=== block 1 ===
<file path="src/rtl/fetch_queue.sv">
// Instruction-fetch front end: issues sequential PC requests to instruction memory,
// buffers in-order responses with their PCs, and hands one instruction per cycle to decode.
module fetch_queue #(
    parameter int          DEPTH    = 4,
    parameter int          MAX_OUT  = 2,
    parameter logic [31:0] RESET_PC = 32'h0000_0000
) (
    input  logic        clk,
    input  logic        rst,
    input  logic        redirect,
    input  logic [31:0] redirect_pc,
    output logic        imem_req,
    output logic [31:0] imem_addr,
    input  logic        imem_ready,
    input  logic        imem_rvalid,
    input  logic [31:0] imem_rdata,
    output logic        instr_valid,
    input  logic        instr_ready,
    output logic [31:0] instr,
    output logic [31:0] pc,
    output logic [31:0] pc_plus4
);
    localparam int          AW  = $clog2(DEPTH);
    localparam int          CW  = $clog2(DEPTH + 1);
    localparam int          OW  = $clog2(MAX_OUT + 1);
    localparam logic [31:0] NOP = 32'h0000_0013;

    logic [31:0]   fetch_pc;
    logic [31:0]   resp_pc;
    logic [CW-1:0] count;
    logic [OW-1:0] outstanding;
    logic [OW-1:0] discard;
    logic [OW-1:0] out_next;
    logic [AW-1:0] rd_ptr;
    logic [AW-1:0] wr_ptr;
    logic [31:0]   data_mem [DEPTH];
    logic [31:0]   pc_mem   [DEPTH];
    logic [31:0]   credit;
    logic [31:0]   target;
    logic          accept;
    logic          rsp;
    logic          push;
    logic          pop;
    logic          empty;

    // Handshakes: a transfer happens on a rising edge where valid and ready are both high;
    // valid never depends on ready, and imem_rvalid carries one response per cycle in order.
    assign empty    = (count == '0);
    assign credit   = 32'(count) + 32'(outstanding) - 32'(discard);
    assign target   = redirect_pc & ~32'h0000_0003;
    assign imem_req = rst && !redirect && (32'(outstanding) < 32'(MAX_OUT))
                      && (credit < 32'(DEPTH));
    assign imem_addr = fetch_pc;
    assign accept    = imem_req && imem_ready;
    // A response with nothing outstanding is a protocol violation and is ignored.
    assign rsp       = imem_rvalid && (outstanding != '0);
    assign push      = rsp && (discard == '0) && !redirect;
    assign out_next  = outstanding + OW'(accept) - OW'(rsp);

    assign instr_valid = !redirect && !empty;
    assign pop         = instr_valid && instr_ready;
    assign instr       = empty ? NOP : data_mem[rd_ptr];
    // With an empty queue the head PC shows the next PC expected from memory.
    assign pc          = empty ? resp_pc : pc_mem[rd_ptr];
    assign pc_plus4    = pc + 32'd4;

    always_ff @(posedge clk or negedge rst) begin
        if (!rst) begin
            fetch_pc    <= RESET_PC;
            resp_pc     <= RESET_PC;
            count       <= '0;
            outstanding <= '0;
            discard     <= '0;
            rd_ptr      <= '0;
            wr_ptr      <= '0;
        end else begin
            outstanding <= out_next;
            if (redirect) begin
                // Everything still in flight after this edge is stale.
                fetch_pc <= target;
                resp_pc  <= target;
                count    <= '0;
                rd_ptr   <= '0;
                wr_ptr   <= '0;
                discard  <= out_next;
            end else begin
                if (accept) begin
                    fetch_pc <= fetch_pc + 32'd4;
                end
                if (rsp && (discard != '0)) begin
                    discard <= discard - OW'(1);
                end
                if (push) begin
                    resp_pc <= resp_pc + 32'd4;
                    wr_ptr  <= wr_ptr + AW'(1);
                end
                if (pop) begin
                    rd_ptr <= rd_ptr + AW'(1);
                end
                if (push && !pop) begin
                    count <= count + CW'(1);
                end else if (pop && !push) begin
                    count <= count - CW'(1);
                end
            end
        end
    end

    always_ff @(posedge clk) begin
        if (push) begin
            data_mem[wr_ptr] <= imem_rdata;
            pc_mem[wr_ptr]   <= resp_pc;
        end
    end

    a_discard_le_out: assert property (@(posedge clk) disable iff (!rst)
        discard <= outstanding);
    a_out_le_max: assert property (@(posedge clk) disable iff (!rst)
        32'(outstanding) <= 32'(MAX_OUT));
    a_count_le_depth: assert property (@(posedge clk) disable iff (!rst)
        32'(count) <= 32'(DEPTH));
    a_credit_le_depth: assert property (@(posedge clk) disable iff (!rst)
        credit <= 32'(DEPTH));

endmodule

</file>
<file path="config.mk">
export PLATFORM = sky130hd
export DESIGN_NAME = fetch_queue
export DESIGN_NICKNAME = d
export VERILOG_FILES = /design/src/rtl/fetch_queue.sv
export SDC_FILE = /design/constraint.sdc
export NUM_CORES = 1
export LEC_CHECK = 0
export CAP_MARGIN = 20
export CORE_MARGIN = 4
export CORE_UTILIZATION = 40
export DETAILED_ROUTE_END_ITERATION = 7
export PLACE_DENSITY_LB_ADDON = 0.1
export SYNTH_ARGS = -nofsm -noshare
export SYNTH_HDL_FRONTEND = slang
export SYNTH_SLANG_ARGS = --single-unit
</file>
<file path="constraint.sdc">
create_clock -name clk -period 5.4 [get_ports clk]
set_input_delay 1.62 -clock clk [delete_from_list [all_inputs] [get_ports clk]]
set_output_delay 1.62 -clock clk [all_outputs]
set_load 0.1 [all_outputs]
</file>
=== block 2 ===
### src/rtl/program_counter_pkg.sv
// rtl/program_counter_pkg.sv - shared CPU fetch-stage constants and next-address op decode
//
// Purpose: address width, reset vector and step shared by the program counter
//          and its next-address selector, plus the branch/increment priority decode.
// Ports:   none (package).
`timescale 1ns/1ps
package program_counter_pkg;

   localparam int                    ADDR_WIDTH      = 16;
   localparam logic [ADDR_WIDTH-1:0] PC_RESET_VECTOR = 16'h0000;
   localparam int                    PC_STEP         = 1;

   typedef enum logic [1:0] {
      PC_HOLD   = 2'b00,
      PC_INC    = 2'b01,
      PC_BRANCH = 2'b10
   } pc_op_e;

   // Branch wins over increment, so a branch is taken even with increment low.
   function automatic pc_op_e pc_decode(input logic branch, input logic increment);
      if (branch) begin
         return PC_BRANCH;
      end
      if (increment) begin
         return PC_INC;
      end
      return PC_HOLD;
   endfunction

endpackage

### src/rtl/pc_next_sel.sv
// rtl/pc_next_sel.sv - combinational next-address mux and adder for the program counter
//
// Purpose: picks the next fetch address from branch target, address + STEP, or hold.
// Ports:
//   address      in  WIDTH  current program counter value
//   bra_add      in  WIDTH  branch target, loaded verbatim
//   branch       in  1      select bra_add (highest priority)
//   increment    in  1      select address + STEP when branch is low
//   next_address out WIDTH  value the register loads on the next edge
`timescale 1ns/1ps
module pc_next_sel
   import program_counter_pkg::*;
#(
   parameter int WIDTH = ADDR_WIDTH,
   parameter int STEP  = PC_STEP
) (
   input  logic [WIDTH-1:0] address,
   input  logic [WIDTH-1:0] bra_add,
   input  logic             branch,
   input  logic             increment,
   output logic [WIDTH-1:0] next_address
);

   pc_op_e op;

   always_comb begin
      op           = pc_decode(branch, increment);
      next_address = address;
      case (op)
         PC_BRANCH: next_address = bra_add;
         // Natural WIDTH-bit overflow gives the wrap from all-ones to zero.
         PC_INC:    next_address = address + WIDTH'(STEP);
         default:   next_address = address;
      endcase
   end

endmodule

### src/rtl/program_counter.sv
// rtl/program_counter.sv - fetch-stage program counter register
//
// Purpose: holds the instruction fetch address; branch, increment or hold each edge.
// Ports:
//   clk       in  1      system clock, rising edge
//   rst       in  1      asynchronous active-high reset to RESET_VECTOR
//   branch    in  1      load bra_add on the next edge
//   increment in  1      advance by STEP when branch is low
//   bra_add   in  WIDTH  branch target address
//   address   out WIDTH  registered program counter value
`timescale 1ns/1ps
module program_counter
   import program_counter_pkg::*;
#(
   parameter int               WIDTH        = ADDR_WIDTH,
   parameter logic [WIDTH-1:0] RESET_VECTOR = WIDTH'(PC_RESET_VECTOR),
   parameter int               STEP         = PC_STEP
) (
   input  logic             clk,
   input  logic             rst,
   input  logic             branch,
   input  logic             increment,
   input  logic [WIDTH-1:0] bra_add,
   output logic [WIDTH-1:0] address
);

   logic [WIDTH-1:0] next_address;

   pc_next_sel #(
      .WIDTH (WIDTH),
      .STEP  (STEP)
   ) u_next_sel (
      .address      (address),
      .bra_add      (bra_add),
      .branch       (branch),
      .increment    (increment),
      .next_address (next_address)
   );

   // The register drives address directly; no input reaches it combinationally.
   always_ff @(posedge clk or posedge rst) begin
      if (rst) begin
         address <= RESET_VECTOR;
      end else begin
         address <= next_address;
      end
   end

endmodule

### config.mk
export PLATFORM = sky130hd
export DESIGN_NAME = program_counter
export DESIGN_NICKNAME = d
export VERILOG_FILES = /design/src/rtl/program_counter_pkg.sv /design/src/rtl/pc_next_sel.sv /design/src/rtl/program_counter.sv
export SDC_FILE = /design/constraint.sdc
export NUM_CORES = 1
export LEC_CHECK = 0
export ABC_AREA = 1
export CAP_MARGIN = 0
export CELL_PAD_IN_SITES_DETAIL_PLACEMENT = 1
export CELL_PAD_IN_SITES_GLOBAL_PLACEMENT = 1
export CORE_AREA = 10 10 72 56
export CTS_CLUSTER_SIZE = 28
export DETAILED_ROUTE_END_ITERATION = 6
export DIE_AREA = 0 0 82 66
export DONT_BUFFER_PORTS = 1
export PLACE_DENSITY = 0.77
export SLEW_MARGIN = 20
export SYNTH_ARGS = -nofsm -noshare
export SYNTH_HDL_FRONTEND = slang
export SYNTH_HIERARCHICAL = 1
export SYNTH_SLANG_ARGS = --single-unit
export TNS_END_PERCENT = 100
### constraint.sdc
create_clock -name clk -period 2.15 [get_ports clk]
set_clock_uncertainty 0.2 [all_clocks]
set_input_delay 0.215 -clock clk [delete_from_list [all_inputs] [get_ports clk]]
set_output_delay 0.215 -clock clk [all_outputs]
set_load 0.05 [all_outputs]
=== block 3 ===
**src/rtl/rps_match_scoreboard_if.sv**
```systemverilog
// Round-result handshake between the round judge and the match scoreboard.
// The judge drives result/result_valid; the scoreboard answers with result_ready.
interface rps_match_scoreboard_if;
  logic [1:0] result;
  logic       result_valid;
  logic       result_ready;

  modport master (
    output result,
    output result_valid,
    input  result_ready
  );

  modport slave (
    input  result,
    input  result_valid,
    output result_ready
  );
endinterface

```
**src/rtl/rps_match_scoreboard.sv**
```systemverilog
// Match scoreboard for stone-paper-scissors: tallies round results and
// declares a winner on target score, round limit or invalid-move streak.
module rps_match_scoreboard #(
  parameter int WIN_TARGET    = 3,
  parameter int MAX_ROUNDS    = 5,
  parameter int INVALID_LIMIT = 3
) (
  input  logic                  clk,
  input  logic                  rst,
  rps_match_scoreboard_if.slave bus,
  input  logic                  new_match,
  output logic [3:0]            p1_score,
  output logic [3:0]            p2_score,
  output logic [3:0]            round_cnt,
  output logic [3:0]            invalid_streak,
  output logic                  match_over,
  output logic [1:0]            match_winner,
  output logic                  match_abort,
  output logic                  match_done_pulse
);

  if (WIN_TARGET < 1 || WIN_TARGET > 15) begin : g_bad_win
    $fatal(1, "WIN_TARGET out of range 1..15");
  end
  if (MAX_ROUNDS < 1 || MAX_ROUNDS > 15) begin : g_bad_rounds
    $fatal(1, "MAX_ROUNDS out of range 1..15");
  end
  if (INVALID_LIMIT < 1 || INVALID_LIMIT > 15) begin : g_bad_inv
    $fatal(1, "INVALID_LIMIT out of range 1..15");
  end

  localparam logic [3:0] WIN_L = 4'(WIN_TARGET);
  localparam logic [3:0] RND_L = 4'(MAX_ROUNDS);
  localparam logic [3:0] INV_L = 4'(INVALID_LIMIT);

  localparam logic [1:0] W_DRAW = 2'b00;
  localparam logic [1:0] W_P1   = 2'b01;
  localparam logic [1:0] W_P2   = 2'b10;
  localparam logic [1:0] W_NONE = 2'b11;

  typedef enum logic {PLAY, DONE} state_t;

  state_t     state, state_n;
  logic [3:0] p1_n, p2_n, rnd_n, inv_n;
  logic       over_n, abort_n, pulse_n;
  logic [1:0] winner_n;
  logic       accept;

  assign bus.result_ready = (state == PLAY) && !new_match;
  assign accept = bus.result_valid && bus.result_ready;

  always_comb begin
    state_n  = state;
    p1_n     = p1_score;
    p2_n     = p2_score;
    rnd_n    = round_cnt;
    inv_n    = invalid_streak;
    over_n   = match_over;
    winner_n = match_winner;
    abort_n  = match_abort;
    pulse_n  = 1'b0;

    if (new_match) begin
      state_n  = PLAY;
      p1_n     = '0;
      p2_n     = '0;
      rnd_n    = '0;
      inv_n    = '0;
      over_n   = 1'b0;
      winner_n = W_NONE;
      abort_n  = 1'b0;
    end else if (accept) begin
      unique case (bus.result)
        2'b01: begin
          p1_n  = p1_score + 4'd1;
          rnd_n = round_cnt + 4'd1;
          inv_n = '0;
        end
        2'b10: begin
          p2_n  = p2_score + 4'd1;
          rnd_n = round_cnt + 4'd1;
          inv_n = '0;
        end
        2'b00: begin
          rnd_n = round_cnt + 4'd1;
          inv_n = '0;
        end
        default: inv_n = invalid_streak + 4'd1;
      endcase

      // End checks look at post-update values, score first.
      if (p1_n == WIN_L) begin
        over_n   = 1'b1;
        winner_n = W_P1;
      end else if (p2_n == WIN_L) begin
        over_n   = 1'b1;
        winner_n = W_P2;
      end else if (rnd_n == RND_L) begin
        over_n = 1'b1;
        unique case (1'b1)
          (p1_n > p2_n): winner_n = W_P1;
          (p2_n > p1_n): winner_n = W_P2;
          default:       winner_n = W_DRAW;
        endcase
      end else if (inv_n == INV_L) begin
        over_n   = 1'b1;
        winner_n = W_DRAW;
        abort_n  = 1'b1;
      end

      if (over_n) begin
        state_n = DONE;
        pulse_n = 1'b1;
      end
    end
  end

  always_ff @(posedge clk or posedge rst) begin
    if (rst) begin
      state            <= PLAY;
      p1_score         <= '0;
      p2_score         <= '0;
      round_cnt        <= '0;
      invalid_streak   <= '0;
      match_over       <= 1'b0;
      match_winner     <= W_NONE;
      match_abort      <= 1'b0;
      match_done_pulse <= 1'b0;
    end else begin
      state            <= state_n;
      p1_score         <= p1_n;
      p2_score         <= p2_n;
      round_cnt        <= rnd_n;
      invalid_streak   <= inv_n;
      match_over       <= over_n;
      match_winner     <= winner_n;
      match_abort      <= abort_n;
      match_done_pulse <= pulse_n;
    end
  end

endmodule

```
**src/flat_wrapper.sv**
```systemverilog
// flat-port wrapper written by rule: the top's interface ports become plain ports
module rps_match_scoreboard_flat 
#(
  parameter int WIN_TARGET    = 3,
  parameter int MAX_ROUNDS    = 5,
  parameter int INVALID_LIMIT = 3
)
  (clk, rst, new_match, p1_score, p2_score, round_cnt, invalid_streak, match_over, match_winner, match_abort, match_done_pulse, bus_result, bus_result_valid, bus_result_ready);
  rps_match_scoreboard_if bus_i ();
  input  logic clk;
  input  logic rst;
  input  logic new_match;
  output logic [3:0] p1_score;
  output logic [3:0] p2_score;
  output logic [3:0] round_cnt;
  output logic [3:0] invalid_streak;
  output logic match_over;
  output logic [1:0] match_winner;
  output logic match_abort;
  output logic match_done_pulse;
  input wire logic [$bits(bus_i.result)-1:0] bus_result;
  input wire logic [$bits(bus_i.result_valid)-1:0] bus_result_valid;
  output wire logic [$bits(bus_i.result_ready)-1:0] bus_result_ready;
  assign bus_i.result = bus_result;
  assign bus_i.result_valid = bus_result_valid;
  assign bus_result_ready = bus_i.result_ready;
  rps_match_scoreboard #(.WIN_TARGET(WIN_TARGET), .MAX_ROUNDS(MAX_ROUNDS), .INVALID_LIMIT(INVALID_LIMIT)) u_core (.clk(clk), .rst(rst), .bus(bus_i), .new_match(new_match), .p1_score(p1_score), .p2_score(p2_score), .round_cnt(round_cnt), .invalid_streak(invalid_streak), .match_over(match_over), .match_winner(match_winner), .match_abort(match_abort), .match_done_pulse(match_done_pulse));
endmodule
```
**config.mk**
```make
export PLATFORM = sky130hd
export DESIGN_NAME = rps_match_scoreboard_flat
export DESIGN_NICKNAME = d
export VERILOG_FILES = /design/src/rtl/rps_match_scoreboard_if.sv /design/src/rtl/rps_match_scoreboard.sv /design/src/flat_wrapper.sv
export SDC_FILE = /design/constraint.sdc
export NUM_CORES = 1
export LEC_CHECK = 0
export CORE_MARGIN = 1.5
export CORE_UTILIZATION = 40
export DETAILED_ROUTE_END_ITERATION = 10
export PLACE_DENSITY = 0.72
export SETUP_SLACK_MARGIN = 0.05
export SLEW_MARGIN = 20
export SYNTH_ARGS = -nofsm -noshare
export SYNTH_HDL_FRONTEND = slang
export SYNTH_SLANG_ARGS = --single-unit
```
**constraint.sdc**
```tcl
create_clock -name clk -period 2.31 [get_ports clk]
set_input_delay 0.5775 -clock clk [delete_from_list [all_inputs] [get_ports clk]]
set_output_delay 0.5775 -clock clk [all_outputs]
set_load 0.01 [all_outputs]
```
=== block 4 ===
==> src/rtl/stage_if.sv <==
// stage_if: instruction-fetch stage. Owns the PC, issues word fetches over a
// req/ready handshake, applies static branch prediction (JAL taken, backward
// conditional branch taken, otherwise fall through) and hands each fetched
// word to decode with its PC, predicted next PC and prediction flag.
module stage_if #(
  parameter logic [31:0] RESET_PC = 32'h0000_0000
) (
  input  logic        clk_in,
  input  logic        rst_in,
  input  logic        stall_i,
  input  logic        jump_i,
  input  logic [31:0] jump_addr_i,
  output logic        mem_req_o,
  output logic [31:0] mem_addr_o,
  input  logic        mem_ready_i,
  input  logic [31:0] mem_data_i,
  output logic        valid_o,
  output logic [31:0] pc_o,
  output logic [31:0] inst_o,
  output logic [31:0] npc_o,
  output logic        predict_result_o
);

  typedef enum logic [1:0] {
    IDLE  = 2'd0,
    FETCH = 2'd1,
    HOLD  = 2'd2,
    FLUSH = 2'd3
  } state_t;

  localparam logic [6:0] OP_JAL    = 7'b1101111;
  localparam logic [6:0] OP_BRANCH = 7'b1100011;

  state_t      state_q;
  logic [31:0] pc_q;
  logic [31:0] req_addr_q;
  logic [31:0] hold_inst_q;
  logic [31:0] hold_pc_q;
  logic        hold_pred_q;
  logic        valid_q;
  logic [31:0] pc_out_q;
  logic [31:0] inst_q;
  logic [31:0] npc_q;
  logic        pred_q;

  // Static prediction: returns {taken, target} for word w fetched at a.
  function automatic logic [32:0] predict(input logic [31:0] w, input logic [31:0] a);
    logic [31:0] imm;
    logic        taken;
    imm   = 32'd4;
    taken = 1'b0;
    if (w[6:0] == OP_JAL) begin
      imm   = {{11{w[31]}}, w[31], w[19:12], w[20], w[30:21], 1'b0};
      taken = 1'b1;
    end else if (w[6:0] == OP_BRANCH && w[31]) begin
      imm   = {{19{w[31]}}, w[31], w[7], w[30:25], w[11:8], 1'b0};
      taken = 1'b1;
    end
    return {taken, a + imm};
  endfunction

  logic [32:0] pred_d;
  logic        pred_taken_d;
  logic [31:0] pred_tgt_d;

  // Prediction on the word currently returning from memory.
  always_comb begin
    pred_d       = predict(mem_data_i, req_addr_q);
    pred_taken_d = pred_d[32];
    pred_tgt_d   = pred_d[31:0];
  end

  // Fetch FSM: PC/request address, one-entry hold buffer and registered outputs.
  always_ff @(posedge clk_in or posedge rst_in) begin
    if (rst_in) begin
      state_q     <= IDLE;
      pc_q        <= RESET_PC;
      req_addr_q  <= RESET_PC;
      hold_inst_q <= 32'd0;
      hold_pc_q   <= 32'd0;
      hold_pred_q <= 1'b0;
      valid_q     <= 1'b0;
      pc_out_q    <= 32'd0;
      inst_q      <= 32'd0;
      npc_q       <= 32'd0;
      pred_q      <= 1'b0;
    end else begin
      valid_q <= 1'b0;
      case (state_q)
        IDLE: begin
          req_addr_q <= pc_q;
          state_q    <= FETCH;
        end
        FETCH: begin
          if (jump_i) begin
            pc_q <= jump_addr_i;
            if (mem_ready_i) begin
              req_addr_q <= jump_addr_i;
            end else begin
              // Request already in flight: keep the address stable, drain it.
              state_q <= FLUSH;
            end
          end else if (mem_ready_i) begin
            pc_q <= pred_tgt_d;
            if (!stall_i) begin
              valid_q    <= 1'b1;
              pc_out_q   <= req_addr_q;
              inst_q     <= mem_data_i;
              npc_q      <= pred_tgt_d;
              pred_q     <= pred_taken_d;
              req_addr_q <= pred_tgt_d;
            end else begin
              hold_inst_q <= mem_data_i;
              hold_pc_q   <= req_addr_q;
              hold_pred_q <= pred_taken_d;
              state_q     <= HOLD;
            end
          end
        end
        HOLD: begin
          if (jump_i) begin
            pc_q       <= jump_addr_i;
            req_addr_q <= jump_addr_i;
            state_q    <= FETCH;
          end else if (!stall_i) begin
            // pc_q already holds the buffered word's predicted target.
            valid_q    <= 1'b1;
            pc_out_q   <= hold_pc_q;
            inst_q     <= hold_inst_q;
            npc_q      <= pc_q;
            pred_q     <= hold_pred_q;
            req_addr_q <= pc_q;
            state_q    <= FETCH;
          end
        end
        FLUSH: begin
          if (jump_i) begin
            pc_q <= jump_addr_i;
          end
          if (mem_ready_i) begin
            // Stale word dropped; a same-cycle jump wins over the older target.
            req_addr_q <= jump_i ? jump_addr_i : pc_q;
            state_q    <= FETCH;
          end
        end
        default: state_q <= IDLE;
      endcase
    end
  end

  assign mem_req_o        = (state_q == FETCH) || (state_q == FLUSH);
  assign mem_addr_o       = req_addr_q;
  assign valid_o          = valid_q;
  assign pc_o             = pc_out_q;
  assign inst_o           = inst_q;
  assign npc_o            = npc_q;
  assign predict_result_o = pred_q;

endmodule

==> config.mk <==
export PLATFORM = sky130hd
export DESIGN_NAME = stage_if
export DESIGN_NICKNAME = d
export VERILOG_FILES = /design/src/rtl/stage_if.sv
export SDC_FILE = /design/constraint.sdc
export NUM_CORES = 1
export LEC_CHECK = 0
export CAP_MARGIN = 5
export CORE_MARGIN = 4
export CORE_UTILIZATION = 40
export DETAILED_ROUTE_END_ITERATION = 8
export SLEW_MARGIN = 10
export SYNTH_ARGS = -nofsm -noshare
export SYNTH_HDL_FRONTEND = slang
export SYNTH_SLANG_ARGS = --single-unit
==> constraint.sdc <==
create_clock -name clk_in -period 24.3 [get_ports clk_in]
set_input_delay 4.86 -clock clk_in [delete_from_list [all_inputs] [get_ports clk_in]]
set_output_delay 4.86 -clock clk_in [all_outputs]
set_load 0.01 [all_outputs]

==> layout pictures side by side <==
Routing congestion map.
image #1
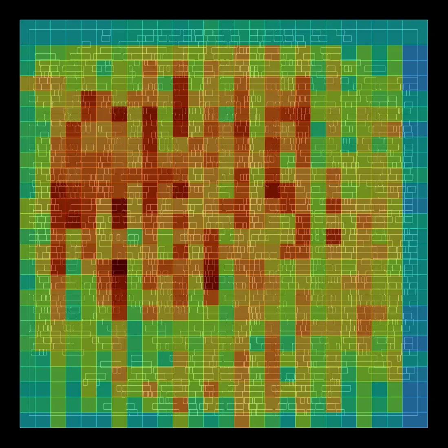
image #2
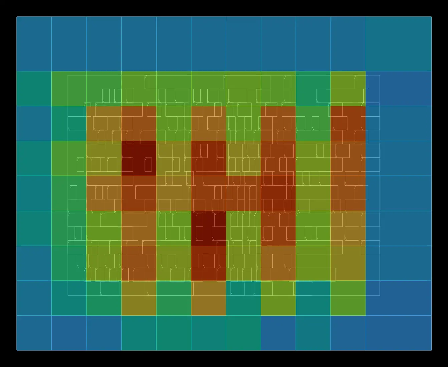
image #3
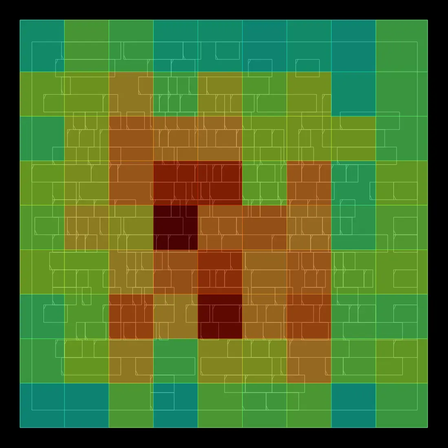
image #4
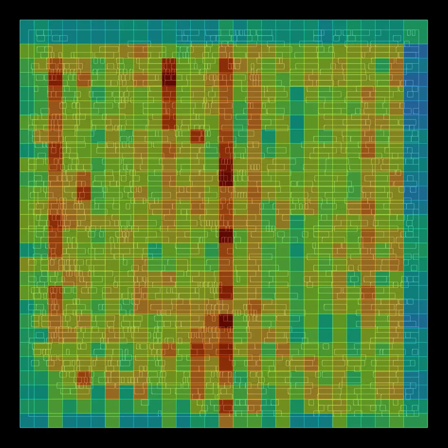
block 2: image #2
block 4: image #1
block 1: image #4
block 3: image #3

**Block 1: signal wires on met4**

Cells faint in the background.
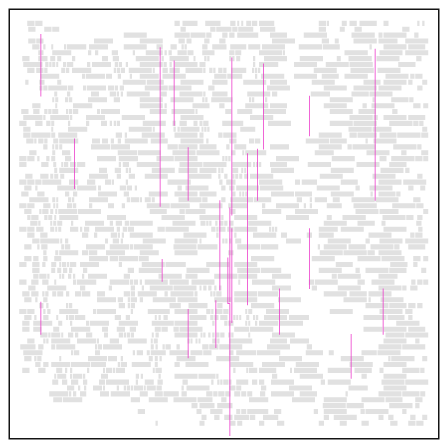
The layer holds 2.4% of the routed length. The layer carries 846 um of wire.
Final Routed Wirelength: 35,200 um
total number of vias: 9,193

**Block 1: clock wires, drivers and flops**

Scale bar: 50 um.
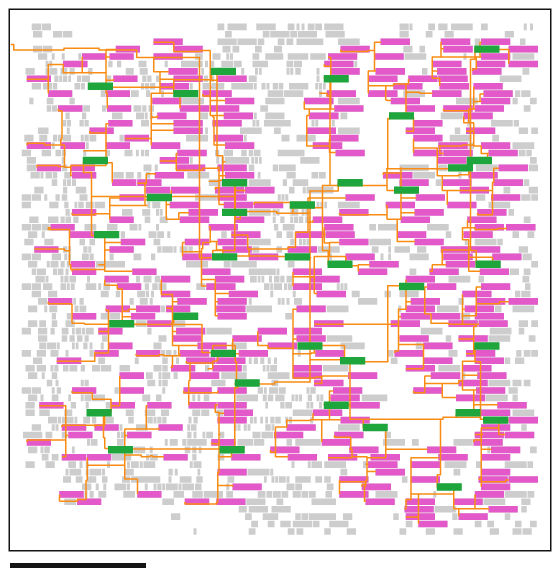
flip-flops: shown in magenta, count 319. clock-net drivers: shown in green, count 36. clock wires: shown in orange, length 3,860 um.
Position of the flops: all over the die.
Late-Pin Clk Latency: 0.51 ns
skew final: 0.0200 ns

==> reports/qor.yml, block 1 <==
status:
  run_status: "completed"
final_layout:
  area_growth_pct: 28.1
  nets: 1322
global_routing:
  grt-ovfl-total: 0
  grt_pass1_wl_um: 54900
clock_tree:
  cts_root_buf: "clkbuf_16"
  cts-htree-levels: 2
  max-clock-path-buffers: 3
yosys:
  ys.flops: 319
  ys_top_cells_by_area: "edfxtp_1, dfrtp_1, mux4_2"
  ff_type: "edfxtp_1"
  synthesis.area_mm2: 0.0144
critical_path:
  crit_path_end: "pc_plus4[31]"
  worst-endpoint-required_ns: 3.78
  crit_type: "flip-flop to output pin"
die:
  die-height_um: 198
worst_hold_path:
  whs_endpoint: "pc_mem[2][30]$_DFFE_PP_"
placement:
  dp_slack_ns: 0.556
-- block 1: repair_timing --
item | CTS | global route
buffers inserted | 0 | 3
endpoints found under the setup margin | 0 | 6
hold buffers | 0 | 0
resized | 0 | 4
-- block 1: layer usage --
layer  vias to the layer above  routed length, um  GRT usage [%]
met4                         0                845           4.90
met1                      4616              15700           25.2
met2                       251              16900           29.0
met3                        55               1680           2.93
met5                         -                  0              0
li1                       4271                  -              -
-- block 1: per-stage QoR --
step	hold WS (ns)	TNS, ns
after floorplan	0.474	-8.17
after CTS	0.547	0
after global routing	0.576	0
final	0.545	0
after global placement	0.520	0
after detailed placement	0.530	0
**Block 3: register map, names as in the netlist**

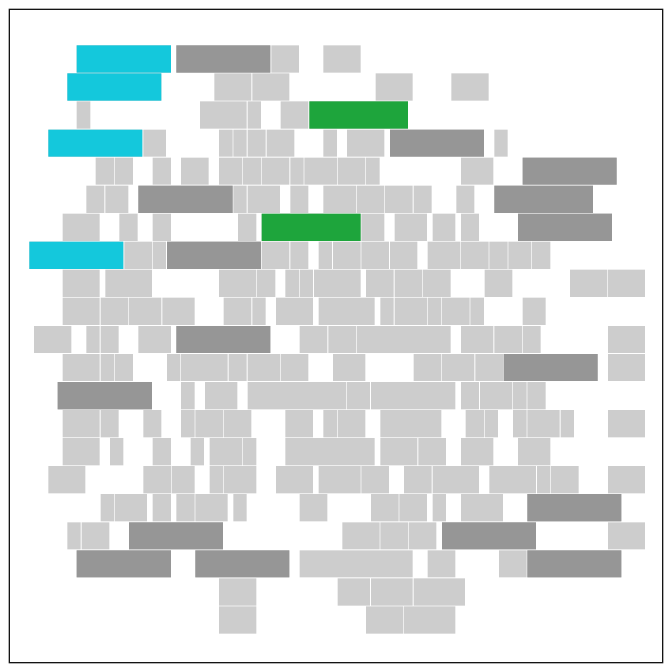
u_core.invalid_streak: shown in cyan, sequential cells 4, where upper left. u_core.match_winner: shown in green, sequential cells 2.
fin util: 60.7%
Seq. cell area: 554 um2
flop share of the area: 26.7%

==> reports/qor.yml, block 3 <==
status:
  run_status: "completed"
sta:
  final_hold_viol_count: 0
  period_used_pct: 96.9
yosys:
  avgSynthCellArea_um2: 9.24
  ys_top_logic_family: "simple AND/OR/NAND/NOR gates"
  syn_nets: 170
  yosysMostFrequentCell: "nor2_1"
global_routing:
  grt_max_degree: 25
  first_global_vias: 1354
critical_path:
  reg2reg_depth: 9
  r2r-start: "u_core.p2_score[1]$_DFFE_PP0P_"
  r2r_end: "u_core.match_winner[0]$_DFFE_PP1P_"
clock_tree:
  cts-htree-levels: 1
  clk_latency_ns: 0.33
  numCtsBuffers: 3
route:
  vias_per_cell: 5.38
  vias: 1383
worst_hold_path:
  min-delay-start: "u_core.match_winner[1]$_DFFE_PP1P_"
final_layout:
  bufAreaShareNonClock_pct: 25.0
  stdcell_count: 257
  clock_area_share_pct: 2.53
placement:
  dpl_cell_area_mm2: 0.00194
-- block 3: layer usage --
metal	GRT usage (%)	wire, um
met2	37.4	2060
met5	0	0
met1	24.4	1660
met3	2.50	145
met4	7.34	76
-- block 3: layout by cell type, fill, tap and decap left out, drive strengths merged, types with 2 or more instances in the layout --
master and n:
nand3b 4, o21a 2, nand2b 2, xnor2 6
nor3 10, inv 4, dfrtp 20, nor4b 2
a2bb2oi 2, clkbuf 3, buf 32, a31oi 2
clkdlybuf4s50 24, a21oi 11, ha 7, nand3 5
nor2 21, o21ai 7, dfstp 2, or3 3
nand2 11, xor2 7
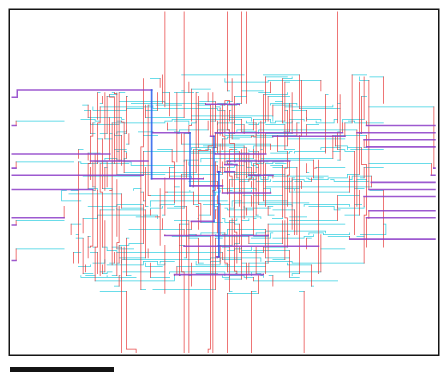
**Above:** block 2 (metal layers overlaid).
Scale bar: 20 um.
M4: shown in blue, wire length 59.8 um. M3: shown in purple, wire length 423 um. M1: shown in cyan, wire length 1,660 um. M2: shown in red, wire length 1,840 um.
drt wl/cell: 17.8 um
total number of vias: 1,209

==> reports/qor.yml, block 2 <==
status:
  run_status: "completed"
clock_tree:
  cts_num_sinks: 16
final_layout:
  layout_top_cells: "nand2_1, nand3_1, dlygate4sd3_1"
  flop_area_um2: 400
  largest_reg_flops: 16
  top_regs: "address: 16 flops"
  regMostFlops: "address"
  stdcell_count: 223
  nets: 210
  logic_area_um2: 604
yosys:
  syn_inst: 155
  ys_seq_share_pct: 36.8
route:
  dr.first_iter.drc_count: 37
global_routing:
  grt_max_degree: 17
placement:
  place_inst: 202
  dp_hpwl_um: 2880
critical_path:
  worst-path-stages: 4
## block 2: per-layer routing
layer	routed length, um	global-route usage, %	part of all wire (%)
met4	59	5.08	1.5
met5	0	0	0
met3	422	5.98	11
met2	1840	25.4	46
met1	1660	17.6	42
## block 2: final cells by class
type	count	share of cell area (%)
clock buffers	3	2.86
inverters	16	4.16
multi-input cells	119	41.9
flip-flops and latches	16	27.7
well taps	36	3.12
repair buffers	33	20.3
**Block 4: signal wires on met4**

Cells faint in the background.
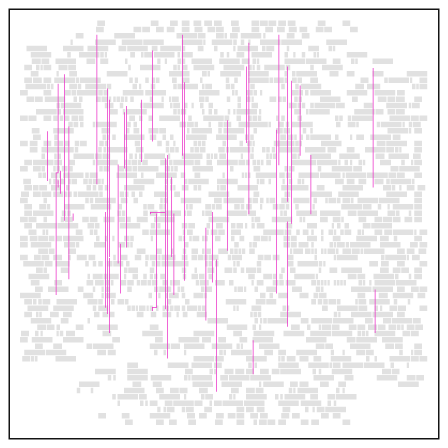
The layer carries 1,890 um of wire. The longest straight run is 96.6 um.
Final Routed Wirelength: 42,300 um
total number of vias: 11,001

==> reports/qor.yml, block 4 <==
die:
  fp-row-count: 64
sta:
  rsz0062_at_grt: "false"
  setup_viol: 0
global_routing:
  grt_pass1_wl_um: 64500
  grt_usage_pct: 24.3
  grt-ovfl-total: 0
final_layout:
  lay_top_count: "dfrtp_1"
  insertedDiodeCount: 0
  num-multi-input-gates: 966
clock_tree:
  clk_pin_slew_ns: 0.06
critical_path:
  crit_buf_inv: 3
  critPathLaunch: "mem_data_i[6]"
yosys:
  adder_share_pct: 3.70
  yosys.cell_types.count: 72
status:
  run_status: "completed"
block 4: layer usage:
metal | global-route usage (%) | routed length (um)
met1 | 32.6 | 17800
met2 | 39.5 | 19800
met3 | 4.00 | 2810
met4 | 9.76 | 1890
met5 | 0 | 13

=== block 5 ===
**Block 5: register map, names as in the netlist**

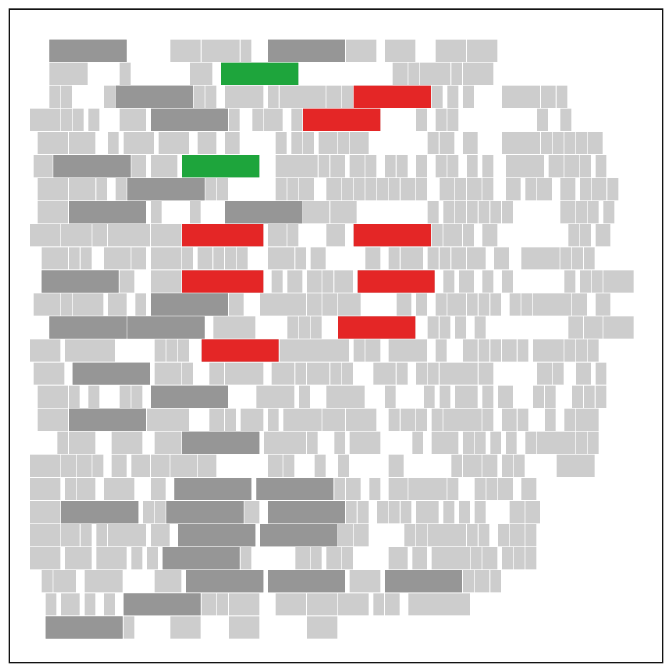

--- src/rtl/multi_sel_rx.sv ---
// Receiver for the multiply-select frame (d x1, x3, x7, x8): recovers the operand,
// checks every word against its expected multiple, and reports frame/abort status.
// state | meaning
// IDLE  | waiting for frame_start with the x1 word
// W3    | expecting d x3
// W7    | expecting d x7
// W8    | expecting d x8; result registered on exit
module multi_sel_rx #(
  parameter int CNT_W = 8
) (
  input  logic             clk,
  input  logic             rst,
  input  logic             frame_start,
  input  logic [10:0]      word,
  output logic [7:0]       d_out,
  output logic             d_valid,
  output logic             d_err,
  output logic             abort,
  output logic             busy,
  output logic [CNT_W-1:0] frame_cnt,
  output logic [CNT_W-1:0] err_cnt
);

  typedef enum logic [1:0] {IDLE, W3, W7, W8} state_t;

  state_t      state;
  logic [7:0]  d_cap;
  logic        err_acc;
  logic [10:0] dx;
  logic [10:0] mul3;
  logic [10:0] mul7;
  logic [10:0] mul8;
  logic        err_fin;

  // 11 bits holds 8 x 255 exactly, so none of these can wrap
  always_comb begin
    dx      = {3'b000, d_cap};
    mul3    = dx + (dx << 1);
    mul7    = (dx << 3) - dx;
    mul8    = dx << 3;
    err_fin = err_acc | (word != mul8);
  end

  always_ff @(posedge clk or negedge rst) begin
    if (!rst) begin
      state     <= IDLE;
      d_cap     <= 8'h00;
      err_acc   <= 1'b0;
      d_out     <= 8'h00;
      d_valid   <= 1'b0;
      d_err     <= 1'b0;
      abort     <= 1'b0;
      busy      <= 1'b0;
      frame_cnt <= '0;
      err_cnt   <= '0;
    end else begin
      d_valid <= 1'b0;
      abort   <= 1'b0;
      if (frame_start) begin
        // a new frame always wins; anything in flight is dropped
        d_cap   <= word[7:0];
        err_acc <= |word[10:8];
        state   <= W3;
        busy    <= 1'b1;
        if (state != IDLE) abort <= 1'b1;
      end else begin
        case (state)
          IDLE: begin
            busy <= 1'b0;
          end
          W3: begin
            err_acc <= err_acc | (word != mul3);
            state   <= W7;
          end
          W7: begin
            err_acc <= err_acc | (word != mul7);
            state   <= W8;
          end
          W8: begin
            d_valid <= 1'b1;
            d_out   <= d_cap;
            d_err   <= err_fin;
            state   <= IDLE;
            busy    <= 1'b0;
            if (frame_cnt != '1) frame_cnt <= frame_cnt + CNT_W'(1);
            if (err_fin && (err_cnt != '1)) err_cnt <= err_cnt + CNT_W'(1);
          end
          default: begin
            state <= IDLE;
            busy  <= 1'b0;
          end
        endcase
      end
    end
  end

endmodule
--- config.mk ---
export PLATFORM = sky130hd
export DESIGN_NAME = multi_sel_rx
export DESIGN_NICKNAME = d
export VERILOG_FILES = /design/src/rtl/multi_sel_rx.sv
export SDC_FILE = /design/constraint.sdc
export NUM_CORES = 1
export LEC_CHECK = 0
export ABC_AREA = 1
export CAP_MARGIN = 40
export CORE_MARGIN = 2
export CORE_UTILIZATION = 55
export DETAILED_ROUTE_END_ITERATION = 10
export GPL_ROUTABILITY_DRIVEN = 1
export PLACE_DENSITY = 0.81
export RECOVER_POWER = 100
export SETUP_SLACK_MARGIN = 0.1
export SKIP_LAST_GASP = 1
export SYNTH_ARGS = -nofsm -noshare
export SYNTH_HDL_FRONTEND = slang
export SYNTH_SLANG_ARGS = --single-unit
--- constraint.sdc ---
create_clock -name clk -period 2.6 [get_ports clk]
set_input_delay 0.65 -clock clk [delete_from_list [all_inputs] [get_ports clk]]
set_output_delay 0.65 -clock clk [all_outputs]
set_load 0.02 [all_outputs]
=== block 6 ===
[src/rtl/gcm_core_share_scheduler.sv]
// gcm_core_share_scheduler
// Shares one GCM_AE_HW_1x1 core among NUM_REQ requesters using round-robin
// arbitration. It drives the ap_start/ap_ready/ap_done handshake for the owner.
// A stalled job (deadlock-monitor block or run-time watchdog) is aborted with a
// core soft reset, so one hung channel cannot starve the others.
module gcm_core_share_scheduler #(
    parameter int NUM_REQ        = 4,
    parameter int TIMEOUT_CYCLES = 4096,
    parameter int BLOCK_HOLD     = 16,
    parameter int RECOVER_CYCLES = 4
) (
    input  logic               clock,
    input  logic               reset,
    input  logic [NUM_REQ-1:0] req,
    output logic [NUM_REQ-1:0] grant,
    output logic [NUM_REQ-1:0] chan_done,
    output logic [NUM_REQ-1:0] chan_err,
    output logic               core_start,
    input  logic               core_ready,
    input  logic               core_done,
    input  logic               core_idle,
    input  logic               core_block,
    output logic               core_rst_req,
    output logic [1:0]         err_cause,
    output logic               busy
);

    localparam int PTR_W = $clog2(NUM_REQ);
    localparam int RUN_W = $clog2(TIMEOUT_CYCLES);
    localparam int BLK_W = $clog2(BLOCK_HOLD);
    localparam int REC_W = $clog2(RECOVER_CYCLES + 1);

    localparam logic [PTR_W-1:0] PTR_LAST  = PTR_W'(NUM_REQ - 1);
    localparam logic [PTR_W:0]   NUM_REQ_W = (PTR_W + 1)'(NUM_REQ);
    localparam logic [RUN_W-1:0] RUN_LAST  = RUN_W'(TIMEOUT_CYCLES - 1);
    localparam logic [BLK_W-1:0] BLK_LAST  = BLK_W'(BLOCK_HOLD - 1);
    localparam logic [REC_W-1:0] REC_LAST  = REC_W'(RECOVER_CYCLES);

    localparam logic [1:0] CAUSE_DEADLOCK = 2'b01;
    localparam logic [1:0] CAUSE_TIMEOUT  = 2'b10;

    typedef enum logic [2:0] {IDLE, START, RUN, DONE, RECOVER} state_t;

    state_t             state, state_next;
    logic [PTR_W-1:0]   rr_ptr;
    logic [PTR_W-1:0]   owner_idx;
    logic [PTR_W-1:0]   rr_next;
    logic [NUM_REQ-1:0] pick;
    logic [RUN_W-1:0]   run_cnt;
    logic [BLK_W-1:0]   blk_cnt;
    logic [REC_W-1:0]   rec_cnt;
    logic               blk_trip;
    logic               run_trip;

    assign blk_trip = core_block && (blk_cnt == BLK_LAST);
    assign run_trip = (run_cnt == RUN_LAST);
    assign rr_next  = (owner_idx == PTR_LAST) ? '0 : owner_idx + PTR_W'(1);

    // Round-robin pick: first requesting channel at or after rr_ptr, wrapping.
    always_comb begin
        logic [PTR_W:0] slot;
        logic           found;
        // NOTE: every combinational output gets a default first; a path that
        // leaves a variable unassigned would otherwise infer a latch.
        pick  = '0;
        found = 1'b0;
        for (int i = 0; i < NUM_REQ; i++) begin
            slot = {1'b0, rr_ptr} + (PTR_W + 1)'(i);
            if (slot >= NUM_REQ_W) slot = slot - NUM_REQ_W;
            if (!found && req[slot[PTR_W-1:0]]) begin
                pick[slot[PTR_W-1:0]] = 1'b1;
                found                 = 1'b1;
            end
        end
    end

    // Binary index of the current owner, used to advance the round-robin pointer.
    always_comb begin
        owner_idx = '0;
        for (int i = 0; i < NUM_REQ; i++) begin
            if (grant[i]) owner_idx = PTR_W'(i);
        end
    end

    // Next-state logic and state-decoded outputs.
    always_comb begin
        state_next   = state;
        core_start   = 1'b0;
        core_rst_req = 1'b0;
        chan_done    = '0;
        chan_err     = '0;
        busy         = (state != IDLE);
        case (state)
            IDLE: begin
                if (|req) state_next = START;
            end
            START: begin
                core_start = 1'b1;
                if (core_ready) state_next = core_done ? DONE : RUN;
            end
            RUN: begin
                // Completion wins over deadlock, and deadlock wins over timeout.
                if (core_done)     state_next = DONE;
                else if (blk_trip) state_next = RECOVER;
                else if (run_trip) state_next = RECOVER;
            end
            DONE: begin
                chan_done  = grant;
                state_next = IDLE;
            end
            RECOVER: begin
                core_rst_req = (rec_cnt != REC_LAST);
                if (rec_cnt == '0) chan_err = grant;
                if (rec_cnt == REC_LAST && core_idle) state_next = IDLE;
            end
            default: state_next = IDLE;
        endcase
    end

    // State register, grant ownership, fairness pointer and sticky abort cause.
    always_ff @(posedge clock) begin
        if (reset) begin
            // NOTE: registers use non-blocking assignments so each one samples
            // pre-edge values regardless of statement order in the block.
            state     <= IDLE;
            grant     <= '0;
            rr_ptr    <= '0;
            err_cause <= '0;
        end else begin
            state <= state_next;
            if (state == IDLE && (|req)) grant <= pick;
            if ((state == DONE) || (state == RECOVER && state_next == IDLE)) begin
                grant  <= '0;
                rr_ptr <= rr_next;
            end
            if (state == RUN && state_next == RECOVER)
                err_cause <= blk_trip ? CAUSE_DEADLOCK : CAUSE_TIMEOUT;
        end
    end

    // Saturating job counters; they sit at zero outside RUN/RECOVER, so they
    // are already cleared when a job enters START.
    always_ff @(posedge clock) begin
        if (reset) begin
            run_cnt <= '0;
            blk_cnt <= '0;
            rec_cnt <= '0;
        end else begin
            if (state == RUN) begin
                if (!(&run_cnt)) run_cnt <= run_cnt + RUN_W'(1);
                if (!core_block)       blk_cnt <= '0;
                else if (!(&blk_cnt))  blk_cnt <= blk_cnt + BLK_W'(1);
            end else begin
                run_cnt <= '0;
                blk_cnt <= '0;
            end
            if (state != RECOVER)       rec_cnt <= '0;
            else if (rec_cnt != REC_LAST) rec_cnt <= rec_cnt + REC_W'(1);
        end
    end

endmodule

[config.mk]
export PLATFORM = sky130hd
export DESIGN_NAME = gcm_core_share_scheduler
export DESIGN_NICKNAME = d
export VERILOG_FILES = /design/src/rtl/gcm_core_share_scheduler.sv
export SDC_FILE = /design/constraint.sdc
export NUM_CORES = 1
export LEC_CHECK = 0
export CAP_MARGIN = 5
export CORE_MARGIN = 2
export CORE_UTILIZATION = 30
export DETAILED_ROUTE_END_ITERATION = 8
export SYNTH_ARGS = -nofsm -noshare
export SYNTH_HDL_FRONTEND = slang
export SYNTH_SLANG_ARGS = --single-unit
export TNS_END_PERCENT = 5
[constraint.sdc]
create_clock -name clock -period 3.61 [get_ports clock]
set_input_delay 0.361 -clock clock [delete_from_list [all_inputs] [get_ports clock]]
set_output_delay 0.361 -clock clock [all_outputs]
set_load 0.005 [all_outputs]
=== block 7 ===
**src/rtl/lowbit_scan_unit.sv**
```systemverilog
// lowbit_scan_unit: multi-cycle bit-scan unit (ctz, msb index, popcount, clz).
// Latency: start sampled at edge E0; result/done update at edge E(N), N = WIDTH/STEP.
// Backpressure: start is ignored while busy; no queueing. Start in the done cycle is accepted.
//
// Ports:
//   clk, reset      - rising-edge clock, synchronous active-high reset
//   start, mode, din - request; mode/din captured with start (00 ctz, 01 msb, 10 pop, 11 clz)
//   busy            - operation in progress
//   done            - one-cycle pulse when result/found update
//   result, found   - registered result; found=1 if the captured operand was nonzero
module lowbit_scan_unit #(
  parameter int WIDTH = 32,
  parameter int STEP  = 4,
  localparam int N     = WIDTH / STEP,
  localparam int RES_W = $clog2(WIDTH) + 1
) (
  input  logic             clk,
  input  logic             reset,
  input  logic             start,
  input  logic [1:0]       mode,
  input  logic [WIDTH-1:0] din,
  output logic             busy,
  output logic             done,
  output logic [RES_W-1:0] result,
  output logic             found
);

  localparam int CNT_W = (N > 1) ? $clog2(N) : 1;

  localparam logic [1:0] MODE_CTZ = 2'b00;
  localparam logic [1:0] MODE_MSB = 2'b01;
  localparam logic [1:0] MODE_POP = 2'b10;
  localparam logic [1:0] MODE_CLZ = 2'b11;

  typedef enum logic {IDLE, SCAN} state_t;

  state_t           state_q, state_d;
  logic [CNT_W-1:0] cnt_q, cnt_d;
  logic [WIDTH-1:0] op_q, op_d;
  logic [1:0]       mode_q, mode_d;
  logic [RES_W-1:0] acc_q, acc_d;
  logic             hit_q, hit_d;
  logic             done_q, done_d;
  logic [RES_W-1:0] result_q, result_d;
  logic             found_q, found_d;

  logic [CNT_W-1:0] chunk_idx;
  logic [STEP-1:0]  chunk;
  logic [RES_W-1:0] chunk_base;
  logic [RES_W-1:0] chunk_tz;
  logic [RES_W-1:0] chunk_lz;
  logic [RES_W-1:0] chunk_hi;
  logic [RES_W-1:0] chunk_ones;

  // Per-cycle chunk analysis. clz walks chunks from the top, everything
  // else walks from bit 0 upward.
  always_comb begin
    chunk_idx  = (mode_q == MODE_CLZ) ? (CNT_W'(N - 1) - cnt_q) : cnt_q;
    chunk      = STEP'(op_q >> (int'(chunk_idx) * STEP));
    chunk_base = RES_W'(int'(chunk_idx) * STEP);
    chunk_tz   = '0;
    chunk_lz   = '0;
    chunk_hi   = '0;
    chunk_ones = '0;
    // Descending loop: the lowest set bit is the last one written.
    for (int i = STEP - 1; i >= 0; i--) begin
      if (chunk[i]) chunk_tz = RES_W'(i);
    end
    // Ascending loop: the highest set bit is the last one written.
    for (int i = 0; i < STEP; i++) begin
      if (chunk[i]) begin
        chunk_hi = RES_W'(i);
        chunk_lz = RES_W'(STEP - 1 - i);
      end
      chunk_ones = chunk_ones + RES_W'(chunk[i]);
    end
  end

  always_comb begin
    state_d  = state_q;
    cnt_d    = cnt_q;
    op_d     = op_q;
    mode_d   = mode_q;
    acc_d    = acc_q;
    hit_d    = hit_q;
    done_d   = 1'b0;
    result_d = result_q;
    found_d  = found_q;

    case (state_q)
      IDLE: begin
        if (start) begin
          op_d    = din;
          mode_d  = mode;
          cnt_d   = '0;
          acc_d   = '0;
          hit_d   = 1'b0;
          state_d = SCAN;
        end
      end
      SCAN: begin
        cnt_d = cnt_q + CNT_W'(1);
        case (mode_q)
          MODE_CTZ, MODE_CLZ: begin
            // Zero count freezes once the first 1 in scan order is seen.
            if (!hit_q) begin
              if (chunk == '0) begin
                acc_d = acc_q + RES_W'(STEP);
              end else begin
                acc_d = acc_q + ((mode_q == MODE_CLZ) ? chunk_lz : chunk_tz);
                hit_d = 1'b1;
              end
            end
          end
          MODE_MSB: begin
            // LSB-first order: the last nonzero chunk holds the highest 1.
            if (chunk != '0) begin
              acc_d = chunk_base + chunk_hi;
              hit_d = 1'b1;
            end
          end
          default: begin
            acc_d = acc_q + chunk_ones;
          end
        endcase

        if (cnt_q == CNT_W'(N - 1)) begin
          state_d  = IDLE;
          cnt_d    = '0;
          done_d   = 1'b1;
          found_d  = (op_q != '0);
          // msb of a zero operand reports WIDTH; ctz/clz reach WIDTH naturally.
          result_d = ((mode_q == MODE_MSB) && !hit_d) ? RES_W'(WIDTH) : acc_d;
        end
      end
      default: state_d = IDLE;
    endcase
  end

  always_ff @(posedge clk) begin
    if (reset) begin
      state_q  <= IDLE;
      cnt_q    <= '0;
      op_q     <= '0;
      mode_q   <= '0;
      acc_q    <= '0;
      hit_q    <= 1'b0;
      done_q   <= 1'b0;
      result_q <= '0;
      found_q  <= 1'b0;
    end else begin
      state_q  <= state_d;
      cnt_q    <= cnt_d;
      op_q     <= op_d;
      mode_q   <= mode_d;
      acc_q    <= acc_d;
      hit_q    <= hit_d;
      done_q   <= done_d;
      result_q <= result_d;
      found_q  <= found_d;
    end
  end

  assign busy   = (state_q == SCAN);
  assign done   = done_q;
  assign result = result_q;
  assign found  = found_q;

endmodule

```
**config.mk**
```make
export PLATFORM = sky130hd
export DESIGN_NAME = lowbit_scan_unit
export DESIGN_NICKNAME = d
export VERILOG_FILES = /design/src/rtl/lowbit_scan_unit.sv
export SDC_FILE = /design/constraint.sdc
export NUM_CORES = 1
export LEC_CHECK = 0
export CORE_ASPECT_RATIO = 0.6
export CORE_MARGIN = 2
export CORE_UTILIZATION = 50
export DETAILED_ROUTE_END_ITERATION = 10
export PLACE_DENSITY_LB_ADDON = 0.08
export SYNTH_ARGS = -nofsm -noshare
export SYNTH_HDL_FRONTEND = slang
export SYNTH_SLANG_ARGS = --single-unit
```
**constraint.sdc**
```tcl
create_clock -name clk -period 3.86 [get_ports clk]
set_clock_uncertainty 0.1 [all_clocks]
set_input_delay 0.772 -clock clk [delete_from_list [all_inputs] [get_ports clk]]
set_output_delay 0.772 -clock clk [all_outputs]
set_load 0.005 [all_outputs]
```
=== block 8 ===
<file path="config.mk">
export PLATFORM = sky130hd
export DESIGN_NAME = sram_regfile_2r1w
export DESIGN_NICKNAME = d
export VERILOG_FILES = /design/src/rtl/sram_regfile_2r1w.sv
export SDC_FILE = /design/constraint.sdc
export NUM_CORES = 1
export LEC_CHECK = 0
export CAP_MARGIN = 20
export CORE_ASPECT_RATIO = 1.2
export CORE_MARGIN = 2
export CORE_UTILIZATION = 55
export DETAILED_ROUTE_END_ITERATION = 7
export GPL_ROUTABILITY_DRIVEN = 0
export GPL_TIMING_DRIVEN = 0
export PLACE_DENSITY = 0.75
export SLEW_MARGIN = 0
export SYNTH_ARGS = -nofsm -noshare
export SYNTH_HDL_FRONTEND = slang
export SYNTH_SLANG_ARGS = --single-unit
</file>
<file path="constraint.sdc">
create_clock -name clk -period 2.85 [get_ports clk]
set_clock_uncertainty 0.1 [all_clocks]
set_input_delay 0.855 -clock clk [delete_from_list [all_inputs] [get_ports clk]]
set_output_delay 0.855 -clock clk [all_outputs]
set_load 0.01 [all_outputs]
</file>
<file path="src/rtl/sram_regfile_2r1w.sv">
// sram_regfile_2r1w
//
// DEPTH x WIDTH storage array with one write port and two registered read ports.
// Serves as the CPU register file and as scratch RAM. After reset, or on a clr
// pulse while idle, a hardware sweep zeroes every word, one word per cycle. While
// the sweep runs, busy is high and all accesses (we/re1/re2) are ignored.
//
// Parameters:
//   WIDTH   data bits per word
//   DEPTH   number of words, 2 <= DEPTH <= 2**ADDR_W
//   ADDR_W  address bits per port
//
// Ports:
//   clk             clock, all state changes on the rising edge
//   rst             asynchronous active-high reset
//   clr             restart the clear sweep (only honoured while idle)
//   we/waddr/wdata  write port; addresses >= DEPTH are dropped
//   re1/raddr1      read port 1 request
//   re2/raddr2      read port 2 request
//   rdata1/rdata2   registered read data, one cycle after the request;
//                   held when not reading, 0 for addresses >= DEPTH
//   busy            high while the clear sweep runs
//
// Build option:
//   SRAM_BYPASS_EN  when defined, a read that hits the word being written in the
//                   same cycle returns the new write data. When undefined, the
//                   read returns the old contents (read-before-write).

module sram_regfile_2r1w #(
    parameter int unsigned WIDTH  = 15,
    parameter int unsigned DEPTH  = 16,
    parameter int unsigned ADDR_W = 4
) (
    input  logic              clk,
    input  logic              rst,
    input  logic              clr,
    input  logic              we,
    input  logic [ADDR_W-1:0] waddr,
    input  logic [WIDTH-1:0]  wdata,
    input  logic              re1,
    input  logic [ADDR_W-1:0] raddr1,
    input  logic              re2,
    input  logic [ADDR_W-1:0] raddr2,
    output logic [WIDTH-1:0]  rdata1,
    output logic [WIDTH-1:0]  rdata2,
    output logic              busy
);

    // One extra bit so that DEPTH == 2**ADDR_W is representable as a limit.
    localparam logic [ADDR_W:0]   DepthLim = DEPTH[ADDR_W:0];
    localparam int unsigned       LastIdx  = DEPTH - 1;
    localparam logic [ADDR_W-1:0] LastPtr  = LastIdx[ADDR_W-1:0];

    typedef enum logic [0:0] {
        StClear,
        StIdle
    } state_e;

    state_e            state_q;
    logic [ADDR_W-1:0] ptr_q;
    logic              busy_q;

    logic [WIDTH-1:0]  mem [DEPTH];

    logic              idle;
    logic              waddr_ok;
    logic              raddr1_ok;
    logic              raddr2_ok;
    logic              wr_en;
    logic [WIDTH-1:0]  rd1_d;
    logic [WIDTH-1:0]  rd2_d;

    assign idle      = (state_q == StIdle);
    assign waddr_ok  = ({1'b0, waddr}  < DepthLim);
    assign raddr1_ok = ({1'b0, raddr1} < DepthLim);
    assign raddr2_ok = ({1'b0, raddr2} < DepthLim);
    assign wr_en     = idle & we & waddr_ok;
    assign busy      = busy_q;

    // Sweep controller. busy is registered alongside the state so it changes
    // exactly on the edges where the state does.
    always_ff @(posedge clk or posedge rst) begin
        if (rst) begin
            state_q <= StClear;
            ptr_q   <= '0;
            busy_q  <= 1'b1;
        end else begin
            case (state_q)
                StClear: begin
                    if (ptr_q == LastPtr) begin
                        state_q <= StIdle;
                        ptr_q   <= '0;
                        busy_q  <= 1'b0;
                    end else begin
                        ptr_q   <= ptr_q + 1'b1;
                    end
                end
                StIdle: begin
                    if (clr) begin
                        state_q <= StClear;
                        ptr_q   <= '0;
                        busy_q  <= 1'b1;
                    end
                end
                default: begin
                    state_q <= StClear;
                    ptr_q   <= '0;
                    busy_q  <= 1'b1;
                end
            endcase
        end
    end

    // Storage has no reset; the sweep is what brings it to zero. A write issued
    // in the same cycle as clr still lands and is later zeroed by the sweep.
    always_ff @(posedge clk) begin
        if (!idle) begin
            mem[ptr_q] <= '0;
        end else if (wr_en) begin
            mem[waddr] <= wdata;
        end
    end

    // Read data selection for both ports.
    always_comb begin
        rd1_d = '0;
        if (raddr1_ok) begin
            rd1_d = mem[raddr1];
`ifdef SRAM_BYPASS_EN
            if (wr_en && (waddr == raddr1)) begin
                rd1_d = wdata;
            end
`endif
        end
    end

    always_comb begin
        rd2_d = '0;
        if (raddr2_ok) begin
            rd2_d = mem[raddr2];
`ifdef SRAM_BYPASS_EN
            if (wr_en && (waddr == raddr2)) begin
                rd2_d = wdata;
            end
`endif
        end
    end

    // Read registers update only on an enabled read while idle; otherwise they
    // hold, including through the whole sweep.
    always_ff @(posedge clk or posedge rst) begin
        if (rst) begin
            rdata1 <= '0;
            rdata2 <= '0;
        end else begin
            if (idle && re1) begin
                rdata1 <= rd1_d;
            end
            if (idle && re2) begin
                rdata2 <= rd2_d;
            end
        end
    end

endmodule

</file>
**Block 8: clock wires, drivers and flops**

Scale bar: 50 um.
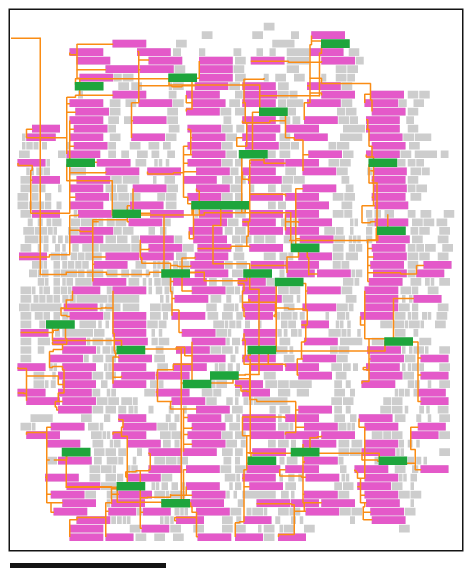
flip-flops: shown in magenta, count 276. clock-net drivers: shown in green, count 27. clock wires: shown in orange, length 2,880 um.
There are 28 routed clock nets. Position of the flops: all over the die.
Late-Pin Clk Latency: 0.54 ns
Power Clock: 3.48 mW
Clk network pwr share: 28.4%

**Block 8: pin placement**

Pins as bars across the die edge, other pins in gray.
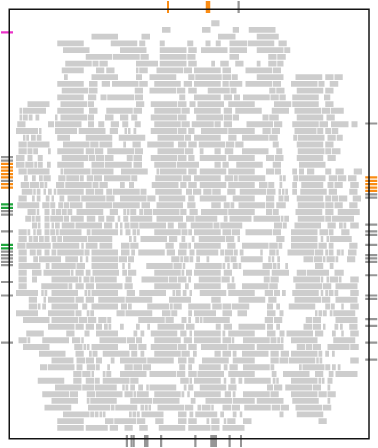
clk: shown in magenta, pins 1, direction input, edge left. waddr: shown in green, pins 4, direction input, edge left. wdata: shown in orange, pins 15, direction input, edge 7 left, 5 right, 3 top.
All pins by edge: 26 left, 22 right, 12 bottom, 4 top.
IO Port Bufs: 60
Die Wd: 144 um
height of the die: 173 um

==> reports/qor.yml, block 8 <==
pwr:
  p_int_mw: 8.58
  pwr-share-seq_pct: 47.3
final_layout:
  top_regs: "mem: 240 flops, rdata1: 15 flops, rdata2: 15 flops"
  area_dominant_class: "registers"
  combAreaFraction_pct: 28.9
  flop-count: 276
  nets: 1083
sta:
  maxSlewViolCount: 0
  hold_slack_ns: 0.375
  layout_min_cycle_time_ns: 2.63
yosys:
  ff_type: "edfxtp_1"
  netlist.top_cell.by_area: "edfxtp_1"
  synthesis.area_mm2: 0.0130
  synthArstFlopShare_pct: 13.0
critical_path:
  crit_arrival_ns: 2.96
  worst-endpoint-required_ns: 3.18
  r2r_end: "mem[7][2]$_DFFE_PP_"
route:
  route.detailed.drc: 0
  vias: 8933
clock_tree:
  ctsResizeCount: 0
  numCtsBuffers: 27
  cts_tree: "yes"
status:
  run_status: "completed"
global_routing:
  first_global_vias: 9067
[block 8: metal layers]
metal / up-vias / track usage, % / share of wire, %
li1: 3864 / - / -
met5: - / 0 / 0
met2: 552 / 51.4 / 48
met1: 4364 / 38.5 / 35
met4: 0 / 22.4 / 8.2
met3: 153 / 5.40 / 8.7
[block 8: critical path, cell delays in order]
cell and delay, ns:
clkdlybuf4s50_1 0.54, nor2b_1 0.24, clkbuf_1 0.64, a22oi_1 0.40, nand4_1 0.19, nand3_1 0.08
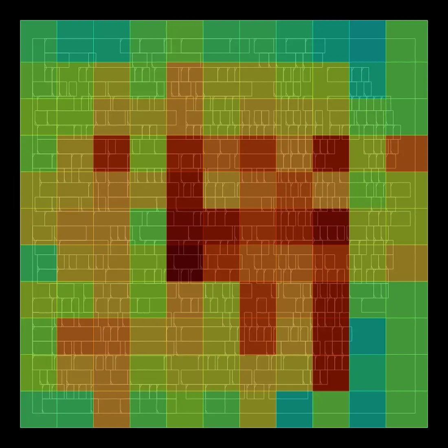
**Above:** block 5 (routing congestion map).
GRT Total Usage: 27.2%
fin util: 69.2%
drt wl/cell: 14.1 um
busiest grt layer: met2
GRT met3 Usage: 4.82%

**Block 5: signal wires on met4**

Cells faint in the background.
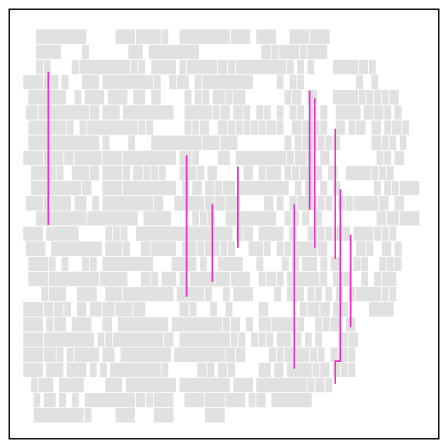
10 nets have wire on it. The layer carries 232 um of wire.
total number of vias: 2,825
Final Routed Wirelength: 7540 um

## Picture notes: 'register map, names as in the netlist' of block 5
state: shown in green, sequential cells 2. d_cap: shown in red, sequential cells 8.
Seq. cell area: 978 um2
flop share of the area: 27.7%

==> reports/qor.yml, block 5 <==
pwr:
  clkPwrFrac_pct: 14.5
  pwr-share-seq_pct: 34.4
  leakage_nw: 1.89
  p_int_mw: 1.53
die:
  dieArea_mm2: 0.00591
  core_area_mm2: 0.00511
  die_w_um: 76.9
sta:
  period_used_pct: 89.9
  maxSlewViolCount: 39
  setup_viol: 0
worst_hold_path:
  hold_path.class: "input port to async pin"
final_layout:
  area_growth_pct: 20.9
  lay_top_count: "nand2_1"
  nFillCells: 438
  area_dominant_class: "logic gates"
  n_all_buffers: 50
status:
  run_status: "finished with violations"
  violations: "max-capacitance violations, max-slew violations"
clock_tree:
  cts_tree: "yes"
  numCtsBuffers: 5
flow_run:
  drv_cap: 1
  log.warning_count: 34
critical_path:
  critical_path.top_delay_family: "simple AND/OR/NAND/NOR gates"
  crit_buf_inv: 1
placement:
  port_buffers: 41
global_routing:
  grt-ovfl-total: 0
  first_global_vias: 2819
yosys:
  syn_inst: 410
==> block 5: repair_timing <==
| item | CTS | global route |
|---|---|---|
| endpoints found under the setup margin | 0 | 1 |
| setup buffers | 0 | 1 |
| gates resized | 0 | 6 |
==> block 5: sequential cells by signal (all words and copies together) (netlist names), 2 cells and up <==
signal	cells
err_cnt	8
state	2
d_out	8
frame_cnt	8
d_cap	8
==> block 5: power by group through the flow <==
stage	logic [mW]	registers [mW]	clock network, mW
detailed placement	1.47	0.958	0
global route	1.58	0.975	0.430
global placement	1.42	0.951	0
CTS	1.47	0.955	0.404
floorplan	0.744	1.11	0
finish	1.41	0.949	0.400
**Block 6: register map, names as in the netlist**

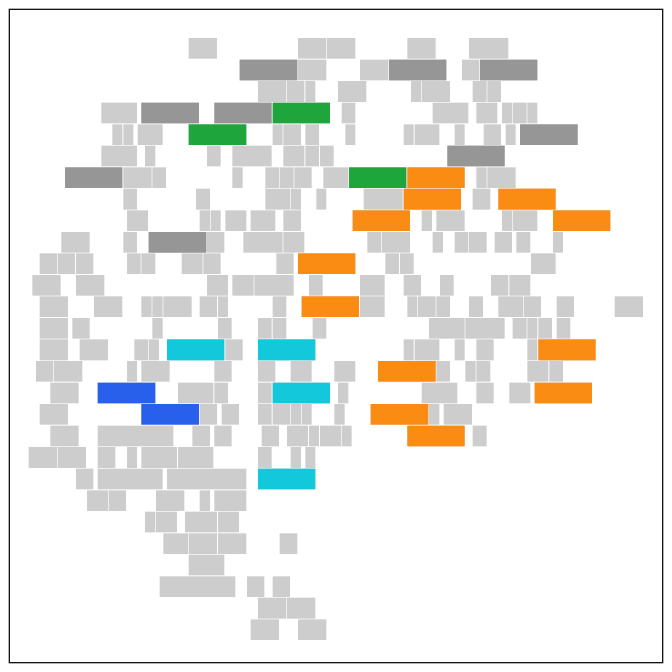
state: shown in green, sequential cells 3. grant: shown in cyan, sequential cells 4, where center. run_cnt: shown in orange, sequential cells 12. rr_ptr: shown in blue, sequential cells 2.
Another 9 sequential cells are not colored.
flop share of the area: 26.5%
Seq. cell area: 601 um2
seq pwr: 0.354 mW
fin util: 38.3%

==> reports/qor.yml, block 6 <==
die:
  dieArea_mm2: 0.00679
clock_tree:
  cts_root_buf: "clkbuf_8"
  numCtsBuffers: 5
  cts_num_sinks: 30
yosys:
  ys_top_logic_family: "simple AND/OR/NAND/NOR gates"
  netlist.top_cell.by_area: "dfxtp_1"
  common_cells: "dfxtp_1, nand2_1, nor2_1"
final_layout:
  flop-count: 30
  nClkBuffers: 7
  drive_above_1_share_pct: 5.26
  n_all_buffers: 26
  area_growth_pct: 23.1
route:
  route.detailed.drc: 0
flow_run:
  drv_cap: 0
placement:
  dp_slack_ns: 1.26
sta:
  worst_pin_slew_ns: 0.630
pwr:
  pg_clk_mw: 0.284
  p_int_mw: 0.546
critical_path:
  cp-end-kind: "output pin"
status:
  run_status: "completed"
block 6: cells in the final DEF (no fill, tap or decap), drive strengths merged, types with 2 or more instances in the layout:
cell,netlist,routed
a31oi,9,9
and2,9,9
nand2,20,20
mux2i,9,9
or4,2,2
clkdlybuf4s50,0,26
inv,9,9
nand4,2,2
and3,6,6
nor3b,3,3
o21ai,13,13
dfxtp,30,30
xnor2,6,6
a211oi,2,2
a21oi,11,11
o21a,5,5
nand3,9,9
nor4,5,5
mux4,3,3
ha,8,8
nand3b,2,2
nor2,16,16
nor3,8,8
nor2b,4,4
or3,2,2
nand2b,2,2
clkbuf,4,7
**Block 7: routing congestion map**

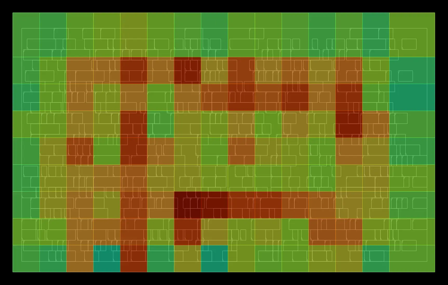
fin util: 68.7%
GRT met3 Usage: 10.4%

==> reports/qor.yml, block 7 <==
sta:
  worst_slack_ns: -0.0875
  setup_viol: 7
yosys:
  synth_top_area_share_pct: 32.5
  ys_seq_share_pct: 32.5
  edf_count: 0
  syn_nets: 466
  netlist.top_cell.by_area: "dfxtp_1"
die:
  fp_util_pct: 52.4
status:
  violations: "negative setup slack"
  run_status: "finished with violations"
pwr:
  peakVddDrop_uv: 230
route:
  drt-total-wl_um: 9760
  dr.first_iter.drc_count: 275
global_routing:
  grt_max_degree: 37
  grt_usage_pct: 28.9
clock_tree:
  clk_pin_slew_ns: 0.09
block 7: state kept, by name, indices dropped and copies added (netlist names):
name and count:
acc_q 6, busy 1, cnt_q 3, done 1, found 1, hit_q 1, mode_q 2, op_q 32
result 6
block 7: critical path: cells and delay by family (launching register included):
kind / cells / cell delay [ns]
buffers and inverters: 2 / 0.15
AND-OR/OR-AND: 5 / 0.84
flip-flops: 1 / 0.35
adder cells (fa/ha/maj): 3 / 0.99
AND/OR/NAND/NOR: 5 / 0.94
multiplexers: 1 / 0.50

=== block 9 ===
--- config.mk ---
export PLATFORM = sky130hd
export DESIGN_NAME = data_sync_rx
export DESIGN_NICKNAME = d
export VERILOG_FILES = /design/src/rtl/data_sync_rx.sv
export SDC_FILE = /design/constraint.sdc
export NUM_CORES = 1
export LEC_CHECK = 0
export CAP_MARGIN = 10
export CORE_MARGIN = 8
export CORE_UTILIZATION = 35
export CTS_CLUSTER_SIZE = 8
export DETAILED_ROUTE_END_ITERATION = 6
export GPL_ROUTABILITY_DRIVEN = 0
export PLACE_DENSITY = 0.71
export SLEW_MARGIN = 20
export SYNTH_ARGS = -nofsm -noshare
export SYNTH_HDL_FRONTEND = slang
export SYNTH_SLANG_ARGS = --single-unit
--- constraint.sdc ---
create_clock -name CLK -period 2.7 [get_ports CLK]
set_input_delay 0.27 -clock CLK [delete_from_list [all_inputs] [get_ports CLK]]
set_output_delay 0.27 -clock CLK [all_outputs]
set_load 0.01 [all_outputs]
--- src/rtl/data_sync_rx.sv ---
// Destination-side bus synchronizer: a level enable from a foreign domain passes through a flop chain,
// and each assertion captures the bus once, emits a one-cycle strobe and flips a toggle acknowledge.
module data_sync_rx #(
  parameter int NUM_STAGES = 2,
  parameter int BUS_WIDTH  = 8
) (
  input  logic                 CLK,
  input  logic                 RST,
  input  logic [BUS_WIDTH-1:0] Unsync_bus,
  input  logic                 bus_enable,
  output logic [BUS_WIDTH-1:0] Sync_bus,
  output logic                 enable_pulse,
  output logic                 Ack_toggle,
  output logic                 Busy
);

  typedef enum logic {IDLE, WAIT_LOW} state_t;

  state_t                state_reg;
  logic [NUM_STAGES-1:0] en_s_reg;
  logic                  en_prev_reg;
  logic                  en_q;
  logic                  chain_low;
  logic                  capture;

  assign en_q      = en_s_reg[NUM_STAGES-1];
  // Re-arming requires the whole chain to be low, so a low gap shorter
  // than NUM_STAGES cycles merges adjacent words into one capture.
  assign chain_low = ~|en_s_reg;
  assign capture   = (state_reg == IDLE) && en_q && !en_prev_reg;

  always_ff @(posedge CLK) begin
    if (!RST) begin
      en_s_reg     <= '0;
      en_prev_reg  <= 1'b0;
      state_reg    <= IDLE;
      Sync_bus     <= '0;
      enable_pulse <= 1'b0;
      Ack_toggle   <= 1'b0;
      Busy         <= 1'b0;
    end else begin
      en_s_reg     <= {en_s_reg[NUM_STAGES-2:0], bus_enable};
      en_prev_reg  <= en_q;
      enable_pulse <= 1'b0;
      case (state_reg)
        IDLE: begin
          if (capture) begin
            Sync_bus     <= Unsync_bus;
            enable_pulse <= 1'b1;
            Ack_toggle   <= ~Ack_toggle;
            Busy         <= 1'b1;
            state_reg    <= WAIT_LOW;
          end
        end
        WAIT_LOW: begin
          if (chain_low) begin
            Busy      <= 1'b0;
            state_reg <= IDLE;
          end
        end
      endcase
    end
  end

endmodule

=== block 10 ===
[src/rtl/calc_pkg.sv]
// Shared definitions for the calculator datapath and its controller:
// operation codes, datapath FSM states and the default operand width.
package calc_pkg;

    localparam int DEFAULT_WIDTH = 8;

    localparam logic [2:0] OP_NOP = 3'b000;
    localparam logic [2:0] OP_ADD = 3'b001;
    localparam logic [2:0] OP_SUB = 3'b010;
    localparam logic [2:0] OP_MUL = 3'b011;
    localparam logic [2:0] OP_XOR = 3'b100;

    typedef enum logic [1:0] {
        IDLE = 2'd0,
        EXEC = 2'd1,
        DONE = 2'd2
    } calc_state_t;

endpackage

[src/rtl/calc_mul_seq.sv]
// Unsigned shift-add multiplier: one partial product per clock, WIDTH clocks.
// done is high in the cycle whose closing edge completes the product, and
// product then shows that final value so the caller can register it.
module calc_mul_seq
    import calc_pkg::*;
#(
    parameter int WIDTH = DEFAULT_WIDTH
) (
    input  logic                 CLK,
    input  logic                 clear_n,
    input  logic                 start,
    input  logic [WIDTH-1:0]     A,
    input  logic [WIDTH-1:0]     B,
    output logic [2*WIDTH-1:0]   product,
    output logic                 done
);

    localparam int CW = $clog2(WIDTH + 1);

    logic [2*WIDTH-1:0] mcand_reg;
    logic [2*WIDTH-1:0] acc_reg;
    logic [2*WIDTH-1:0] acc_next;
    logic [WIDTH-1:0]   mplier_reg;
    logic [CW-1:0]      count_reg;

    always_comb begin
        acc_next = acc_reg;
        if (mplier_reg[0]) begin
            acc_next = acc_reg + mcand_reg;
        end
    end

    always_ff @(posedge CLK or negedge clear_n) begin
        if (!clear_n) begin
            mcand_reg  <= '0;
            acc_reg    <= '0;
            mplier_reg <= '0;
            count_reg  <= '0;
        end else if (start) begin
            mcand_reg  <= {{WIDTH{1'b0}}, A};
            mplier_reg <= B;
            acc_reg    <= '0;
            count_reg  <= CW'(WIDTH);
        end else if (count_reg != '0) begin
            acc_reg    <= acc_next;
            mcand_reg  <= mcand_reg << 1;
            mplier_reg <= mplier_reg >> 1;
            count_reg  <= count_reg - 1'b1;
        end
    end

    assign product = acc_next;
    assign done    = (count_reg == CW'(1));

endmodule

[src/rtl/calc_datapath.sv]
// Calculator datapath: owns the RA/RB operand registers, starts one operation
// per rising edge of Done_in and reports a registered result with valid/busy.
module calc_datapath
    import calc_pkg::*;
#(
    parameter int WIDTH = DEFAULT_WIDTH
) (
    input  logic                 CLK,
    input  logic                 clear_n,
    input  logic [WIDTH-1:0]     Din,
    input  logic                 WE,
    input  logic                 W1,
    input  logic [2:0]           MS,
    input  logic                 Done_in,
    output logic [2*WIDTH-1:0]   result,
    output logic                 result_valid,
    output logic                 busy,
    output logic                 ovf,
    output logic                 err
);

    logic [WIDTH-1:0]   ra_reg;
    logic [WIDTH-1:0]   rb_reg;
    logic [WIDTH-1:0]   a_reg;
    logic [WIDTH-1:0]   b_reg;
    logic [2:0]         op_reg;
    calc_state_t        state_reg;
    logic               done_prev_reg;
    logic               start;

    logic [WIDTH:0]     sum_full;
    logic [2*WIDTH-1:0] diff_full;
    logic [2*WIDTH-1:0] alu_result;
    logic               alu_ovf;
    logic               alu_err;

    logic               mul_start;
    logic               mul_done;
    logic [2*WIDTH-1:0] mul_product;

    // Operand writes are independent of the FSM; operations use latched copies.
    always_ff @(posedge CLK or negedge clear_n) begin
        if (!clear_n) begin
            ra_reg <= '0;
            rb_reg <= '0;
        end else if (WE) begin
            if (W1) begin
                rb_reg <= Din;
            end else begin
                ra_reg <= Din;
            end
        end
    end

    assign start     = (state_reg == IDLE) && Done_in && !done_prev_reg;
    assign mul_start = start && (MS == OP_MUL);

    calc_mul_seq #(
        .WIDTH(WIDTH)
    ) u_mul (
        .CLK    (CLK),
        .clear_n(clear_n),
        .start  (mul_start),
        .A      (ra_reg),
        .B      (rb_reg),
        .product(mul_product),
        .done   (mul_done)
    );

    // Difference computed at full result width so the sign fills the upper half.
    assign sum_full  = {1'b0, a_reg} + {1'b0, b_reg};
    assign diff_full = {{WIDTH{1'b0}}, a_reg} - {{WIDTH{1'b0}}, b_reg};

    always_comb begin
        alu_result = '0;
        alu_ovf    = 1'b0;
        alu_err    = 1'b0;
        case (op_reg)
            OP_NOP: begin
            end
            OP_ADD: begin
                alu_result = {{(WIDTH-1){1'b0}}, sum_full};
                alu_ovf    = sum_full[WIDTH];
            end
            OP_SUB: begin
                alu_result = diff_full;
                alu_ovf    = (a_reg < b_reg);
            end
            OP_MUL: begin
            end
            OP_XOR: begin
                alu_result = {{WIDTH{1'b0}}, a_reg ^ b_reg};
            end
            default: begin
                alu_err = 1'b1;
            end
        endcase
    end

    always_ff @(posedge CLK or negedge clear_n) begin
        if (!clear_n) begin
            state_reg     <= IDLE;
            done_prev_reg <= 1'b0;
            a_reg         <= '0;
            b_reg         <= '0;
            op_reg        <= OP_NOP;
            result        <= '0;
            result_valid  <= 1'b0;
            busy          <= 1'b0;
            ovf           <= 1'b0;
            err           <= 1'b0;
        end else begin
            done_prev_reg <= Done_in;
            case (state_reg)
                IDLE: begin
                    if (start) begin
                        a_reg        <= ra_reg;
                        b_reg        <= rb_reg;
                        op_reg       <= MS;
                        result_valid <= 1'b0;
                        ovf          <= 1'b0;
                        err          <= 1'b0;
                        busy         <= 1'b1;
                        state_reg    <= EXEC;
                    end
                end
                EXEC: begin
                    if (op_reg == OP_MUL) begin
                        if (mul_done) begin
                            result       <= mul_product;
                            ovf          <= 1'b0;
                            err          <= 1'b0;
                            result_valid <= 1'b1;
                            busy         <= 1'b0;
                            state_reg    <= DONE;
                        end
                    end else begin
                        result       <= alu_result;
                        ovf          <= alu_ovf;
                        err          <= alu_err;
                        result_valid <= 1'b1;
                        busy         <= 1'b0;
                        state_reg    <= DONE;
                    end
                end
                DONE: begin
                    // Held-high Done_in parks here, so it can start only one op.
                    if (!Done_in) begin
                        result_valid <= 1'b0;
                        state_reg    <= IDLE;
                    end
                end
                default: begin
                    busy      <= 1'b0;
                    state_reg <= IDLE;
                end
            endcase
        end
    end

endmodule

[config.mk]
export PLATFORM = sky130hd
export DESIGN_NAME = calc_datapath
export DESIGN_NICKNAME = d
export VERILOG_FILES = /design/src/rtl/calc_pkg.sv /design/src/rtl/calc_mul_seq.sv /design/src/rtl/calc_datapath.sv
export SDC_FILE = /design/constraint.sdc
export NUM_CORES = 1
export LEC_CHECK = 0
export ABC_AREA = 1
export CAP_MARGIN = 20
export CELL_PAD_IN_SITES_DETAIL_PLACEMENT = 0
export CELL_PAD_IN_SITES_GLOBAL_PLACEMENT = 1
export CORE_MARGIN = 3
export CORE_UTILIZATION = 41
export DETAILED_ROUTE_END_ITERATION = 10
export PLACE_DENSITY = 0.88
export SYNTH_ARGS = -nofsm -noshare
export SYNTH_HDL_FRONTEND = slang
export SYNTH_SLANG_ARGS = --single-unit
[constraint.sdc]
create_clock -name CLK -period 2.1 [get_ports CLK]
set_clock_uncertainty 0.1 [all_clocks]
set_input_delay 0.63 -clock CLK [delete_from_list [all_inputs] [get_ports CLK]]
set_output_delay 0.63 -clock CLK [all_outputs]
set_load 0.02 [all_outputs]
=== block 11 ===
[src/rtl/sorcerer_ram_arbiter_if.sv]
// ---------------------------------------------------------------------------
// sorcerer_ram_arbiter_if
// Signal bundle between the Sorcerer core / download stream / memory
// controller (master side) and the RAM arbiter (slave side).
//   cpu_*  : Z80 request strobe, captured command, completion and status
//   dl_*   : download write stream and its FIFO status
//   mem_*  : single external RAM port
//   dbg_state : arbiter FSM state (IDLE=0, ISSUE=1, WAIT=2, DONE=3)
// ---------------------------------------------------------------------------
interface sorcerer_ram_arbiter_if;
  logic        cpu_req;
  logic        cpu_we;
  logic [14:0] cpu_addr;
  logic [7:0]  cpu_wdata;
  logic [7:0]  cpu_rdata;
  logic        cpu_ack;
  logic        cpu_wait;
  logic        cpu_overrun;

  logic        dl_we;
  logic [14:0] dl_addr;
  logic [7:0]  dl_data;
  logic        dl_full;
  logic        dl_idle;

  logic        mem_cs;
  logic        mem_we;
  logic [14:0] mem_addr;
  logic [7:0]  mem_d;
  logic [7:0]  mem_q;

  logic [1:0]  dbg_state;

  modport slave (
    input  cpu_req, cpu_we, cpu_addr, cpu_wdata,
    output cpu_rdata, cpu_ack, cpu_wait, cpu_overrun,
    input  dl_we, dl_addr, dl_data,
    output dl_full, dl_idle,
    output mem_cs, mem_we, mem_addr, mem_d,
    input  mem_q,
    output dbg_state
  );

  modport master (
    output cpu_req, cpu_we, cpu_addr, cpu_wdata,
    input  cpu_rdata, cpu_ack, cpu_wait, cpu_overrun,
    output dl_we, dl_addr, dl_data,
    input  dl_full, dl_idle,
    input  mem_cs, mem_we, mem_addr, mem_d,
    output mem_q,
    input  dbg_state
  );
endinterface

[src/rtl/sorcerer_ram_arbiter.sv]
// ---------------------------------------------------------------------------
// sorcerer_ram_arbiter
// Shares the single 32K external RAM port between the Z80 and the download
// (DL) write stream. DL writes are buffered in a small FIFO; the CPU has
// priority, but after MAX_CPU_RUN consecutive CPU grants with DL data
// waiting, one DL write is forced through.
//
// Ports:
//   CLK12 : system clock
//   RESET : synchronous active-high reset; aborts any access, flushes FIFO
//   bus   : sorcerer_ram_arbiter_if.slave (cpu_*, dl_*, mem_*, dbg_state)
//
// Handshake semantics:
//   cpu_req is a one-cycle strobe; {cpu_we, cpu_addr, cpu_wdata} are taken
//   in that cycle. cpu_wait is high from the cpu_req cycle through the
//   cpu_ack cycle inclusive; cpu_ack pulses for one cycle and cpu_rdata is
//   valid with it for reads. A cpu_req while one is outstanding is dropped
//   and sets the sticky cpu_overrun. dl_we is accepted in any cycle where
//   dl_full is low and dropped otherwise; DL writes get no ack, dl_idle
//   reports that all accepted DL writes have been issued. mem_cs is a
//   one-cycle strobe qualifying mem_we/mem_addr/mem_d; read data is taken
//   from mem_q LATENCY cycles after mem_cs.
// ---------------------------------------------------------------------------
module sorcerer_ram_arbiter #(
  parameter int LATENCY     = 2,
  parameter int FIFO_DEPTH  = 4,
  parameter int MAX_CPU_RUN = 3
) (
  input logic                   CLK12,
  input logic                   RESET,
  sorcerer_ram_arbiter_if.slave bus
);

  localparam int PW = $clog2(FIFO_DEPTH);
  localparam int RW = $clog2(MAX_CPU_RUN + 1);
  localparam logic [PW:0]   FULL_CNT = (PW + 1)'(FIFO_DEPTH);
  localparam logic [RW-1:0] RUN_MAX  = RW'(MAX_CPU_RUN);
  localparam logic [2:0]    LAT_INIT = 3'(LATENCY - 1);

  typedef enum logic [1:0] {
    S_IDLE  = 2'd0,
    S_ISSUE = 2'd1,
    S_WAIT  = 2'd2,
    S_DONE  = 2'd3
  } state_t;

  state_t        state_q, state_d;

  // Pending CPU command; stays set through service until the DONE cycle.
  logic          pend_q, pend_d;
  logic          pend_we_q, pend_we_d;
  logic [14:0]   pend_addr_q, pend_addr_d;
  logic [7:0]    pend_wdata_q, pend_wdata_d;

  // Granted access, held from the grant until the next grant.
  logic          gnt_cpu_q, gnt_cpu_d;
  logic          gnt_we_q, gnt_we_d;
  logic [14:0]   gnt_addr_q, gnt_addr_d;
  logic [7:0]    gnt_data_q, gnt_data_d;

  logic [2:0]    lat_q, lat_d;
  logic [7:0]    rdata_q, rdata_d;
  logic          ovr_q, ovr_d;
  logic [RW-1:0] run_q, run_d;

  // DL FIFO: {addr, data} entries, occupancy counter with one extra bit.
  logic [22:0]   fifo_q [FIFO_DEPTH];
  logic [PW:0]   cnt_q, cnt_d;
  logic [PW-1:0] wr_ptr_q, wr_ptr_d;
  logic [PW-1:0] rd_ptr_q, rd_ptr_d;

  logic          fifo_empty;
  logic          fifo_full;
  logic          push;
  logic          pop;
  logic          cpu_accept;
  logic          cpu_elig;
  logic          eff_we;
  logic [14:0]   eff_addr;
  logic [7:0]    eff_wdata;
  logic [22:0]   head;

  assign fifo_empty = (cnt_q == '0);
  assign fifo_full  = (cnt_q == FULL_CNT);
  assign push       = bus.dl_we & ~fifo_full;
  assign head       = fifo_q[rd_ptr_q];

  // A new request is only taken when nothing is outstanding.
  assign cpu_accept = bus.cpu_req & ~pend_q;
  assign cpu_elig   = pend_q | cpu_accept;

  // Pending-bypass: a request arriving in an IDLE cycle is granted from the
  // live inputs instead of waiting a cycle for the pending register.
  assign eff_we    = pend_q ? pend_we_q    : bus.cpu_we;
  assign eff_addr  = pend_q ? pend_addr_q  : bus.cpu_addr;
  assign eff_wdata = pend_q ? pend_wdata_q : bus.cpu_wdata;

  always_comb begin
    state_d      = state_q;
    pend_d       = pend_q;
    pend_we_d    = pend_we_q;
    pend_addr_d  = pend_addr_q;
    pend_wdata_d = pend_wdata_q;
    gnt_cpu_d    = gnt_cpu_q;
    gnt_we_d     = gnt_we_q;
    gnt_addr_d   = gnt_addr_q;
    gnt_data_d   = gnt_data_q;
    lat_d        = lat_q;
    rdata_d      = rdata_q;
    ovr_d        = ovr_q | (bus.cpu_req & pend_q);
    run_d        = run_q;
    pop          = 1'b0;

    if (cpu_accept) begin
      pend_d       = 1'b1;
      pend_we_d    = bus.cpu_we;
      pend_addr_d  = bus.cpu_addr;
      pend_wdata_d = bus.cpu_wdata;
    end

    case (state_q)
      S_IDLE: begin
        if (cpu_elig && (fifo_empty || (run_q < RUN_MAX))) begin
          state_d    = S_ISSUE;
          gnt_cpu_d  = 1'b1;
          gnt_we_d   = eff_we;
          gnt_addr_d = eff_addr;
          gnt_data_d = eff_wdata;
          // The run only counts while DL data is actually being held off.
          run_d      = fifo_empty ? '0 : run_q + RW'(1);
        end else if (!fifo_empty) begin
          state_d    = S_ISSUE;
          pop        = 1'b1;
          gnt_cpu_d  = 1'b0;
          gnt_we_d   = 1'b1;
          gnt_addr_d = head[22:8];
          gnt_data_d = head[7:0];
          run_d      = '0;
        end else begin
          run_d      = '0;
        end
      end
      S_ISSUE: begin
        if (gnt_we_q) begin
          state_d = S_DONE;
        end else begin
          state_d = S_WAIT;
          lat_d   = LAT_INIT;
        end
      end
      S_WAIT: begin
        if (lat_q == 3'd0) begin
          if (gnt_cpu_q) rdata_d = bus.mem_q;
          state_d = S_DONE;
        end else begin
          lat_d = lat_q - 3'd1;
        end
      end
      S_DONE: begin
        if (gnt_cpu_q) pend_d = 1'b0;
        state_d = S_IDLE;
      end
      default: state_d = S_IDLE;
    endcase

    if ((state_q != S_IDLE) && fifo_empty) run_d = '0;
  end

  always_comb begin
    wr_ptr_d = push ? wr_ptr_q + PW'(1) : wr_ptr_q;
    rd_ptr_d = pop  ? rd_ptr_q + PW'(1) : rd_ptr_q;
    case ({push, pop})
      2'b10:   cnt_d = cnt_q + (PW + 1)'(1);
      2'b01:   cnt_d = cnt_q - (PW + 1)'(1);
      default: cnt_d = cnt_q;
    endcase
  end

  always_ff @(posedge CLK12) begin
    if (RESET) begin
      state_q      <= S_IDLE;
      pend_q       <= 1'b0;
      pend_we_q    <= 1'b0;
      pend_addr_q  <= '0;
      pend_wdata_q <= '0;
      gnt_cpu_q    <= 1'b0;
      gnt_we_q     <= 1'b0;
      gnt_addr_q   <= '0;
      gnt_data_q   <= '0;
      lat_q        <= '0;
      rdata_q      <= '0;
      ovr_q        <= 1'b0;
      run_q        <= '0;
      cnt_q        <= '0;
      wr_ptr_q     <= '0;
      rd_ptr_q     <= '0;
    end else begin
      state_q      <= state_d;
      pend_q       <= pend_d;
      pend_we_q    <= pend_we_d;
      pend_addr_q  <= pend_addr_d;
      pend_wdata_q <= pend_wdata_d;
      gnt_cpu_q    <= gnt_cpu_d;
      gnt_we_q     <= gnt_we_d;
      gnt_addr_q   <= gnt_addr_d;
      gnt_data_q   <= gnt_data_d;
      lat_q        <= lat_d;
      rdata_q      <= rdata_d;
      ovr_q        <= ovr_d;
      run_q        <= run_d;
      cnt_q        <= cnt_d;
      wr_ptr_q     <= wr_ptr_d;
      rd_ptr_q     <= rd_ptr_d;
    end
  end

  // Storage needs no reset: the pointers and counter define what is valid.
  always_ff @(posedge CLK12) begin
    if (push) fifo_q[wr_ptr_q] <= {bus.dl_addr, bus.dl_data};
  end

  assign bus.mem_cs      = (state_q == S_ISSUE);
  assign bus.mem_we      = gnt_we_q;
  assign bus.mem_addr    = gnt_addr_q;
  assign bus.mem_d       = gnt_data_q;
  assign bus.cpu_rdata   = rdata_q;
  assign bus.cpu_ack     = (state_q == S_DONE) & gnt_cpu_q;
  assign bus.cpu_wait    = ~RESET & (bus.cpu_req | pend_q);
  assign bus.cpu_overrun = ovr_q;
  assign bus.dl_full     = fifo_full;
  assign bus.dl_idle     = fifo_empty & ~((state_q != S_IDLE) & ~gnt_cpu_q);
  assign bus.dbg_state   = state_q;

endmodule
[src/flat_wrapper.sv]
// flat-port wrapper written by rule: the top's interface ports become plain ports
module sorcerer_ram_arbiter_flat 
#(
  parameter int LATENCY     = 2,
  parameter int FIFO_DEPTH  = 4,
  parameter int MAX_CPU_RUN = 3
)
  (CLK12, RESET, bus_cpu_req, bus_cpu_we, bus_cpu_addr, bus_cpu_wdata, bus_cpu_rdata, bus_cpu_ack, bus_cpu_wait, bus_cpu_overrun, bus_dl_we, bus_dl_addr, bus_dl_data, bus_dl_full, bus_dl_idle, bus_mem_cs, bus_mem_we, bus_mem_addr, bus_mem_d, bus_mem_q, bus_dbg_state);
  sorcerer_ram_arbiter_if bus_i ();
  input logic CLK12;
  input logic RESET;
  input wire logic [$bits(bus_i.cpu_req)-1:0] bus_cpu_req;
  input wire logic [$bits(bus_i.cpu_we)-1:0] bus_cpu_we;
  input wire logic [$bits(bus_i.cpu_addr)-1:0] bus_cpu_addr;
  input wire logic [$bits(bus_i.cpu_wdata)-1:0] bus_cpu_wdata;
  output wire logic [$bits(bus_i.cpu_rdata)-1:0] bus_cpu_rdata;
  output wire logic [$bits(bus_i.cpu_ack)-1:0] bus_cpu_ack;
  output wire logic [$bits(bus_i.cpu_wait)-1:0] bus_cpu_wait;
  output wire logic [$bits(bus_i.cpu_overrun)-1:0] bus_cpu_overrun;
  input wire logic [$bits(bus_i.dl_we)-1:0] bus_dl_we;
  input wire logic [$bits(bus_i.dl_addr)-1:0] bus_dl_addr;
  input wire logic [$bits(bus_i.dl_data)-1:0] bus_dl_data;
  output wire logic [$bits(bus_i.dl_full)-1:0] bus_dl_full;
  output wire logic [$bits(bus_i.dl_idle)-1:0] bus_dl_idle;
  output wire logic [$bits(bus_i.mem_cs)-1:0] bus_mem_cs;
  output wire logic [$bits(bus_i.mem_we)-1:0] bus_mem_we;
  output wire logic [$bits(bus_i.mem_addr)-1:0] bus_mem_addr;
  output wire logic [$bits(bus_i.mem_d)-1:0] bus_mem_d;
  input wire logic [$bits(bus_i.mem_q)-1:0] bus_mem_q;
  output wire logic [$bits(bus_i.dbg_state)-1:0] bus_dbg_state;
  assign bus_i.cpu_req = bus_cpu_req;
  assign bus_i.cpu_we = bus_cpu_we;
  assign bus_i.cpu_addr = bus_cpu_addr;
  assign bus_i.cpu_wdata = bus_cpu_wdata;
  assign bus_cpu_rdata = bus_i.cpu_rdata;
  assign bus_cpu_ack = bus_i.cpu_ack;
  assign bus_cpu_wait = bus_i.cpu_wait;
  assign bus_cpu_overrun = bus_i.cpu_overrun;
  assign bus_i.dl_we = bus_dl_we;
  assign bus_i.dl_addr = bus_dl_addr;
  assign bus_i.dl_data = bus_dl_data;
  assign bus_dl_full = bus_i.dl_full;
  assign bus_dl_idle = bus_i.dl_idle;
  assign bus_mem_cs = bus_i.mem_cs;
  assign bus_mem_we = bus_i.mem_we;
  assign bus_mem_addr = bus_i.mem_addr;
  assign bus_mem_d = bus_i.mem_d;
  assign bus_i.mem_q = bus_mem_q;
  assign bus_dbg_state = bus_i.dbg_state;
  sorcerer_ram_arbiter #(.LATENCY(LATENCY), .FIFO_DEPTH(FIFO_DEPTH), .MAX_CPU_RUN(MAX_CPU_RUN)) u_core (.CLK12(CLK12), .RESET(RESET), .bus(bus_i));
endmodule
[config.mk]
export PLATFORM = sky130hd
export DESIGN_NAME = sorcerer_ram_arbiter_flat
export DESIGN_NICKNAME = d
export VERILOG_FILES = /design/src/rtl/sorcerer_ram_arbiter_if.sv /design/src/rtl/sorcerer_ram_arbiter.sv /design/src/flat_wrapper.sv
export SDC_FILE = /design/constraint.sdc
export NUM_CORES = 1
export LEC_CHECK = 0
export ABC_CLOCK_PERIOD_IN_PS = 2560
export CAP_MARGIN = 20
export CORE_MARGIN = 2
export CORE_UTILIZATION = 30
export CTS_CLUSTER_DIAMETER = 100
export DETAILED_ROUTE_END_ITERATION = 8
export PLACE_DENSITY_LB_ADDON = 0.1
export SLEW_MARGIN = 20
export SYNTH_ARGS = -nofsm -noshare
export SYNTH_HDL_FRONTEND = slang
export SYNTH_SLANG_ARGS = --single-unit
export TNS_END_PERCENT = 1
[constraint.sdc]
create_clock -name CLK12 -period 2.56 [get_ports CLK12]
set_input_delay 0.384 -clock CLK12 [delete_from_list [all_inputs] [get_ports CLK12]]
set_output_delay 0.384 -clock CLK12 [all_outputs]
set_load 0.05 [all_outputs]
=== block 12 ===
===== src/rtl/fetch_pkg.sv =====
// Shared constants and types for the fetch_queue instruction-fetch front end.
package fetch_pkg;

  localparam logic [31:0] NOP_INST = 32'h0000_0013;

  typedef logic [0:0] fetch_state_t;
  localparam fetch_state_t StIdle = 1'b0;
  localparam fetch_state_t StRun  = 1'b1;

  localparam int unsigned DefPcWidth   = 10;
  localparam int unsigned DefDataWidth = 32;

  // Decode-side entry layout for the default configuration.
  typedef struct packed {
    logic [DefDataWidth-1:0] inst;
    logic [DefPcWidth-1:0]   pc;
  } fetch_entry_t;

endpackage


===== src/rtl/fetch_fifo.sv =====
// Synchronous FIFO with clear, occupancy count and full/empty flags.
module fetch_fifo #(
  parameter int unsigned Width = 42,
  parameter int unsigned Depth = 4,
  localparam int unsigned CntW = $clog2(Depth) + 1
) (
  input  logic             clk_i,
  input  logic             rst_ni,
  input  logic             push_i,
  input  logic [Width-1:0] data_i,
  input  logic             pop_i,
  input  logic             clear_i,
  output logic [Width-1:0] data_o,
  output logic [CntW-1:0]  count_o,
  output logic             full_o,
  output logic             empty_o
);

  localparam int unsigned PtrW = $clog2(Depth);

  logic [Width-1:0] mem_q [Depth];
  logic [PtrW-1:0]  wr_ptr_q, rd_ptr_q;
  logic [CntW-1:0]  count_q;
  logic             do_push, do_pop;

  assign full_o  = (count_q == CntW'(Depth));
  assign empty_o = (count_q == '0);
  assign do_pop  = pop_i && !empty_o;
  assign do_push = push_i && (!full_o || do_pop);

  always_ff @(posedge clk_i or negedge rst_ni) begin
    if (!rst_ni) begin
      wr_ptr_q <= '0;
      rd_ptr_q <= '0;
      count_q  <= '0;
    end else if (clear_i) begin
      wr_ptr_q <= '0;
      rd_ptr_q <= '0;
      count_q  <= '0;
    end else begin
      if (do_push) wr_ptr_q <= wr_ptr_q + PtrW'(1);
      if (do_pop)  rd_ptr_q <= rd_ptr_q + PtrW'(1);
      count_q <= count_q + CntW'(do_push) - CntW'(do_pop);
    end
  end

  always_ff @(posedge clk_i) begin
    if (do_push && !clear_i) mem_q[wr_ptr_q] <= data_i;
  end

  assign data_o  = mem_q[rd_ptr_q];
  assign count_o = count_q;

  push_no_overflow_a: assert property (@(posedge clk_i) disable iff (!rst_ni)
    !(push_i && full_o && !pop_i && !clear_i));

endmodule


===== src/rtl/fetch_queue.sv =====
// Instruction-fetch front end: in-order IM word fetches buffered in a prefetch FIFO for decode.
// Optional FETCH_STATS_EN adds saturating stat_stall / stat_drop counters.
module fetch_queue
  import fetch_pkg::*;
#(
  parameter int unsigned         PC_WIDTH   = 10,
  parameter int unsigned         DATA_WIDTH = 32,
  parameter int unsigned         DEPTH      = 4,
  parameter logic [PC_WIDTH-1:0] RESET_PC   = '0
) (
  input  logic                  clock,
  input  logic                  reset_n,
  input  logic                  enable,
  output logic                  im_req,
  output logic [PC_WIDTH-1:0]   im_addr,
  input  logic                  im_rvalid,
  input  logic [DATA_WIDTH-1:0] im_rdata,
  input  logic                  redirect_valid,
  input  logic [PC_WIDTH-1:0]   redirect_pc,
  output logic                  out_valid,
  input  logic                  out_ready,
  output logic [DATA_WIDTH-1:0] out_inst,
  output logic [PC_WIDTH-1:0]   out_pc
`ifdef FETCH_STATS_EN
  ,
  output logic [15:0]           stat_stall,
  output logic [15:0]           stat_drop
`endif
);

  localparam int unsigned PtrW   = $clog2(DEPTH);
  localparam int unsigned CntW   = PtrW + 1;
  localparam int unsigned SumW   = CntW + 1;
  localparam int unsigned EntryW = DATA_WIDTH + PC_WIDTH;

  fetch_state_t        state_q, state_d;
  logic [PC_WIDTH-1:0] fetch_pc_q, fetch_pc_d;
  logic [CntW-1:0]     outstanding_q, outstanding_d;
  logic [CntW-1:0]     drop_cnt_q, drop_cnt_d;
  logic [PC_WIDTH-1:0] tag_q [DEPTH];
  logic [PtrW-1:0]     tag_wr_q, tag_wr_d, tag_rd_q, tag_rd_d;

  logic [CntW-1:0]     fifo_count;
  logic                fifo_full, fifo_empty;
  logic [EntryW-1:0]   fifo_head;
  logic                credit_ok, issue, rsp, push, pop;

  assign state_d   = enable ? StRun : StIdle;
  // Buffered plus in-flight words (including ones to be dropped) never exceed DEPTH.
  assign credit_ok = ({1'b0, fifo_count} + {1'b0, outstanding_q}) < SumW'(DEPTH);
  assign issue     = (state_q == StRun) && !redirect_valid && credit_ok;
  assign rsp       = im_rvalid && (outstanding_q != '0);
  assign push      = rsp && (drop_cnt_q == '0) && !redirect_valid && (!fifo_full || pop);
  assign pop       = out_valid && out_ready;

  always_comb begin
    outstanding_d = outstanding_q + CntW'(issue) - CntW'(rsp);
    drop_cnt_d    = drop_cnt_q;
    fetch_pc_d    = fetch_pc_q;
    tag_wr_d      = tag_wr_q;
    tag_rd_d      = tag_rd_q;
    if (redirect_valid) begin
      // Everything still in flight after this cycle's response belongs to the old path.
      drop_cnt_d = outstanding_q - CntW'(rsp);
      fetch_pc_d = redirect_pc;
      tag_wr_d   = '0;
      tag_rd_d   = '0;
    end else begin
      if (rsp && (drop_cnt_q != '0)) drop_cnt_d = drop_cnt_q - CntW'(1);
      if (issue) begin
        fetch_pc_d = fetch_pc_q + PC_WIDTH'(1);
        tag_wr_d   = tag_wr_q + PtrW'(1);
      end
      if (push) tag_rd_d = tag_rd_q + PtrW'(1);
    end
  end

  always_ff @(posedge clock or negedge reset_n) begin
    if (!reset_n) begin
      state_q       <= StIdle;
      fetch_pc_q    <= RESET_PC;
      outstanding_q <= '0;
      drop_cnt_q    <= '0;
      tag_wr_q      <= '0;
      tag_rd_q      <= '0;
    end else begin
      state_q       <= state_d;
      fetch_pc_q    <= fetch_pc_d;
      outstanding_q <= outstanding_d;
      drop_cnt_q    <= drop_cnt_d;
      tag_wr_q      <= tag_wr_d;
      tag_rd_q      <= tag_rd_d;
    end
  end

  always_ff @(posedge clock) begin
    if (issue) tag_q[tag_wr_q] <= fetch_pc_q;
  end

  fetch_fifo #(
    .Width (EntryW),
    .Depth (DEPTH)
  ) u_data_fifo (
    .clk_i   (clock),
    .rst_ni  (reset_n),
    .push_i  (push),
    .data_i  ({im_rdata, tag_q[tag_rd_q]}),
    .pop_i   (pop),
    .clear_i (redirect_valid),
    .data_o  (fifo_head),
    .count_o (fifo_count),
    .full_o  (fifo_full),
    .empty_o (fifo_empty)
  );

  assign im_req    = issue;
  assign im_addr   = fetch_pc_q;
  assign out_valid = !fifo_empty;
  assign out_inst  = out_valid ? fifo_head[EntryW-1 -: DATA_WIDTH] : DATA_WIDTH'(NOP_INST);
  assign out_pc    = out_valid ? fifo_head[PC_WIDTH-1:0] : '0;

`ifdef FETCH_STATS_EN
  logic [15:0] stall_q, drop_q;

  always_ff @(posedge clock or negedge reset_n) begin
    if (!reset_n) begin
      stall_q <= '0;
      drop_q  <= '0;
    end else begin
      if (out_valid && !out_ready && (stall_q != '1)) stall_q <= stall_q + 16'd1;
      if (rsp && !push && (drop_q != '1))            drop_q  <= drop_q + 16'd1;
    end
  end

  assign stat_stall = stall_q;
  assign stat_drop  = drop_q;
`endif

endmodule


===== config.mk =====
export PLATFORM = sky130hd
export DESIGN_NAME = fetch_queue
export DESIGN_NICKNAME = d
export VERILOG_FILES = /design/src/rtl/fetch_pkg.sv /design/src/rtl/fetch_fifo.sv /design/src/rtl/fetch_queue.sv
export SDC_FILE = /design/constraint.sdc
export NUM_CORES = 1
export LEC_CHECK = 0
export CAP_MARGIN = 0
export CORE_ASPECT_RATIO = 2
export CORE_MARGIN = 4
export CORE_UTILIZATION = 51
export DETAILED_ROUTE_END_ITERATION = 10
export PLACE_DENSITY = 0.85
export SLEW_MARGIN = 0
export SYNTH_ARGS = -nofsm -noshare
export SYNTH_HDL_FRONTEND = slang
export SYNTH_HIERARCHICAL = 1
export SYNTH_SLANG_ARGS = --single-unit

===== constraint.sdc =====
create_clock -name clock -period 3.1 [get_ports clock]
set_clock_uncertainty 0.05 [all_clocks]
set_input_delay 0.465 -clock clock [delete_from_list [all_inputs] [get_ports clock]]
set_output_delay 0.465 -clock clock [all_outputs]
set_load 0.005 [all_outputs]

**Block 11: signal wires on met4**

Cells faint in the background.
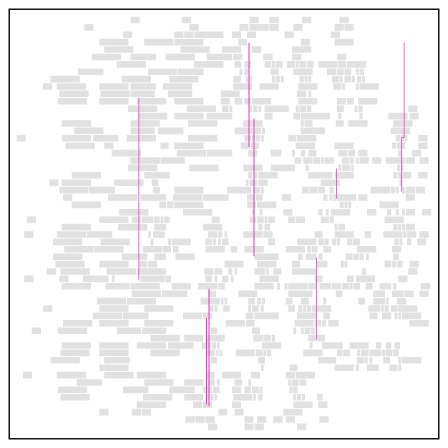
7 nets have wire on it. The wires run mostly vertical.
total number of vias: 4,696
Final Routed Wirelength: 17,600 um

==> reports/qor.yml, block 11 <==
sta:
  layout_min_cycle_time_ns: 2.38
  max_freq_ghz: 0.420
  hold_slack_ns: 0.292
  worst_slack_ns: 0.180
pwr:
  leakage_nw: 3.14
  pwr-share-seq_pct: 39.3
  p_int_mw: 5.78
  netSwitchingFraction_pct: 32.6
final_layout:
  logic_area_mm2: 0.00257
  layout_top_cells: "clkdlybuf4s50_1, edfxtp_1, dfxtp_1"
  area_dominant_class: "registers"
  stdcell_count: 979
flow_run:
  log.warning_count: 34
yosys:
  avgSynthCellArea_um2: 12.9
  adder_share_pct: 2.59
  ys_top_cells_by_area: "edfxtp_1, dfxtp_1, mux4_1"
  synth.cellmix.simpleShare_pct: 10.8
  ys_seq_share_pct: 60.5
global_routing:
  grt_usage_pct: 14.6
  antenna_found_initial: 0
critical_path:
  start_kind: "flip-flop"
clock_tree:
  clk_latency_ns: 0.42
route:
  first_pass_iters: 4
  route.detailed.drc: 0
status:
  run_status: "completed"
[block 11: flip-flops by register name (all words and copies together), names as in the netlist, 2 cells and up, named ones only]
register / flops
u_core.bus.dbg_state: 2
u_core.cnt_q: 3
u_core.bus.cpu_rdata: 8
u_core.bus.mem_d: 8
u_core.bus.mem_addr: 15
u_core.wr_ptr_q: 2
u_core.lat_q: 3
u_core.rd_ptr_q: 2
u_core.pend_wdata_q: 8
u_core.pend_addr_q: 15
u_core.fifo_q: 92
u_core.run_q: 2
[block 11: metal layers]
layer	routed length [um]	global-route usage (%)
met4	325	5.45
met3	857	3.55
met5	0	0
met2	8480	24.3
met1	7910	18.3
**Block 10: register map, names as in the netlist**

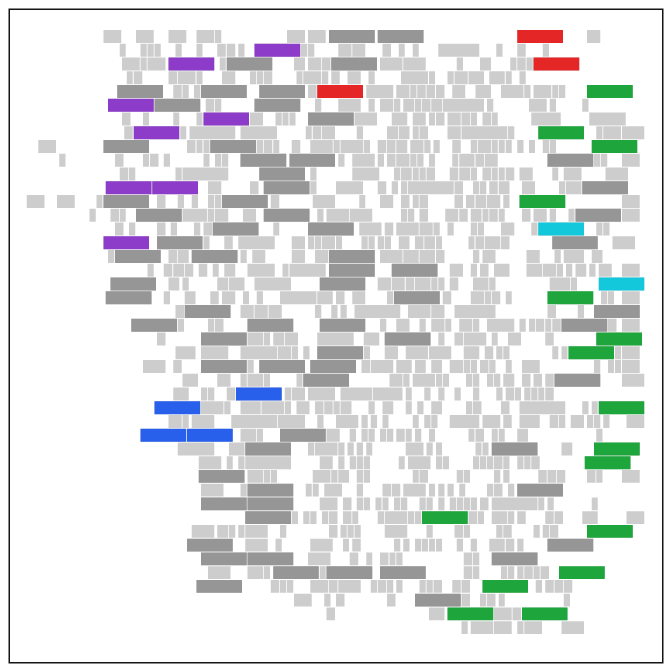
result: shown in green, sequential cells 16. op_reg: shown in red, sequential cells 3. state_reg: shown in cyan, sequential cells 2. ra_reg: shown in purple, sequential cells 8, where upper left. u_mul.count_reg: shown in blue, sequential cells 4.
fin util: 51.7%
seq pwr: 3.31 mW
Seq. cell area: 0.00255 mm2

**Block 10: clock wires, drivers and flops**

Scale bar: 50 um.
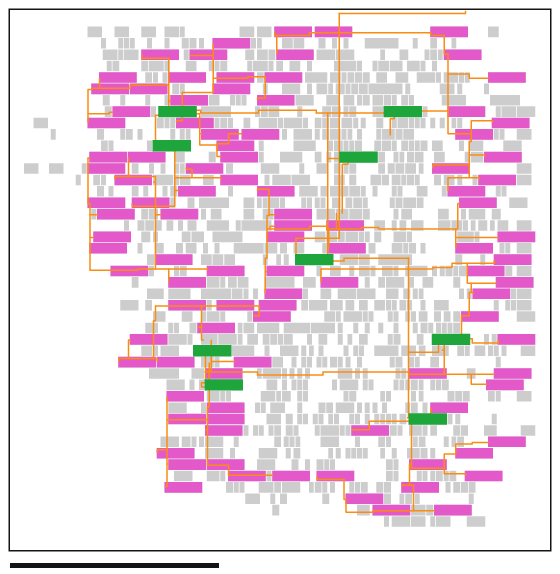
flip-flops: shown in magenta, count 102. clock wires: shown in orange, length 1,310 um. clock-net drivers: shown in green, count 9.
Position of the flops: all over the die. There are 10 routed clock nets.
Clk network pwr share: 14.2%
Late-Pin Clk Latency: 0.36 ns
Power Clock: 1.69 mW

==> reports/qor.yml, block 10 <==
worst_hold_path:
  hold_path.class: "input port to async pin"
final_layout:
  flop-count: 102
  clock_area_share_pct: 3.91
global_routing:
  busiest_layer: "met1"
  first_global_vias: 4891
  grt_usage_pct: 19.3
flow_run:
  drv_cap: 0
sta:
  rsz0062_at_grt: "true"
  worst_slack_ns: -0.0284
  final_hold_viol_count: 0
  setup_viol: 2
  layout_min_cycle_time_ns: 2.13
yosys:
  ys_top_logic_family: "simple AND/OR/NAND/NOR gates"
  yosysMostFrequentCell: "nand2_1"
  ys_seq_share_pct: 41.2
pwr:
  p_int_mw: 6.43
  peakVddDrop_uv: 548
  pg_comb_mw: 6.92
die:
  fp-row-count: 44
  die_w_um: 129
status:
  violations: "negative setup slack"
  run_status: "finished with violations"
clock_tree:
  cts_setup_buffers: 1
critical_path:
  crit_type: "flip-flop to flip-flop"
  worst-endpoint-required_ns: 2.25
  start_kind: "flip-flop"
route:
  vias: 5273
[block 10: layout by cell type (no fill, tap or decap), drive strengths merged, types with 2 or more instances in the layout]
cell           count
nor2              50
xnor2              3
buf               56
nor3               6
dfrtp            102
or2                3
dlymetal6s2s       6
nand2            217
fa                 3
o21ai             66
clkinv             2
o21bai             2
nand4              6
clkdlybuf4s50     28
xor2               4
a21oi             30
inv              135
nand3b             6
nand3             67
o22ai             17
o221ai             9
a211oi             2
o211ai             4
clkbuf            10
ha                33
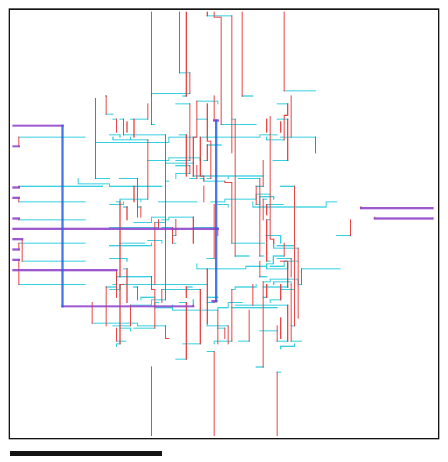
**Above:** block 9 (metal layers overlaid).
Scale bar: 20 um.
M1: shown in cyan, wire length 457 um. M4: shown in blue, wire length 47.6 um. M3: shown in purple, wire length 86.9 um. M2: shown in red, wire length 528 um.
drt wl/cell: 11.8 um
total number of vias: 464

==> reports/qor.yml, block 9 <==
status:
  run_status: "completed"
yosys:
  common_cells: "dfxtp_1, nand2_1, o21ai_2"
  netlist.top_cell.by_area: "dfxtp_1"
  synth.cellmix.simpleShare_pct: 21.7
  yosysCellCount: 58
  ff_type: "dfxtp_1"
  synthArstFlopShare_pct: 0
  ys.flops: 15
  avgSynthCellArea_um2: 9.84
placement:
  port_buffers: 21
clock_tree:
  cts_root_buf: "clkbuf_4"
  numCtsBuffers: 3
  cts_num_sinks: 15
sta:
  worst_slack_ns: 1.22
  maxSlewViolCount: 0
global_routing:
  grt.met3_usage_pct: 3.60
critical_path:
  worst-path-stages: 3
  crit_type: "flip-flop to flip-flop"
  worstPathMaxFanout: 18
pwr:
  p_sw_mw: 0.0998
  pwr-share-seq_pct: 56.6
final_layout:
  clock_area_share_pct: 3.49
die:
  core_area_mm2: 0.00152
  ios: 22
## block 9: per-stage QoR
stage | cell area (um2) | total power [mW] | cells | hold WS (ns)
4_1_cts | 790 | 0.423 | 95 | 0.471
3_3_place_gp | 762 | 0.294 | 91 | 0.449
6_report | 790 | 0.416 | 95 | 0.468
3_5_place_dp | 762 | 0.294 | 91 | 0.452
5_1_grt | 790 | 0.441 | 95 | 0.479
2_1_floorplan | 571 | 0.267 | 58 | 0.397
## block 9: routing by layer
metal	part of all wire (%)	wire length, um	vias up
li1	-	-	233
met1	41	456	213
met2	47	528	14
met3	7.7	86	4
met4	4.2	47	0
met5	0	0	-
**Block 12: signal wires on met4**

Cells faint in the background.
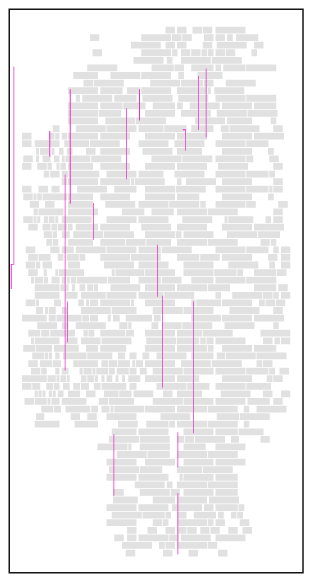
The layer carries 469 um of wire. The wires run mostly vertical. The longest straight run is 70.8 um. 10 nets have wire on it. The layer holds 2.6% of the routed length.
total number of vias: 4,815
Final Routed Wirelength: 17,900 um

==> reports/qor.yml, block 12 <==
pwr:
  power.density_mw_per_mm2: 594
  powerSeq_mw: 3.75
  pg_clk_mw: 2.39
  netSwitchingFraction_pct: 22.8
  p_int_mw: 5.33
  pg_comb_mw: 0.779
final_layout:
  flop-count: 236
  drive_above_1_share_pct: 19.9
yosys:
  muxShareOfSynthArea_pct: 12.7
  yosys.cell_types.count: 44
  yosys.area_share.aoi_pct: 1.77
  ff_type: "edfxtp_1"
global_routing:
  first_global_vias: 5328
sta:
  worst_slack_ns: 0.156
  hold_slack_ns: 0.372
placement:
  place_inst: 816
clock_tree:
  clk_latency_ns: 0.49
status:
  run_status: "completed"
route:
  vias_per_cell: 5.64
critical_path:
  critPathMaxStageDelay_ns: 0.52
  crit_path_end: "im_req"
-- block 12: cell families after synthesis --
kind of cell / after synthesis
flip-flops: 236
AND/OR/NAND/NOR: 108
multiplexers: 56
buffers and inverters: 36
AND-OR/OR-AND: 25
adder cells (fa/ha/maj): 20
XOR/XNOR: 15
-- block 12: routing by layer --
metal  vias to the layer above  track usage (%)
met2                       141             33.8
met3                        37             1.93
met4                         0             5.87
li1                       2182                -
met1                      2455             19.0
met5                         -                0

=== block 13 ===
**Block 13: register map, names as in the netlist**

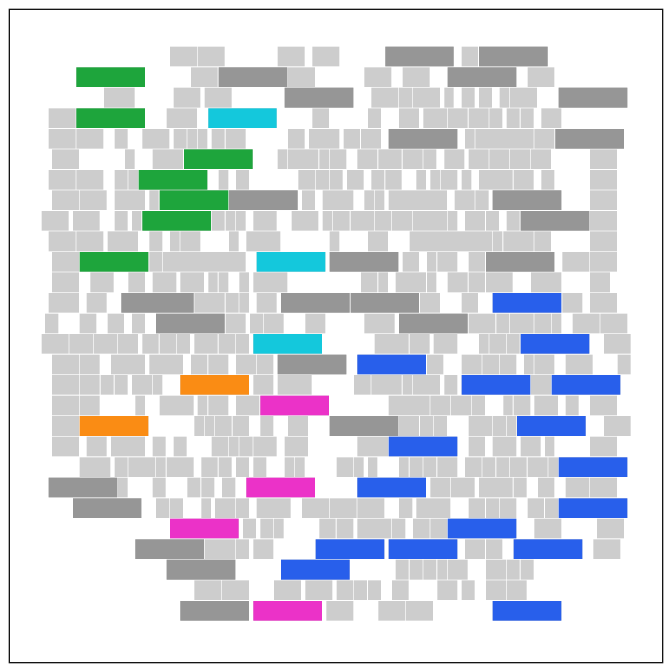
**Block 13: routing congestion map**

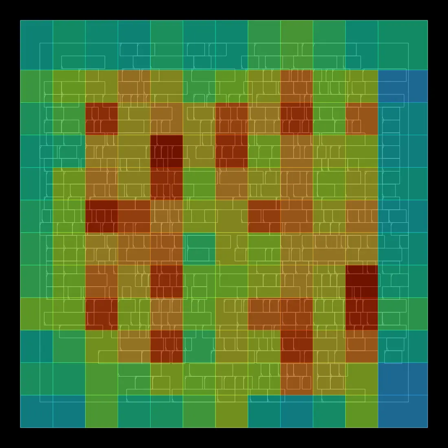
--- src/rtl/sm_feed_arb.sv ---
// rtl/sm_feed_arb.sv - round-robin feeder sharing one serial sequence detector between two byte requesters
module sm_feed_arb #(
  parameter int unsigned GUARD_BITS = 5,
  parameter logic        FLUSH_VAL  = 1'b0,
  parameter int unsigned DET_LAT    = 1,
  parameter int unsigned CNT_W      = 16
) (
  input  logic             clk,
  input  logic             rst_n,
  input  logic             req0_valid,
  input  logic [7:0]       req0_data,
  output logic             req0_ready,
  input  logic             req1_valid,
  input  logic [7:0]       req1_data,
  output logic             req1_ready,
  output logic             det_data,
  output logic             det_bit_vld,
  input  logic             det_find,
  input  logic             clr_cnt,
  output logic [CNT_W-1:0] match0_cnt,
  output logic [CNT_W-1:0] match1_cnt,
  output logic             busy,
  output logic             done,
  output logic             done_id
);

  typedef enum logic [1:0] {
    IDLE  = 2'd0,
    SHIFT = 2'd1,
    GUARD = 2'd2
  } state_t;

  localparam logic [3:0]       GUARD_LAST = 4'(GUARD_BITS - 1);
  localparam logic [CNT_W-1:0] CNT_MAX    = {CNT_W{1'b1}};

  state_t     state;
  logic [7:0] shreg;
  logic [2:0] bit_cnt;
  logic [3:0] guard_cnt;
  logic       owner;
  logic       rr_last;   // id of the requester served most recently
  logic       grant0;
  logic       grant1;
  logic       dtag_v;
  logic       dtag_id;

  // Tie goes to the requester not served last; a lone requester always wins.
  always_comb begin
    grant0 = req0_valid && (!req1_valid || rr_last);
    grant1 = req1_valid && !grant0;
  end

  // Ready only exists in IDLE and is forced low while reset is held.
  assign req0_ready = rst_n && (state == IDLE) && grant0;
  assign req1_ready = rst_n && (state == IDLE) && grant1;

  // Main sequencer: accept a byte, shift it MSB-first, then flush with guard bits.
  always_ff @(posedge clk or negedge rst_n) begin
    if (!rst_n) begin
      state       <= IDLE;
      shreg       <= 8'h00;
      bit_cnt     <= 3'd0;
      guard_cnt   <= 4'd0;
      owner       <= 1'b0;
      rr_last     <= 1'b1;
      det_data    <= FLUSH_VAL;
      det_bit_vld <= 1'b0;
      busy        <= 1'b0;
      done        <= 1'b0;
      done_id     <= 1'b0;
    end else begin
      done <= 1'b0;
      case (state)
        IDLE: begin
          det_data    <= FLUSH_VAL;
          det_bit_vld <= 1'b0;
          busy        <= 1'b0;
          if (grant0 || grant1) begin
            shreg       <= grant1 ? req1_data : req0_data;
            det_data    <= grant1 ? req1_data[7] : req0_data[7];
            det_bit_vld <= 1'b1;
            busy        <= 1'b1;
            owner       <= grant1;
            rr_last     <= grant1;
            bit_cnt     <= 3'd0;
            state       <= SHIFT;
          end
        end
        SHIFT: begin
          if (bit_cnt == 3'd7) begin
            det_data    <= FLUSH_VAL;
            det_bit_vld <= 1'b0;
            guard_cnt   <= 4'd0;
            state       <= GUARD;
          end else begin
            // shreg[7] is already on det_data, so the next bit is shreg[6].
            det_data <= shreg[6];
            shreg    <= {shreg[6:0], 1'b0};
            bit_cnt  <= bit_cnt + 3'd1;
          end
        end
        GUARD: begin
          det_data <= FLUSH_VAL;
          if (guard_cnt == GUARD_LAST) begin
            busy    <= 1'b0;
            done    <= 1'b1;
            done_id <= owner;
            state   <= IDLE;
          end else begin
            guard_cnt <= guard_cnt + 4'd1;
          end
        end
        default: begin
          state <= IDLE;
        end
      endcase
    end
  end

  // The tag rides alongside det_data; busy and owner are registered on the same edges.
  generate
    if (DET_LAT == 0) begin : g_no_lat
      assign dtag_v  = busy;
      assign dtag_id = owner;
    end else begin : g_lat
      logic [DET_LAT-1:0] pipe_v;
      logic [DET_LAT-1:0] pipe_id;

      // Delay the tag by the detector latency so each match finds its owner.
      always_ff @(posedge clk or negedge rst_n) begin
        if (!rst_n) begin
          pipe_v  <= '0;
          pipe_id <= '0;
        end else begin
          pipe_v  <= (pipe_v << 1) | DET_LAT'(busy);
          pipe_id <= (pipe_id << 1) | DET_LAT'(owner);
        end
      end

      assign dtag_v  = pipe_v[DET_LAT-1];
      assign dtag_id = pipe_id[DET_LAT-1];
    end
  endgenerate

  // Saturating per-requester match counters; clear wins over a same-cycle match.
  always_ff @(posedge clk or negedge rst_n) begin
    if (!rst_n) begin
      match0_cnt <= '0;
      match1_cnt <= '0;
    end else if (clr_cnt) begin
      match0_cnt <= '0;
      match1_cnt <= '0;
    end else if (det_find && dtag_v) begin
      if (!dtag_id && (match0_cnt != CNT_MAX)) begin
        match0_cnt <= match0_cnt + CNT_W'(1);
      end
      if (dtag_id && (match1_cnt != CNT_MAX)) begin
        match1_cnt <= match1_cnt + CNT_W'(1);
      end
    end
  end

endmodule

--- config.mk ---
export PLATFORM = sky130hd
export DESIGN_NAME = sm_feed_arb
export DESIGN_NICKNAME = d
export VERILOG_FILES = /design/src/rtl/sm_feed_arb.sv
export SDC_FILE = /design/constraint.sdc
export NUM_CORES = 1
export LEC_CHECK = 0
export CAP_MARGIN = 15
export CORE_MARGIN = 4
export CORE_UTILIZATION = 54
export CTS_BUF_LIST = sky130_fd_sc_hd__clkbuf_4
export DETAILED_ROUTE_END_ITERATION = 8
export PLACE_DENSITY = 0.89
export SLEW_MARGIN = 0
export SYNTH_ARGS = -nofsm -noshare
export SYNTH_HDL_FRONTEND = slang
export SYNTH_SLANG_ARGS = --single-unit
--- constraint.sdc ---
create_clock -name clk -period 2.6 [get_ports clk]
set_clock_uncertainty 0.15 [all_clocks]
set_input_delay 0.65 -clock clk [delete_from_list [all_inputs] [get_ports clk]]
set_output_delay 0.65 -clock clk [all_outputs]
set_load 0.02 [all_outputs]
==> reports/qor.yml <==
status:
  run_status: "completed"
clock_tree:
  cts-htree-levels: 3
  numCtsBuffers: 9
  ctsResizeCount: 7
yosys:
  syn_nets: 377
  netlist.top_cell.by_area: "dfrtp_1"
  syn_inst: 345
  avgSynthCellArea_um2: 9.63
critical_path:
  worstPathMaxFanout: 2
  r2r_end: "shreg[2]$_DFFE_PN0P_"
  reg2reg_depth: 6
route:
  dr.first_iter.drc_count: 134
  vias: 3005
  highest_layer: "met4"
sta:
  tns_ns: 0
  rsz0062_at_grt: "false"
final_layout:
  lay_top_count: "clkdlybuf4s50_1"
  n_all_buffers: 81
  logic_area_mm2: 0.00179
global_routing:
  first_global_vias: 2957
die:
  well_tap_count: 75
  fp-row-count: 28
pwr:
  pg_comb_mw: 0.945
  p_total_mw: 2.85
placement:
  place_inst: 487
## Picture notes: 'register map, names as in the netlist' of block 13
bit_cnt: shown in cyan, sequential cells 3. guard_cnt: shown in magenta, sequential cells 4, where bottom center. state: shown in orange, sequential cells 2. match1_cnt: shown in blue, sequential cells 16. shreg: shown in green, sequential cells 7, where upper left.
Another 25 sequential cells are not colored.
Seq. cell area: 0.00143 mm2
fin util: 71.5%
seq pwr: 1.18 mW
flop share of the area: 33.5%

## Picture notes: 'routing congestion map' of block 13
GRT Total Usage: 21.7%
drt wl/cell: 15.1 um
busiest grt layer: met2
met2 Use GR: 37.8%

## synth_stat cells, drive strengths merged (10+ instances only)
library cell	instances
clkbuf	10
or4	10
a21oi	29
nor2b	13
mux2	17
inv	12
dfrtp	56
mux2i	10
nand3	15
nand2	26
nor2	17
ha	10
o21ai	25
## worst register-to-register path: cells and delay by family (launching register included)
| family | cells | cell delay, ns |
|---|---|---|
| simple gates | 1 | 0.41 |
| flops | 1 | 0.43 |
| mux | 1 | 0.39 |
| buf+inv | 2 | 0.29 |
| fa+ha+maj | 1 | 0.19 |
| compound gates | 1 | 0.19 |


## Gallery

Pin placement.
Pins as bars across the die edge, other pins in gray.
panel A
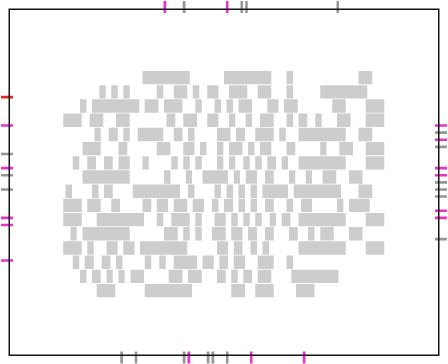
panel B
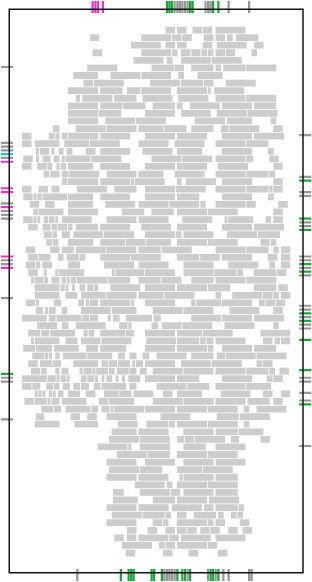
panel C
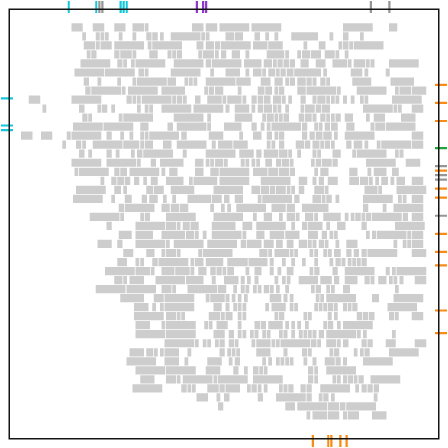
panel D
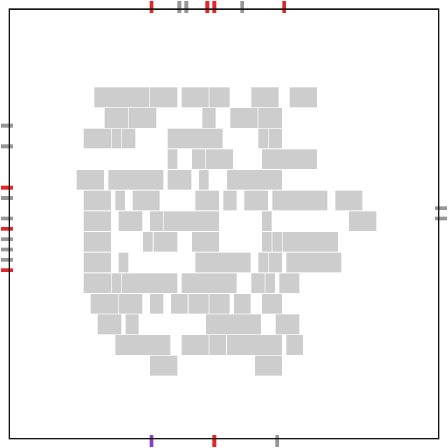
panel E
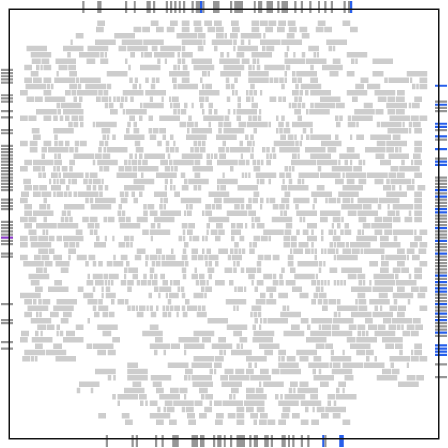
panel F
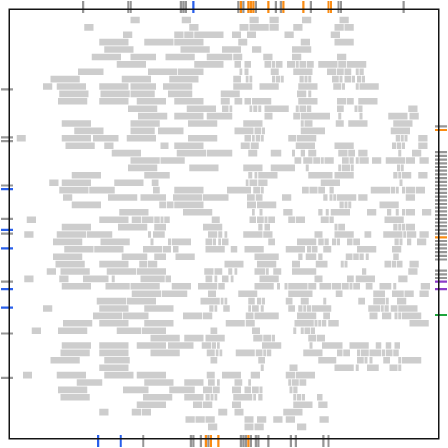
block 11 -> panel F
block 9 -> panel D
block 2 -> panel A
block 12 -> panel B
block 4 -> panel E
block 10 -> panel C

Key to panel B:
im_rdata: shown in green, pins 32, direction input, edge 14 bottom, 10 right, 7 top, 1 left. im_addr: shown in magenta, pins 10, direction output, edge 6 left, 4 top. reset_n: shown in cyan, pins 1, direction input, edge left.
All pins by edge: 30 right, 27 bottom, 23 left, 22 top.


## Gallery

Register map, names as in the netlist.
shot_01.png
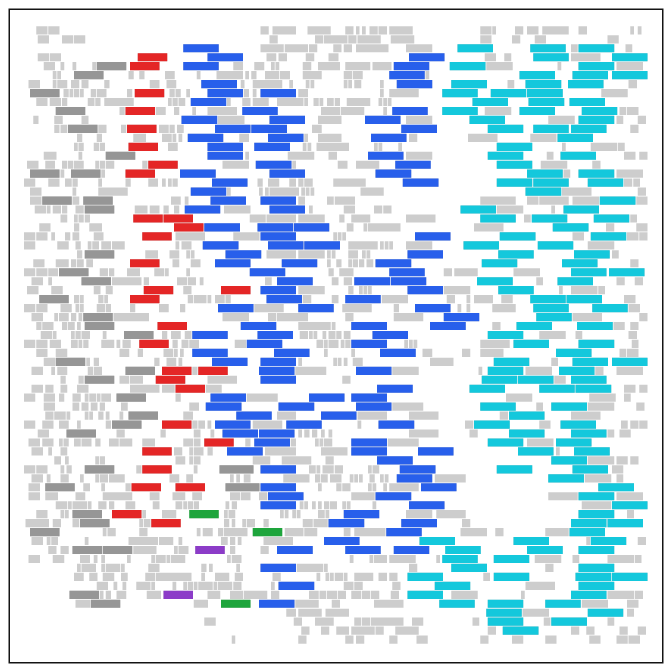
shot_02.png
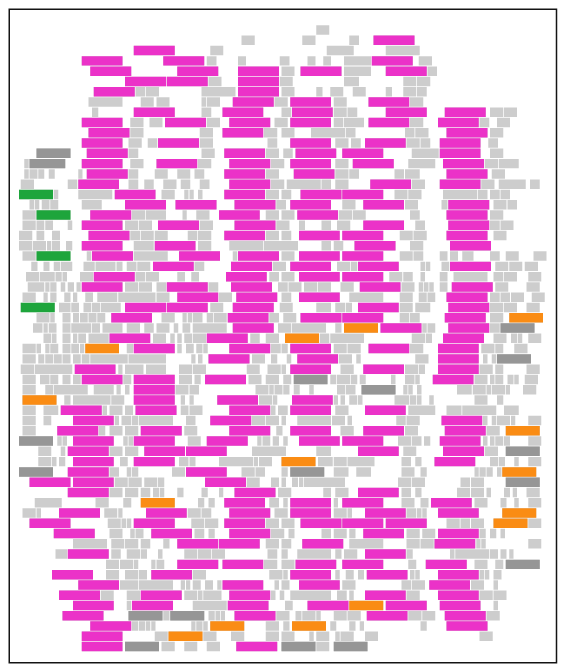
shot_03.png
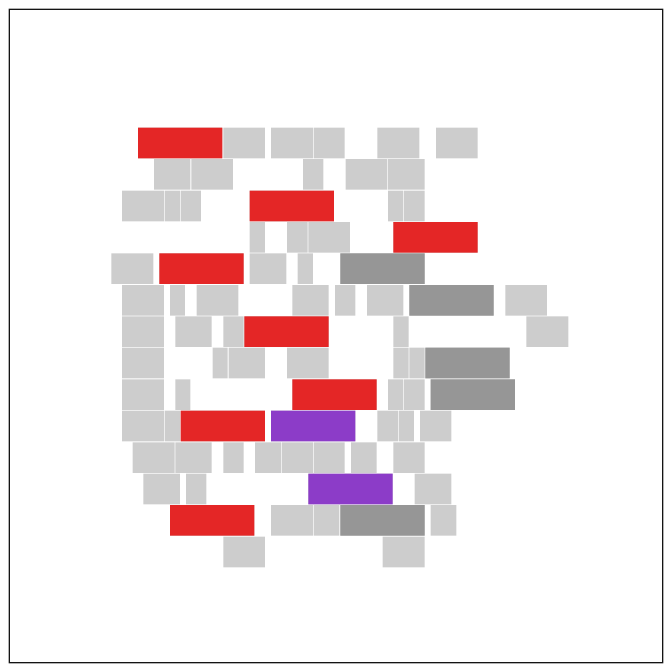
shot_04.png
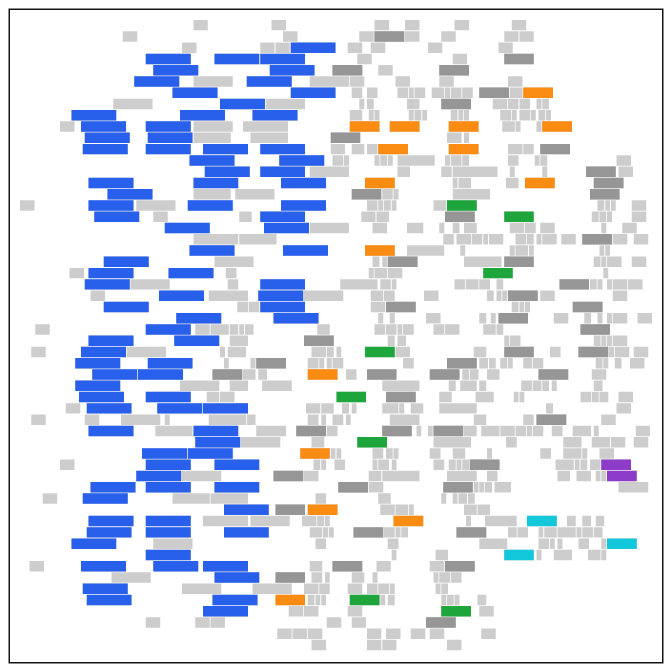
shot_05.png
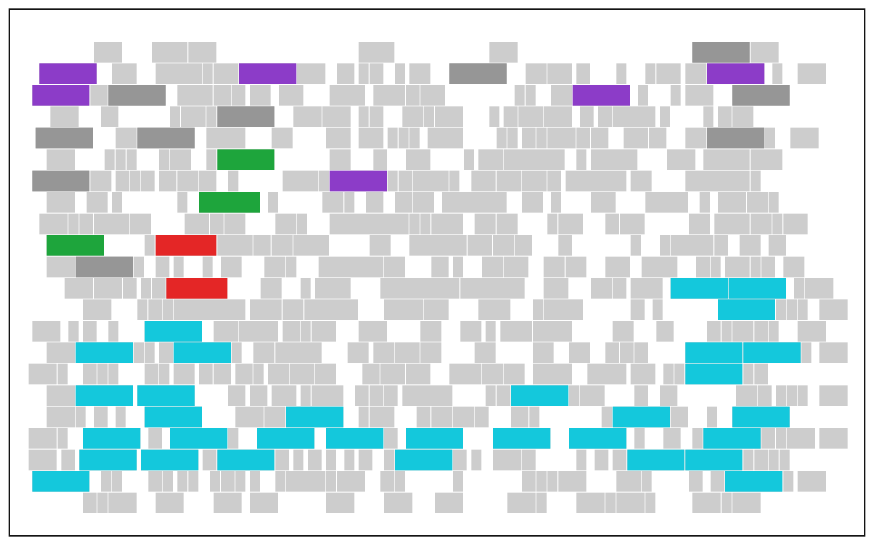
shot_06.png
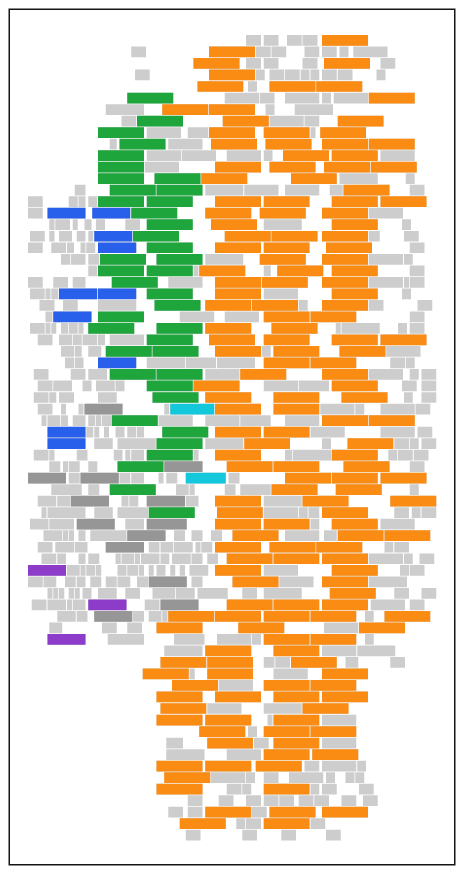
block 1 -> shot_01.png
block 11 -> shot_04.png
block 12 -> shot_06.png
block 7 -> shot_05.png
block 8 -> shot_02.png
block 9 -> shot_03.png

Key to shot_06.png:
u_data_fifo/rd_ptr_q: shown in cyan, sequential cells 2. drop_cnt_q: shown in purple, sequential cells 3. im_addr: shown in blue, sequential cells 10. tag_q: shown in green, sequential cells 40. u_data_fifo/mem_q: shown in orange, sequential cells 168.

Power figures rest on the tool's default switching activity, not on a simulated workload.
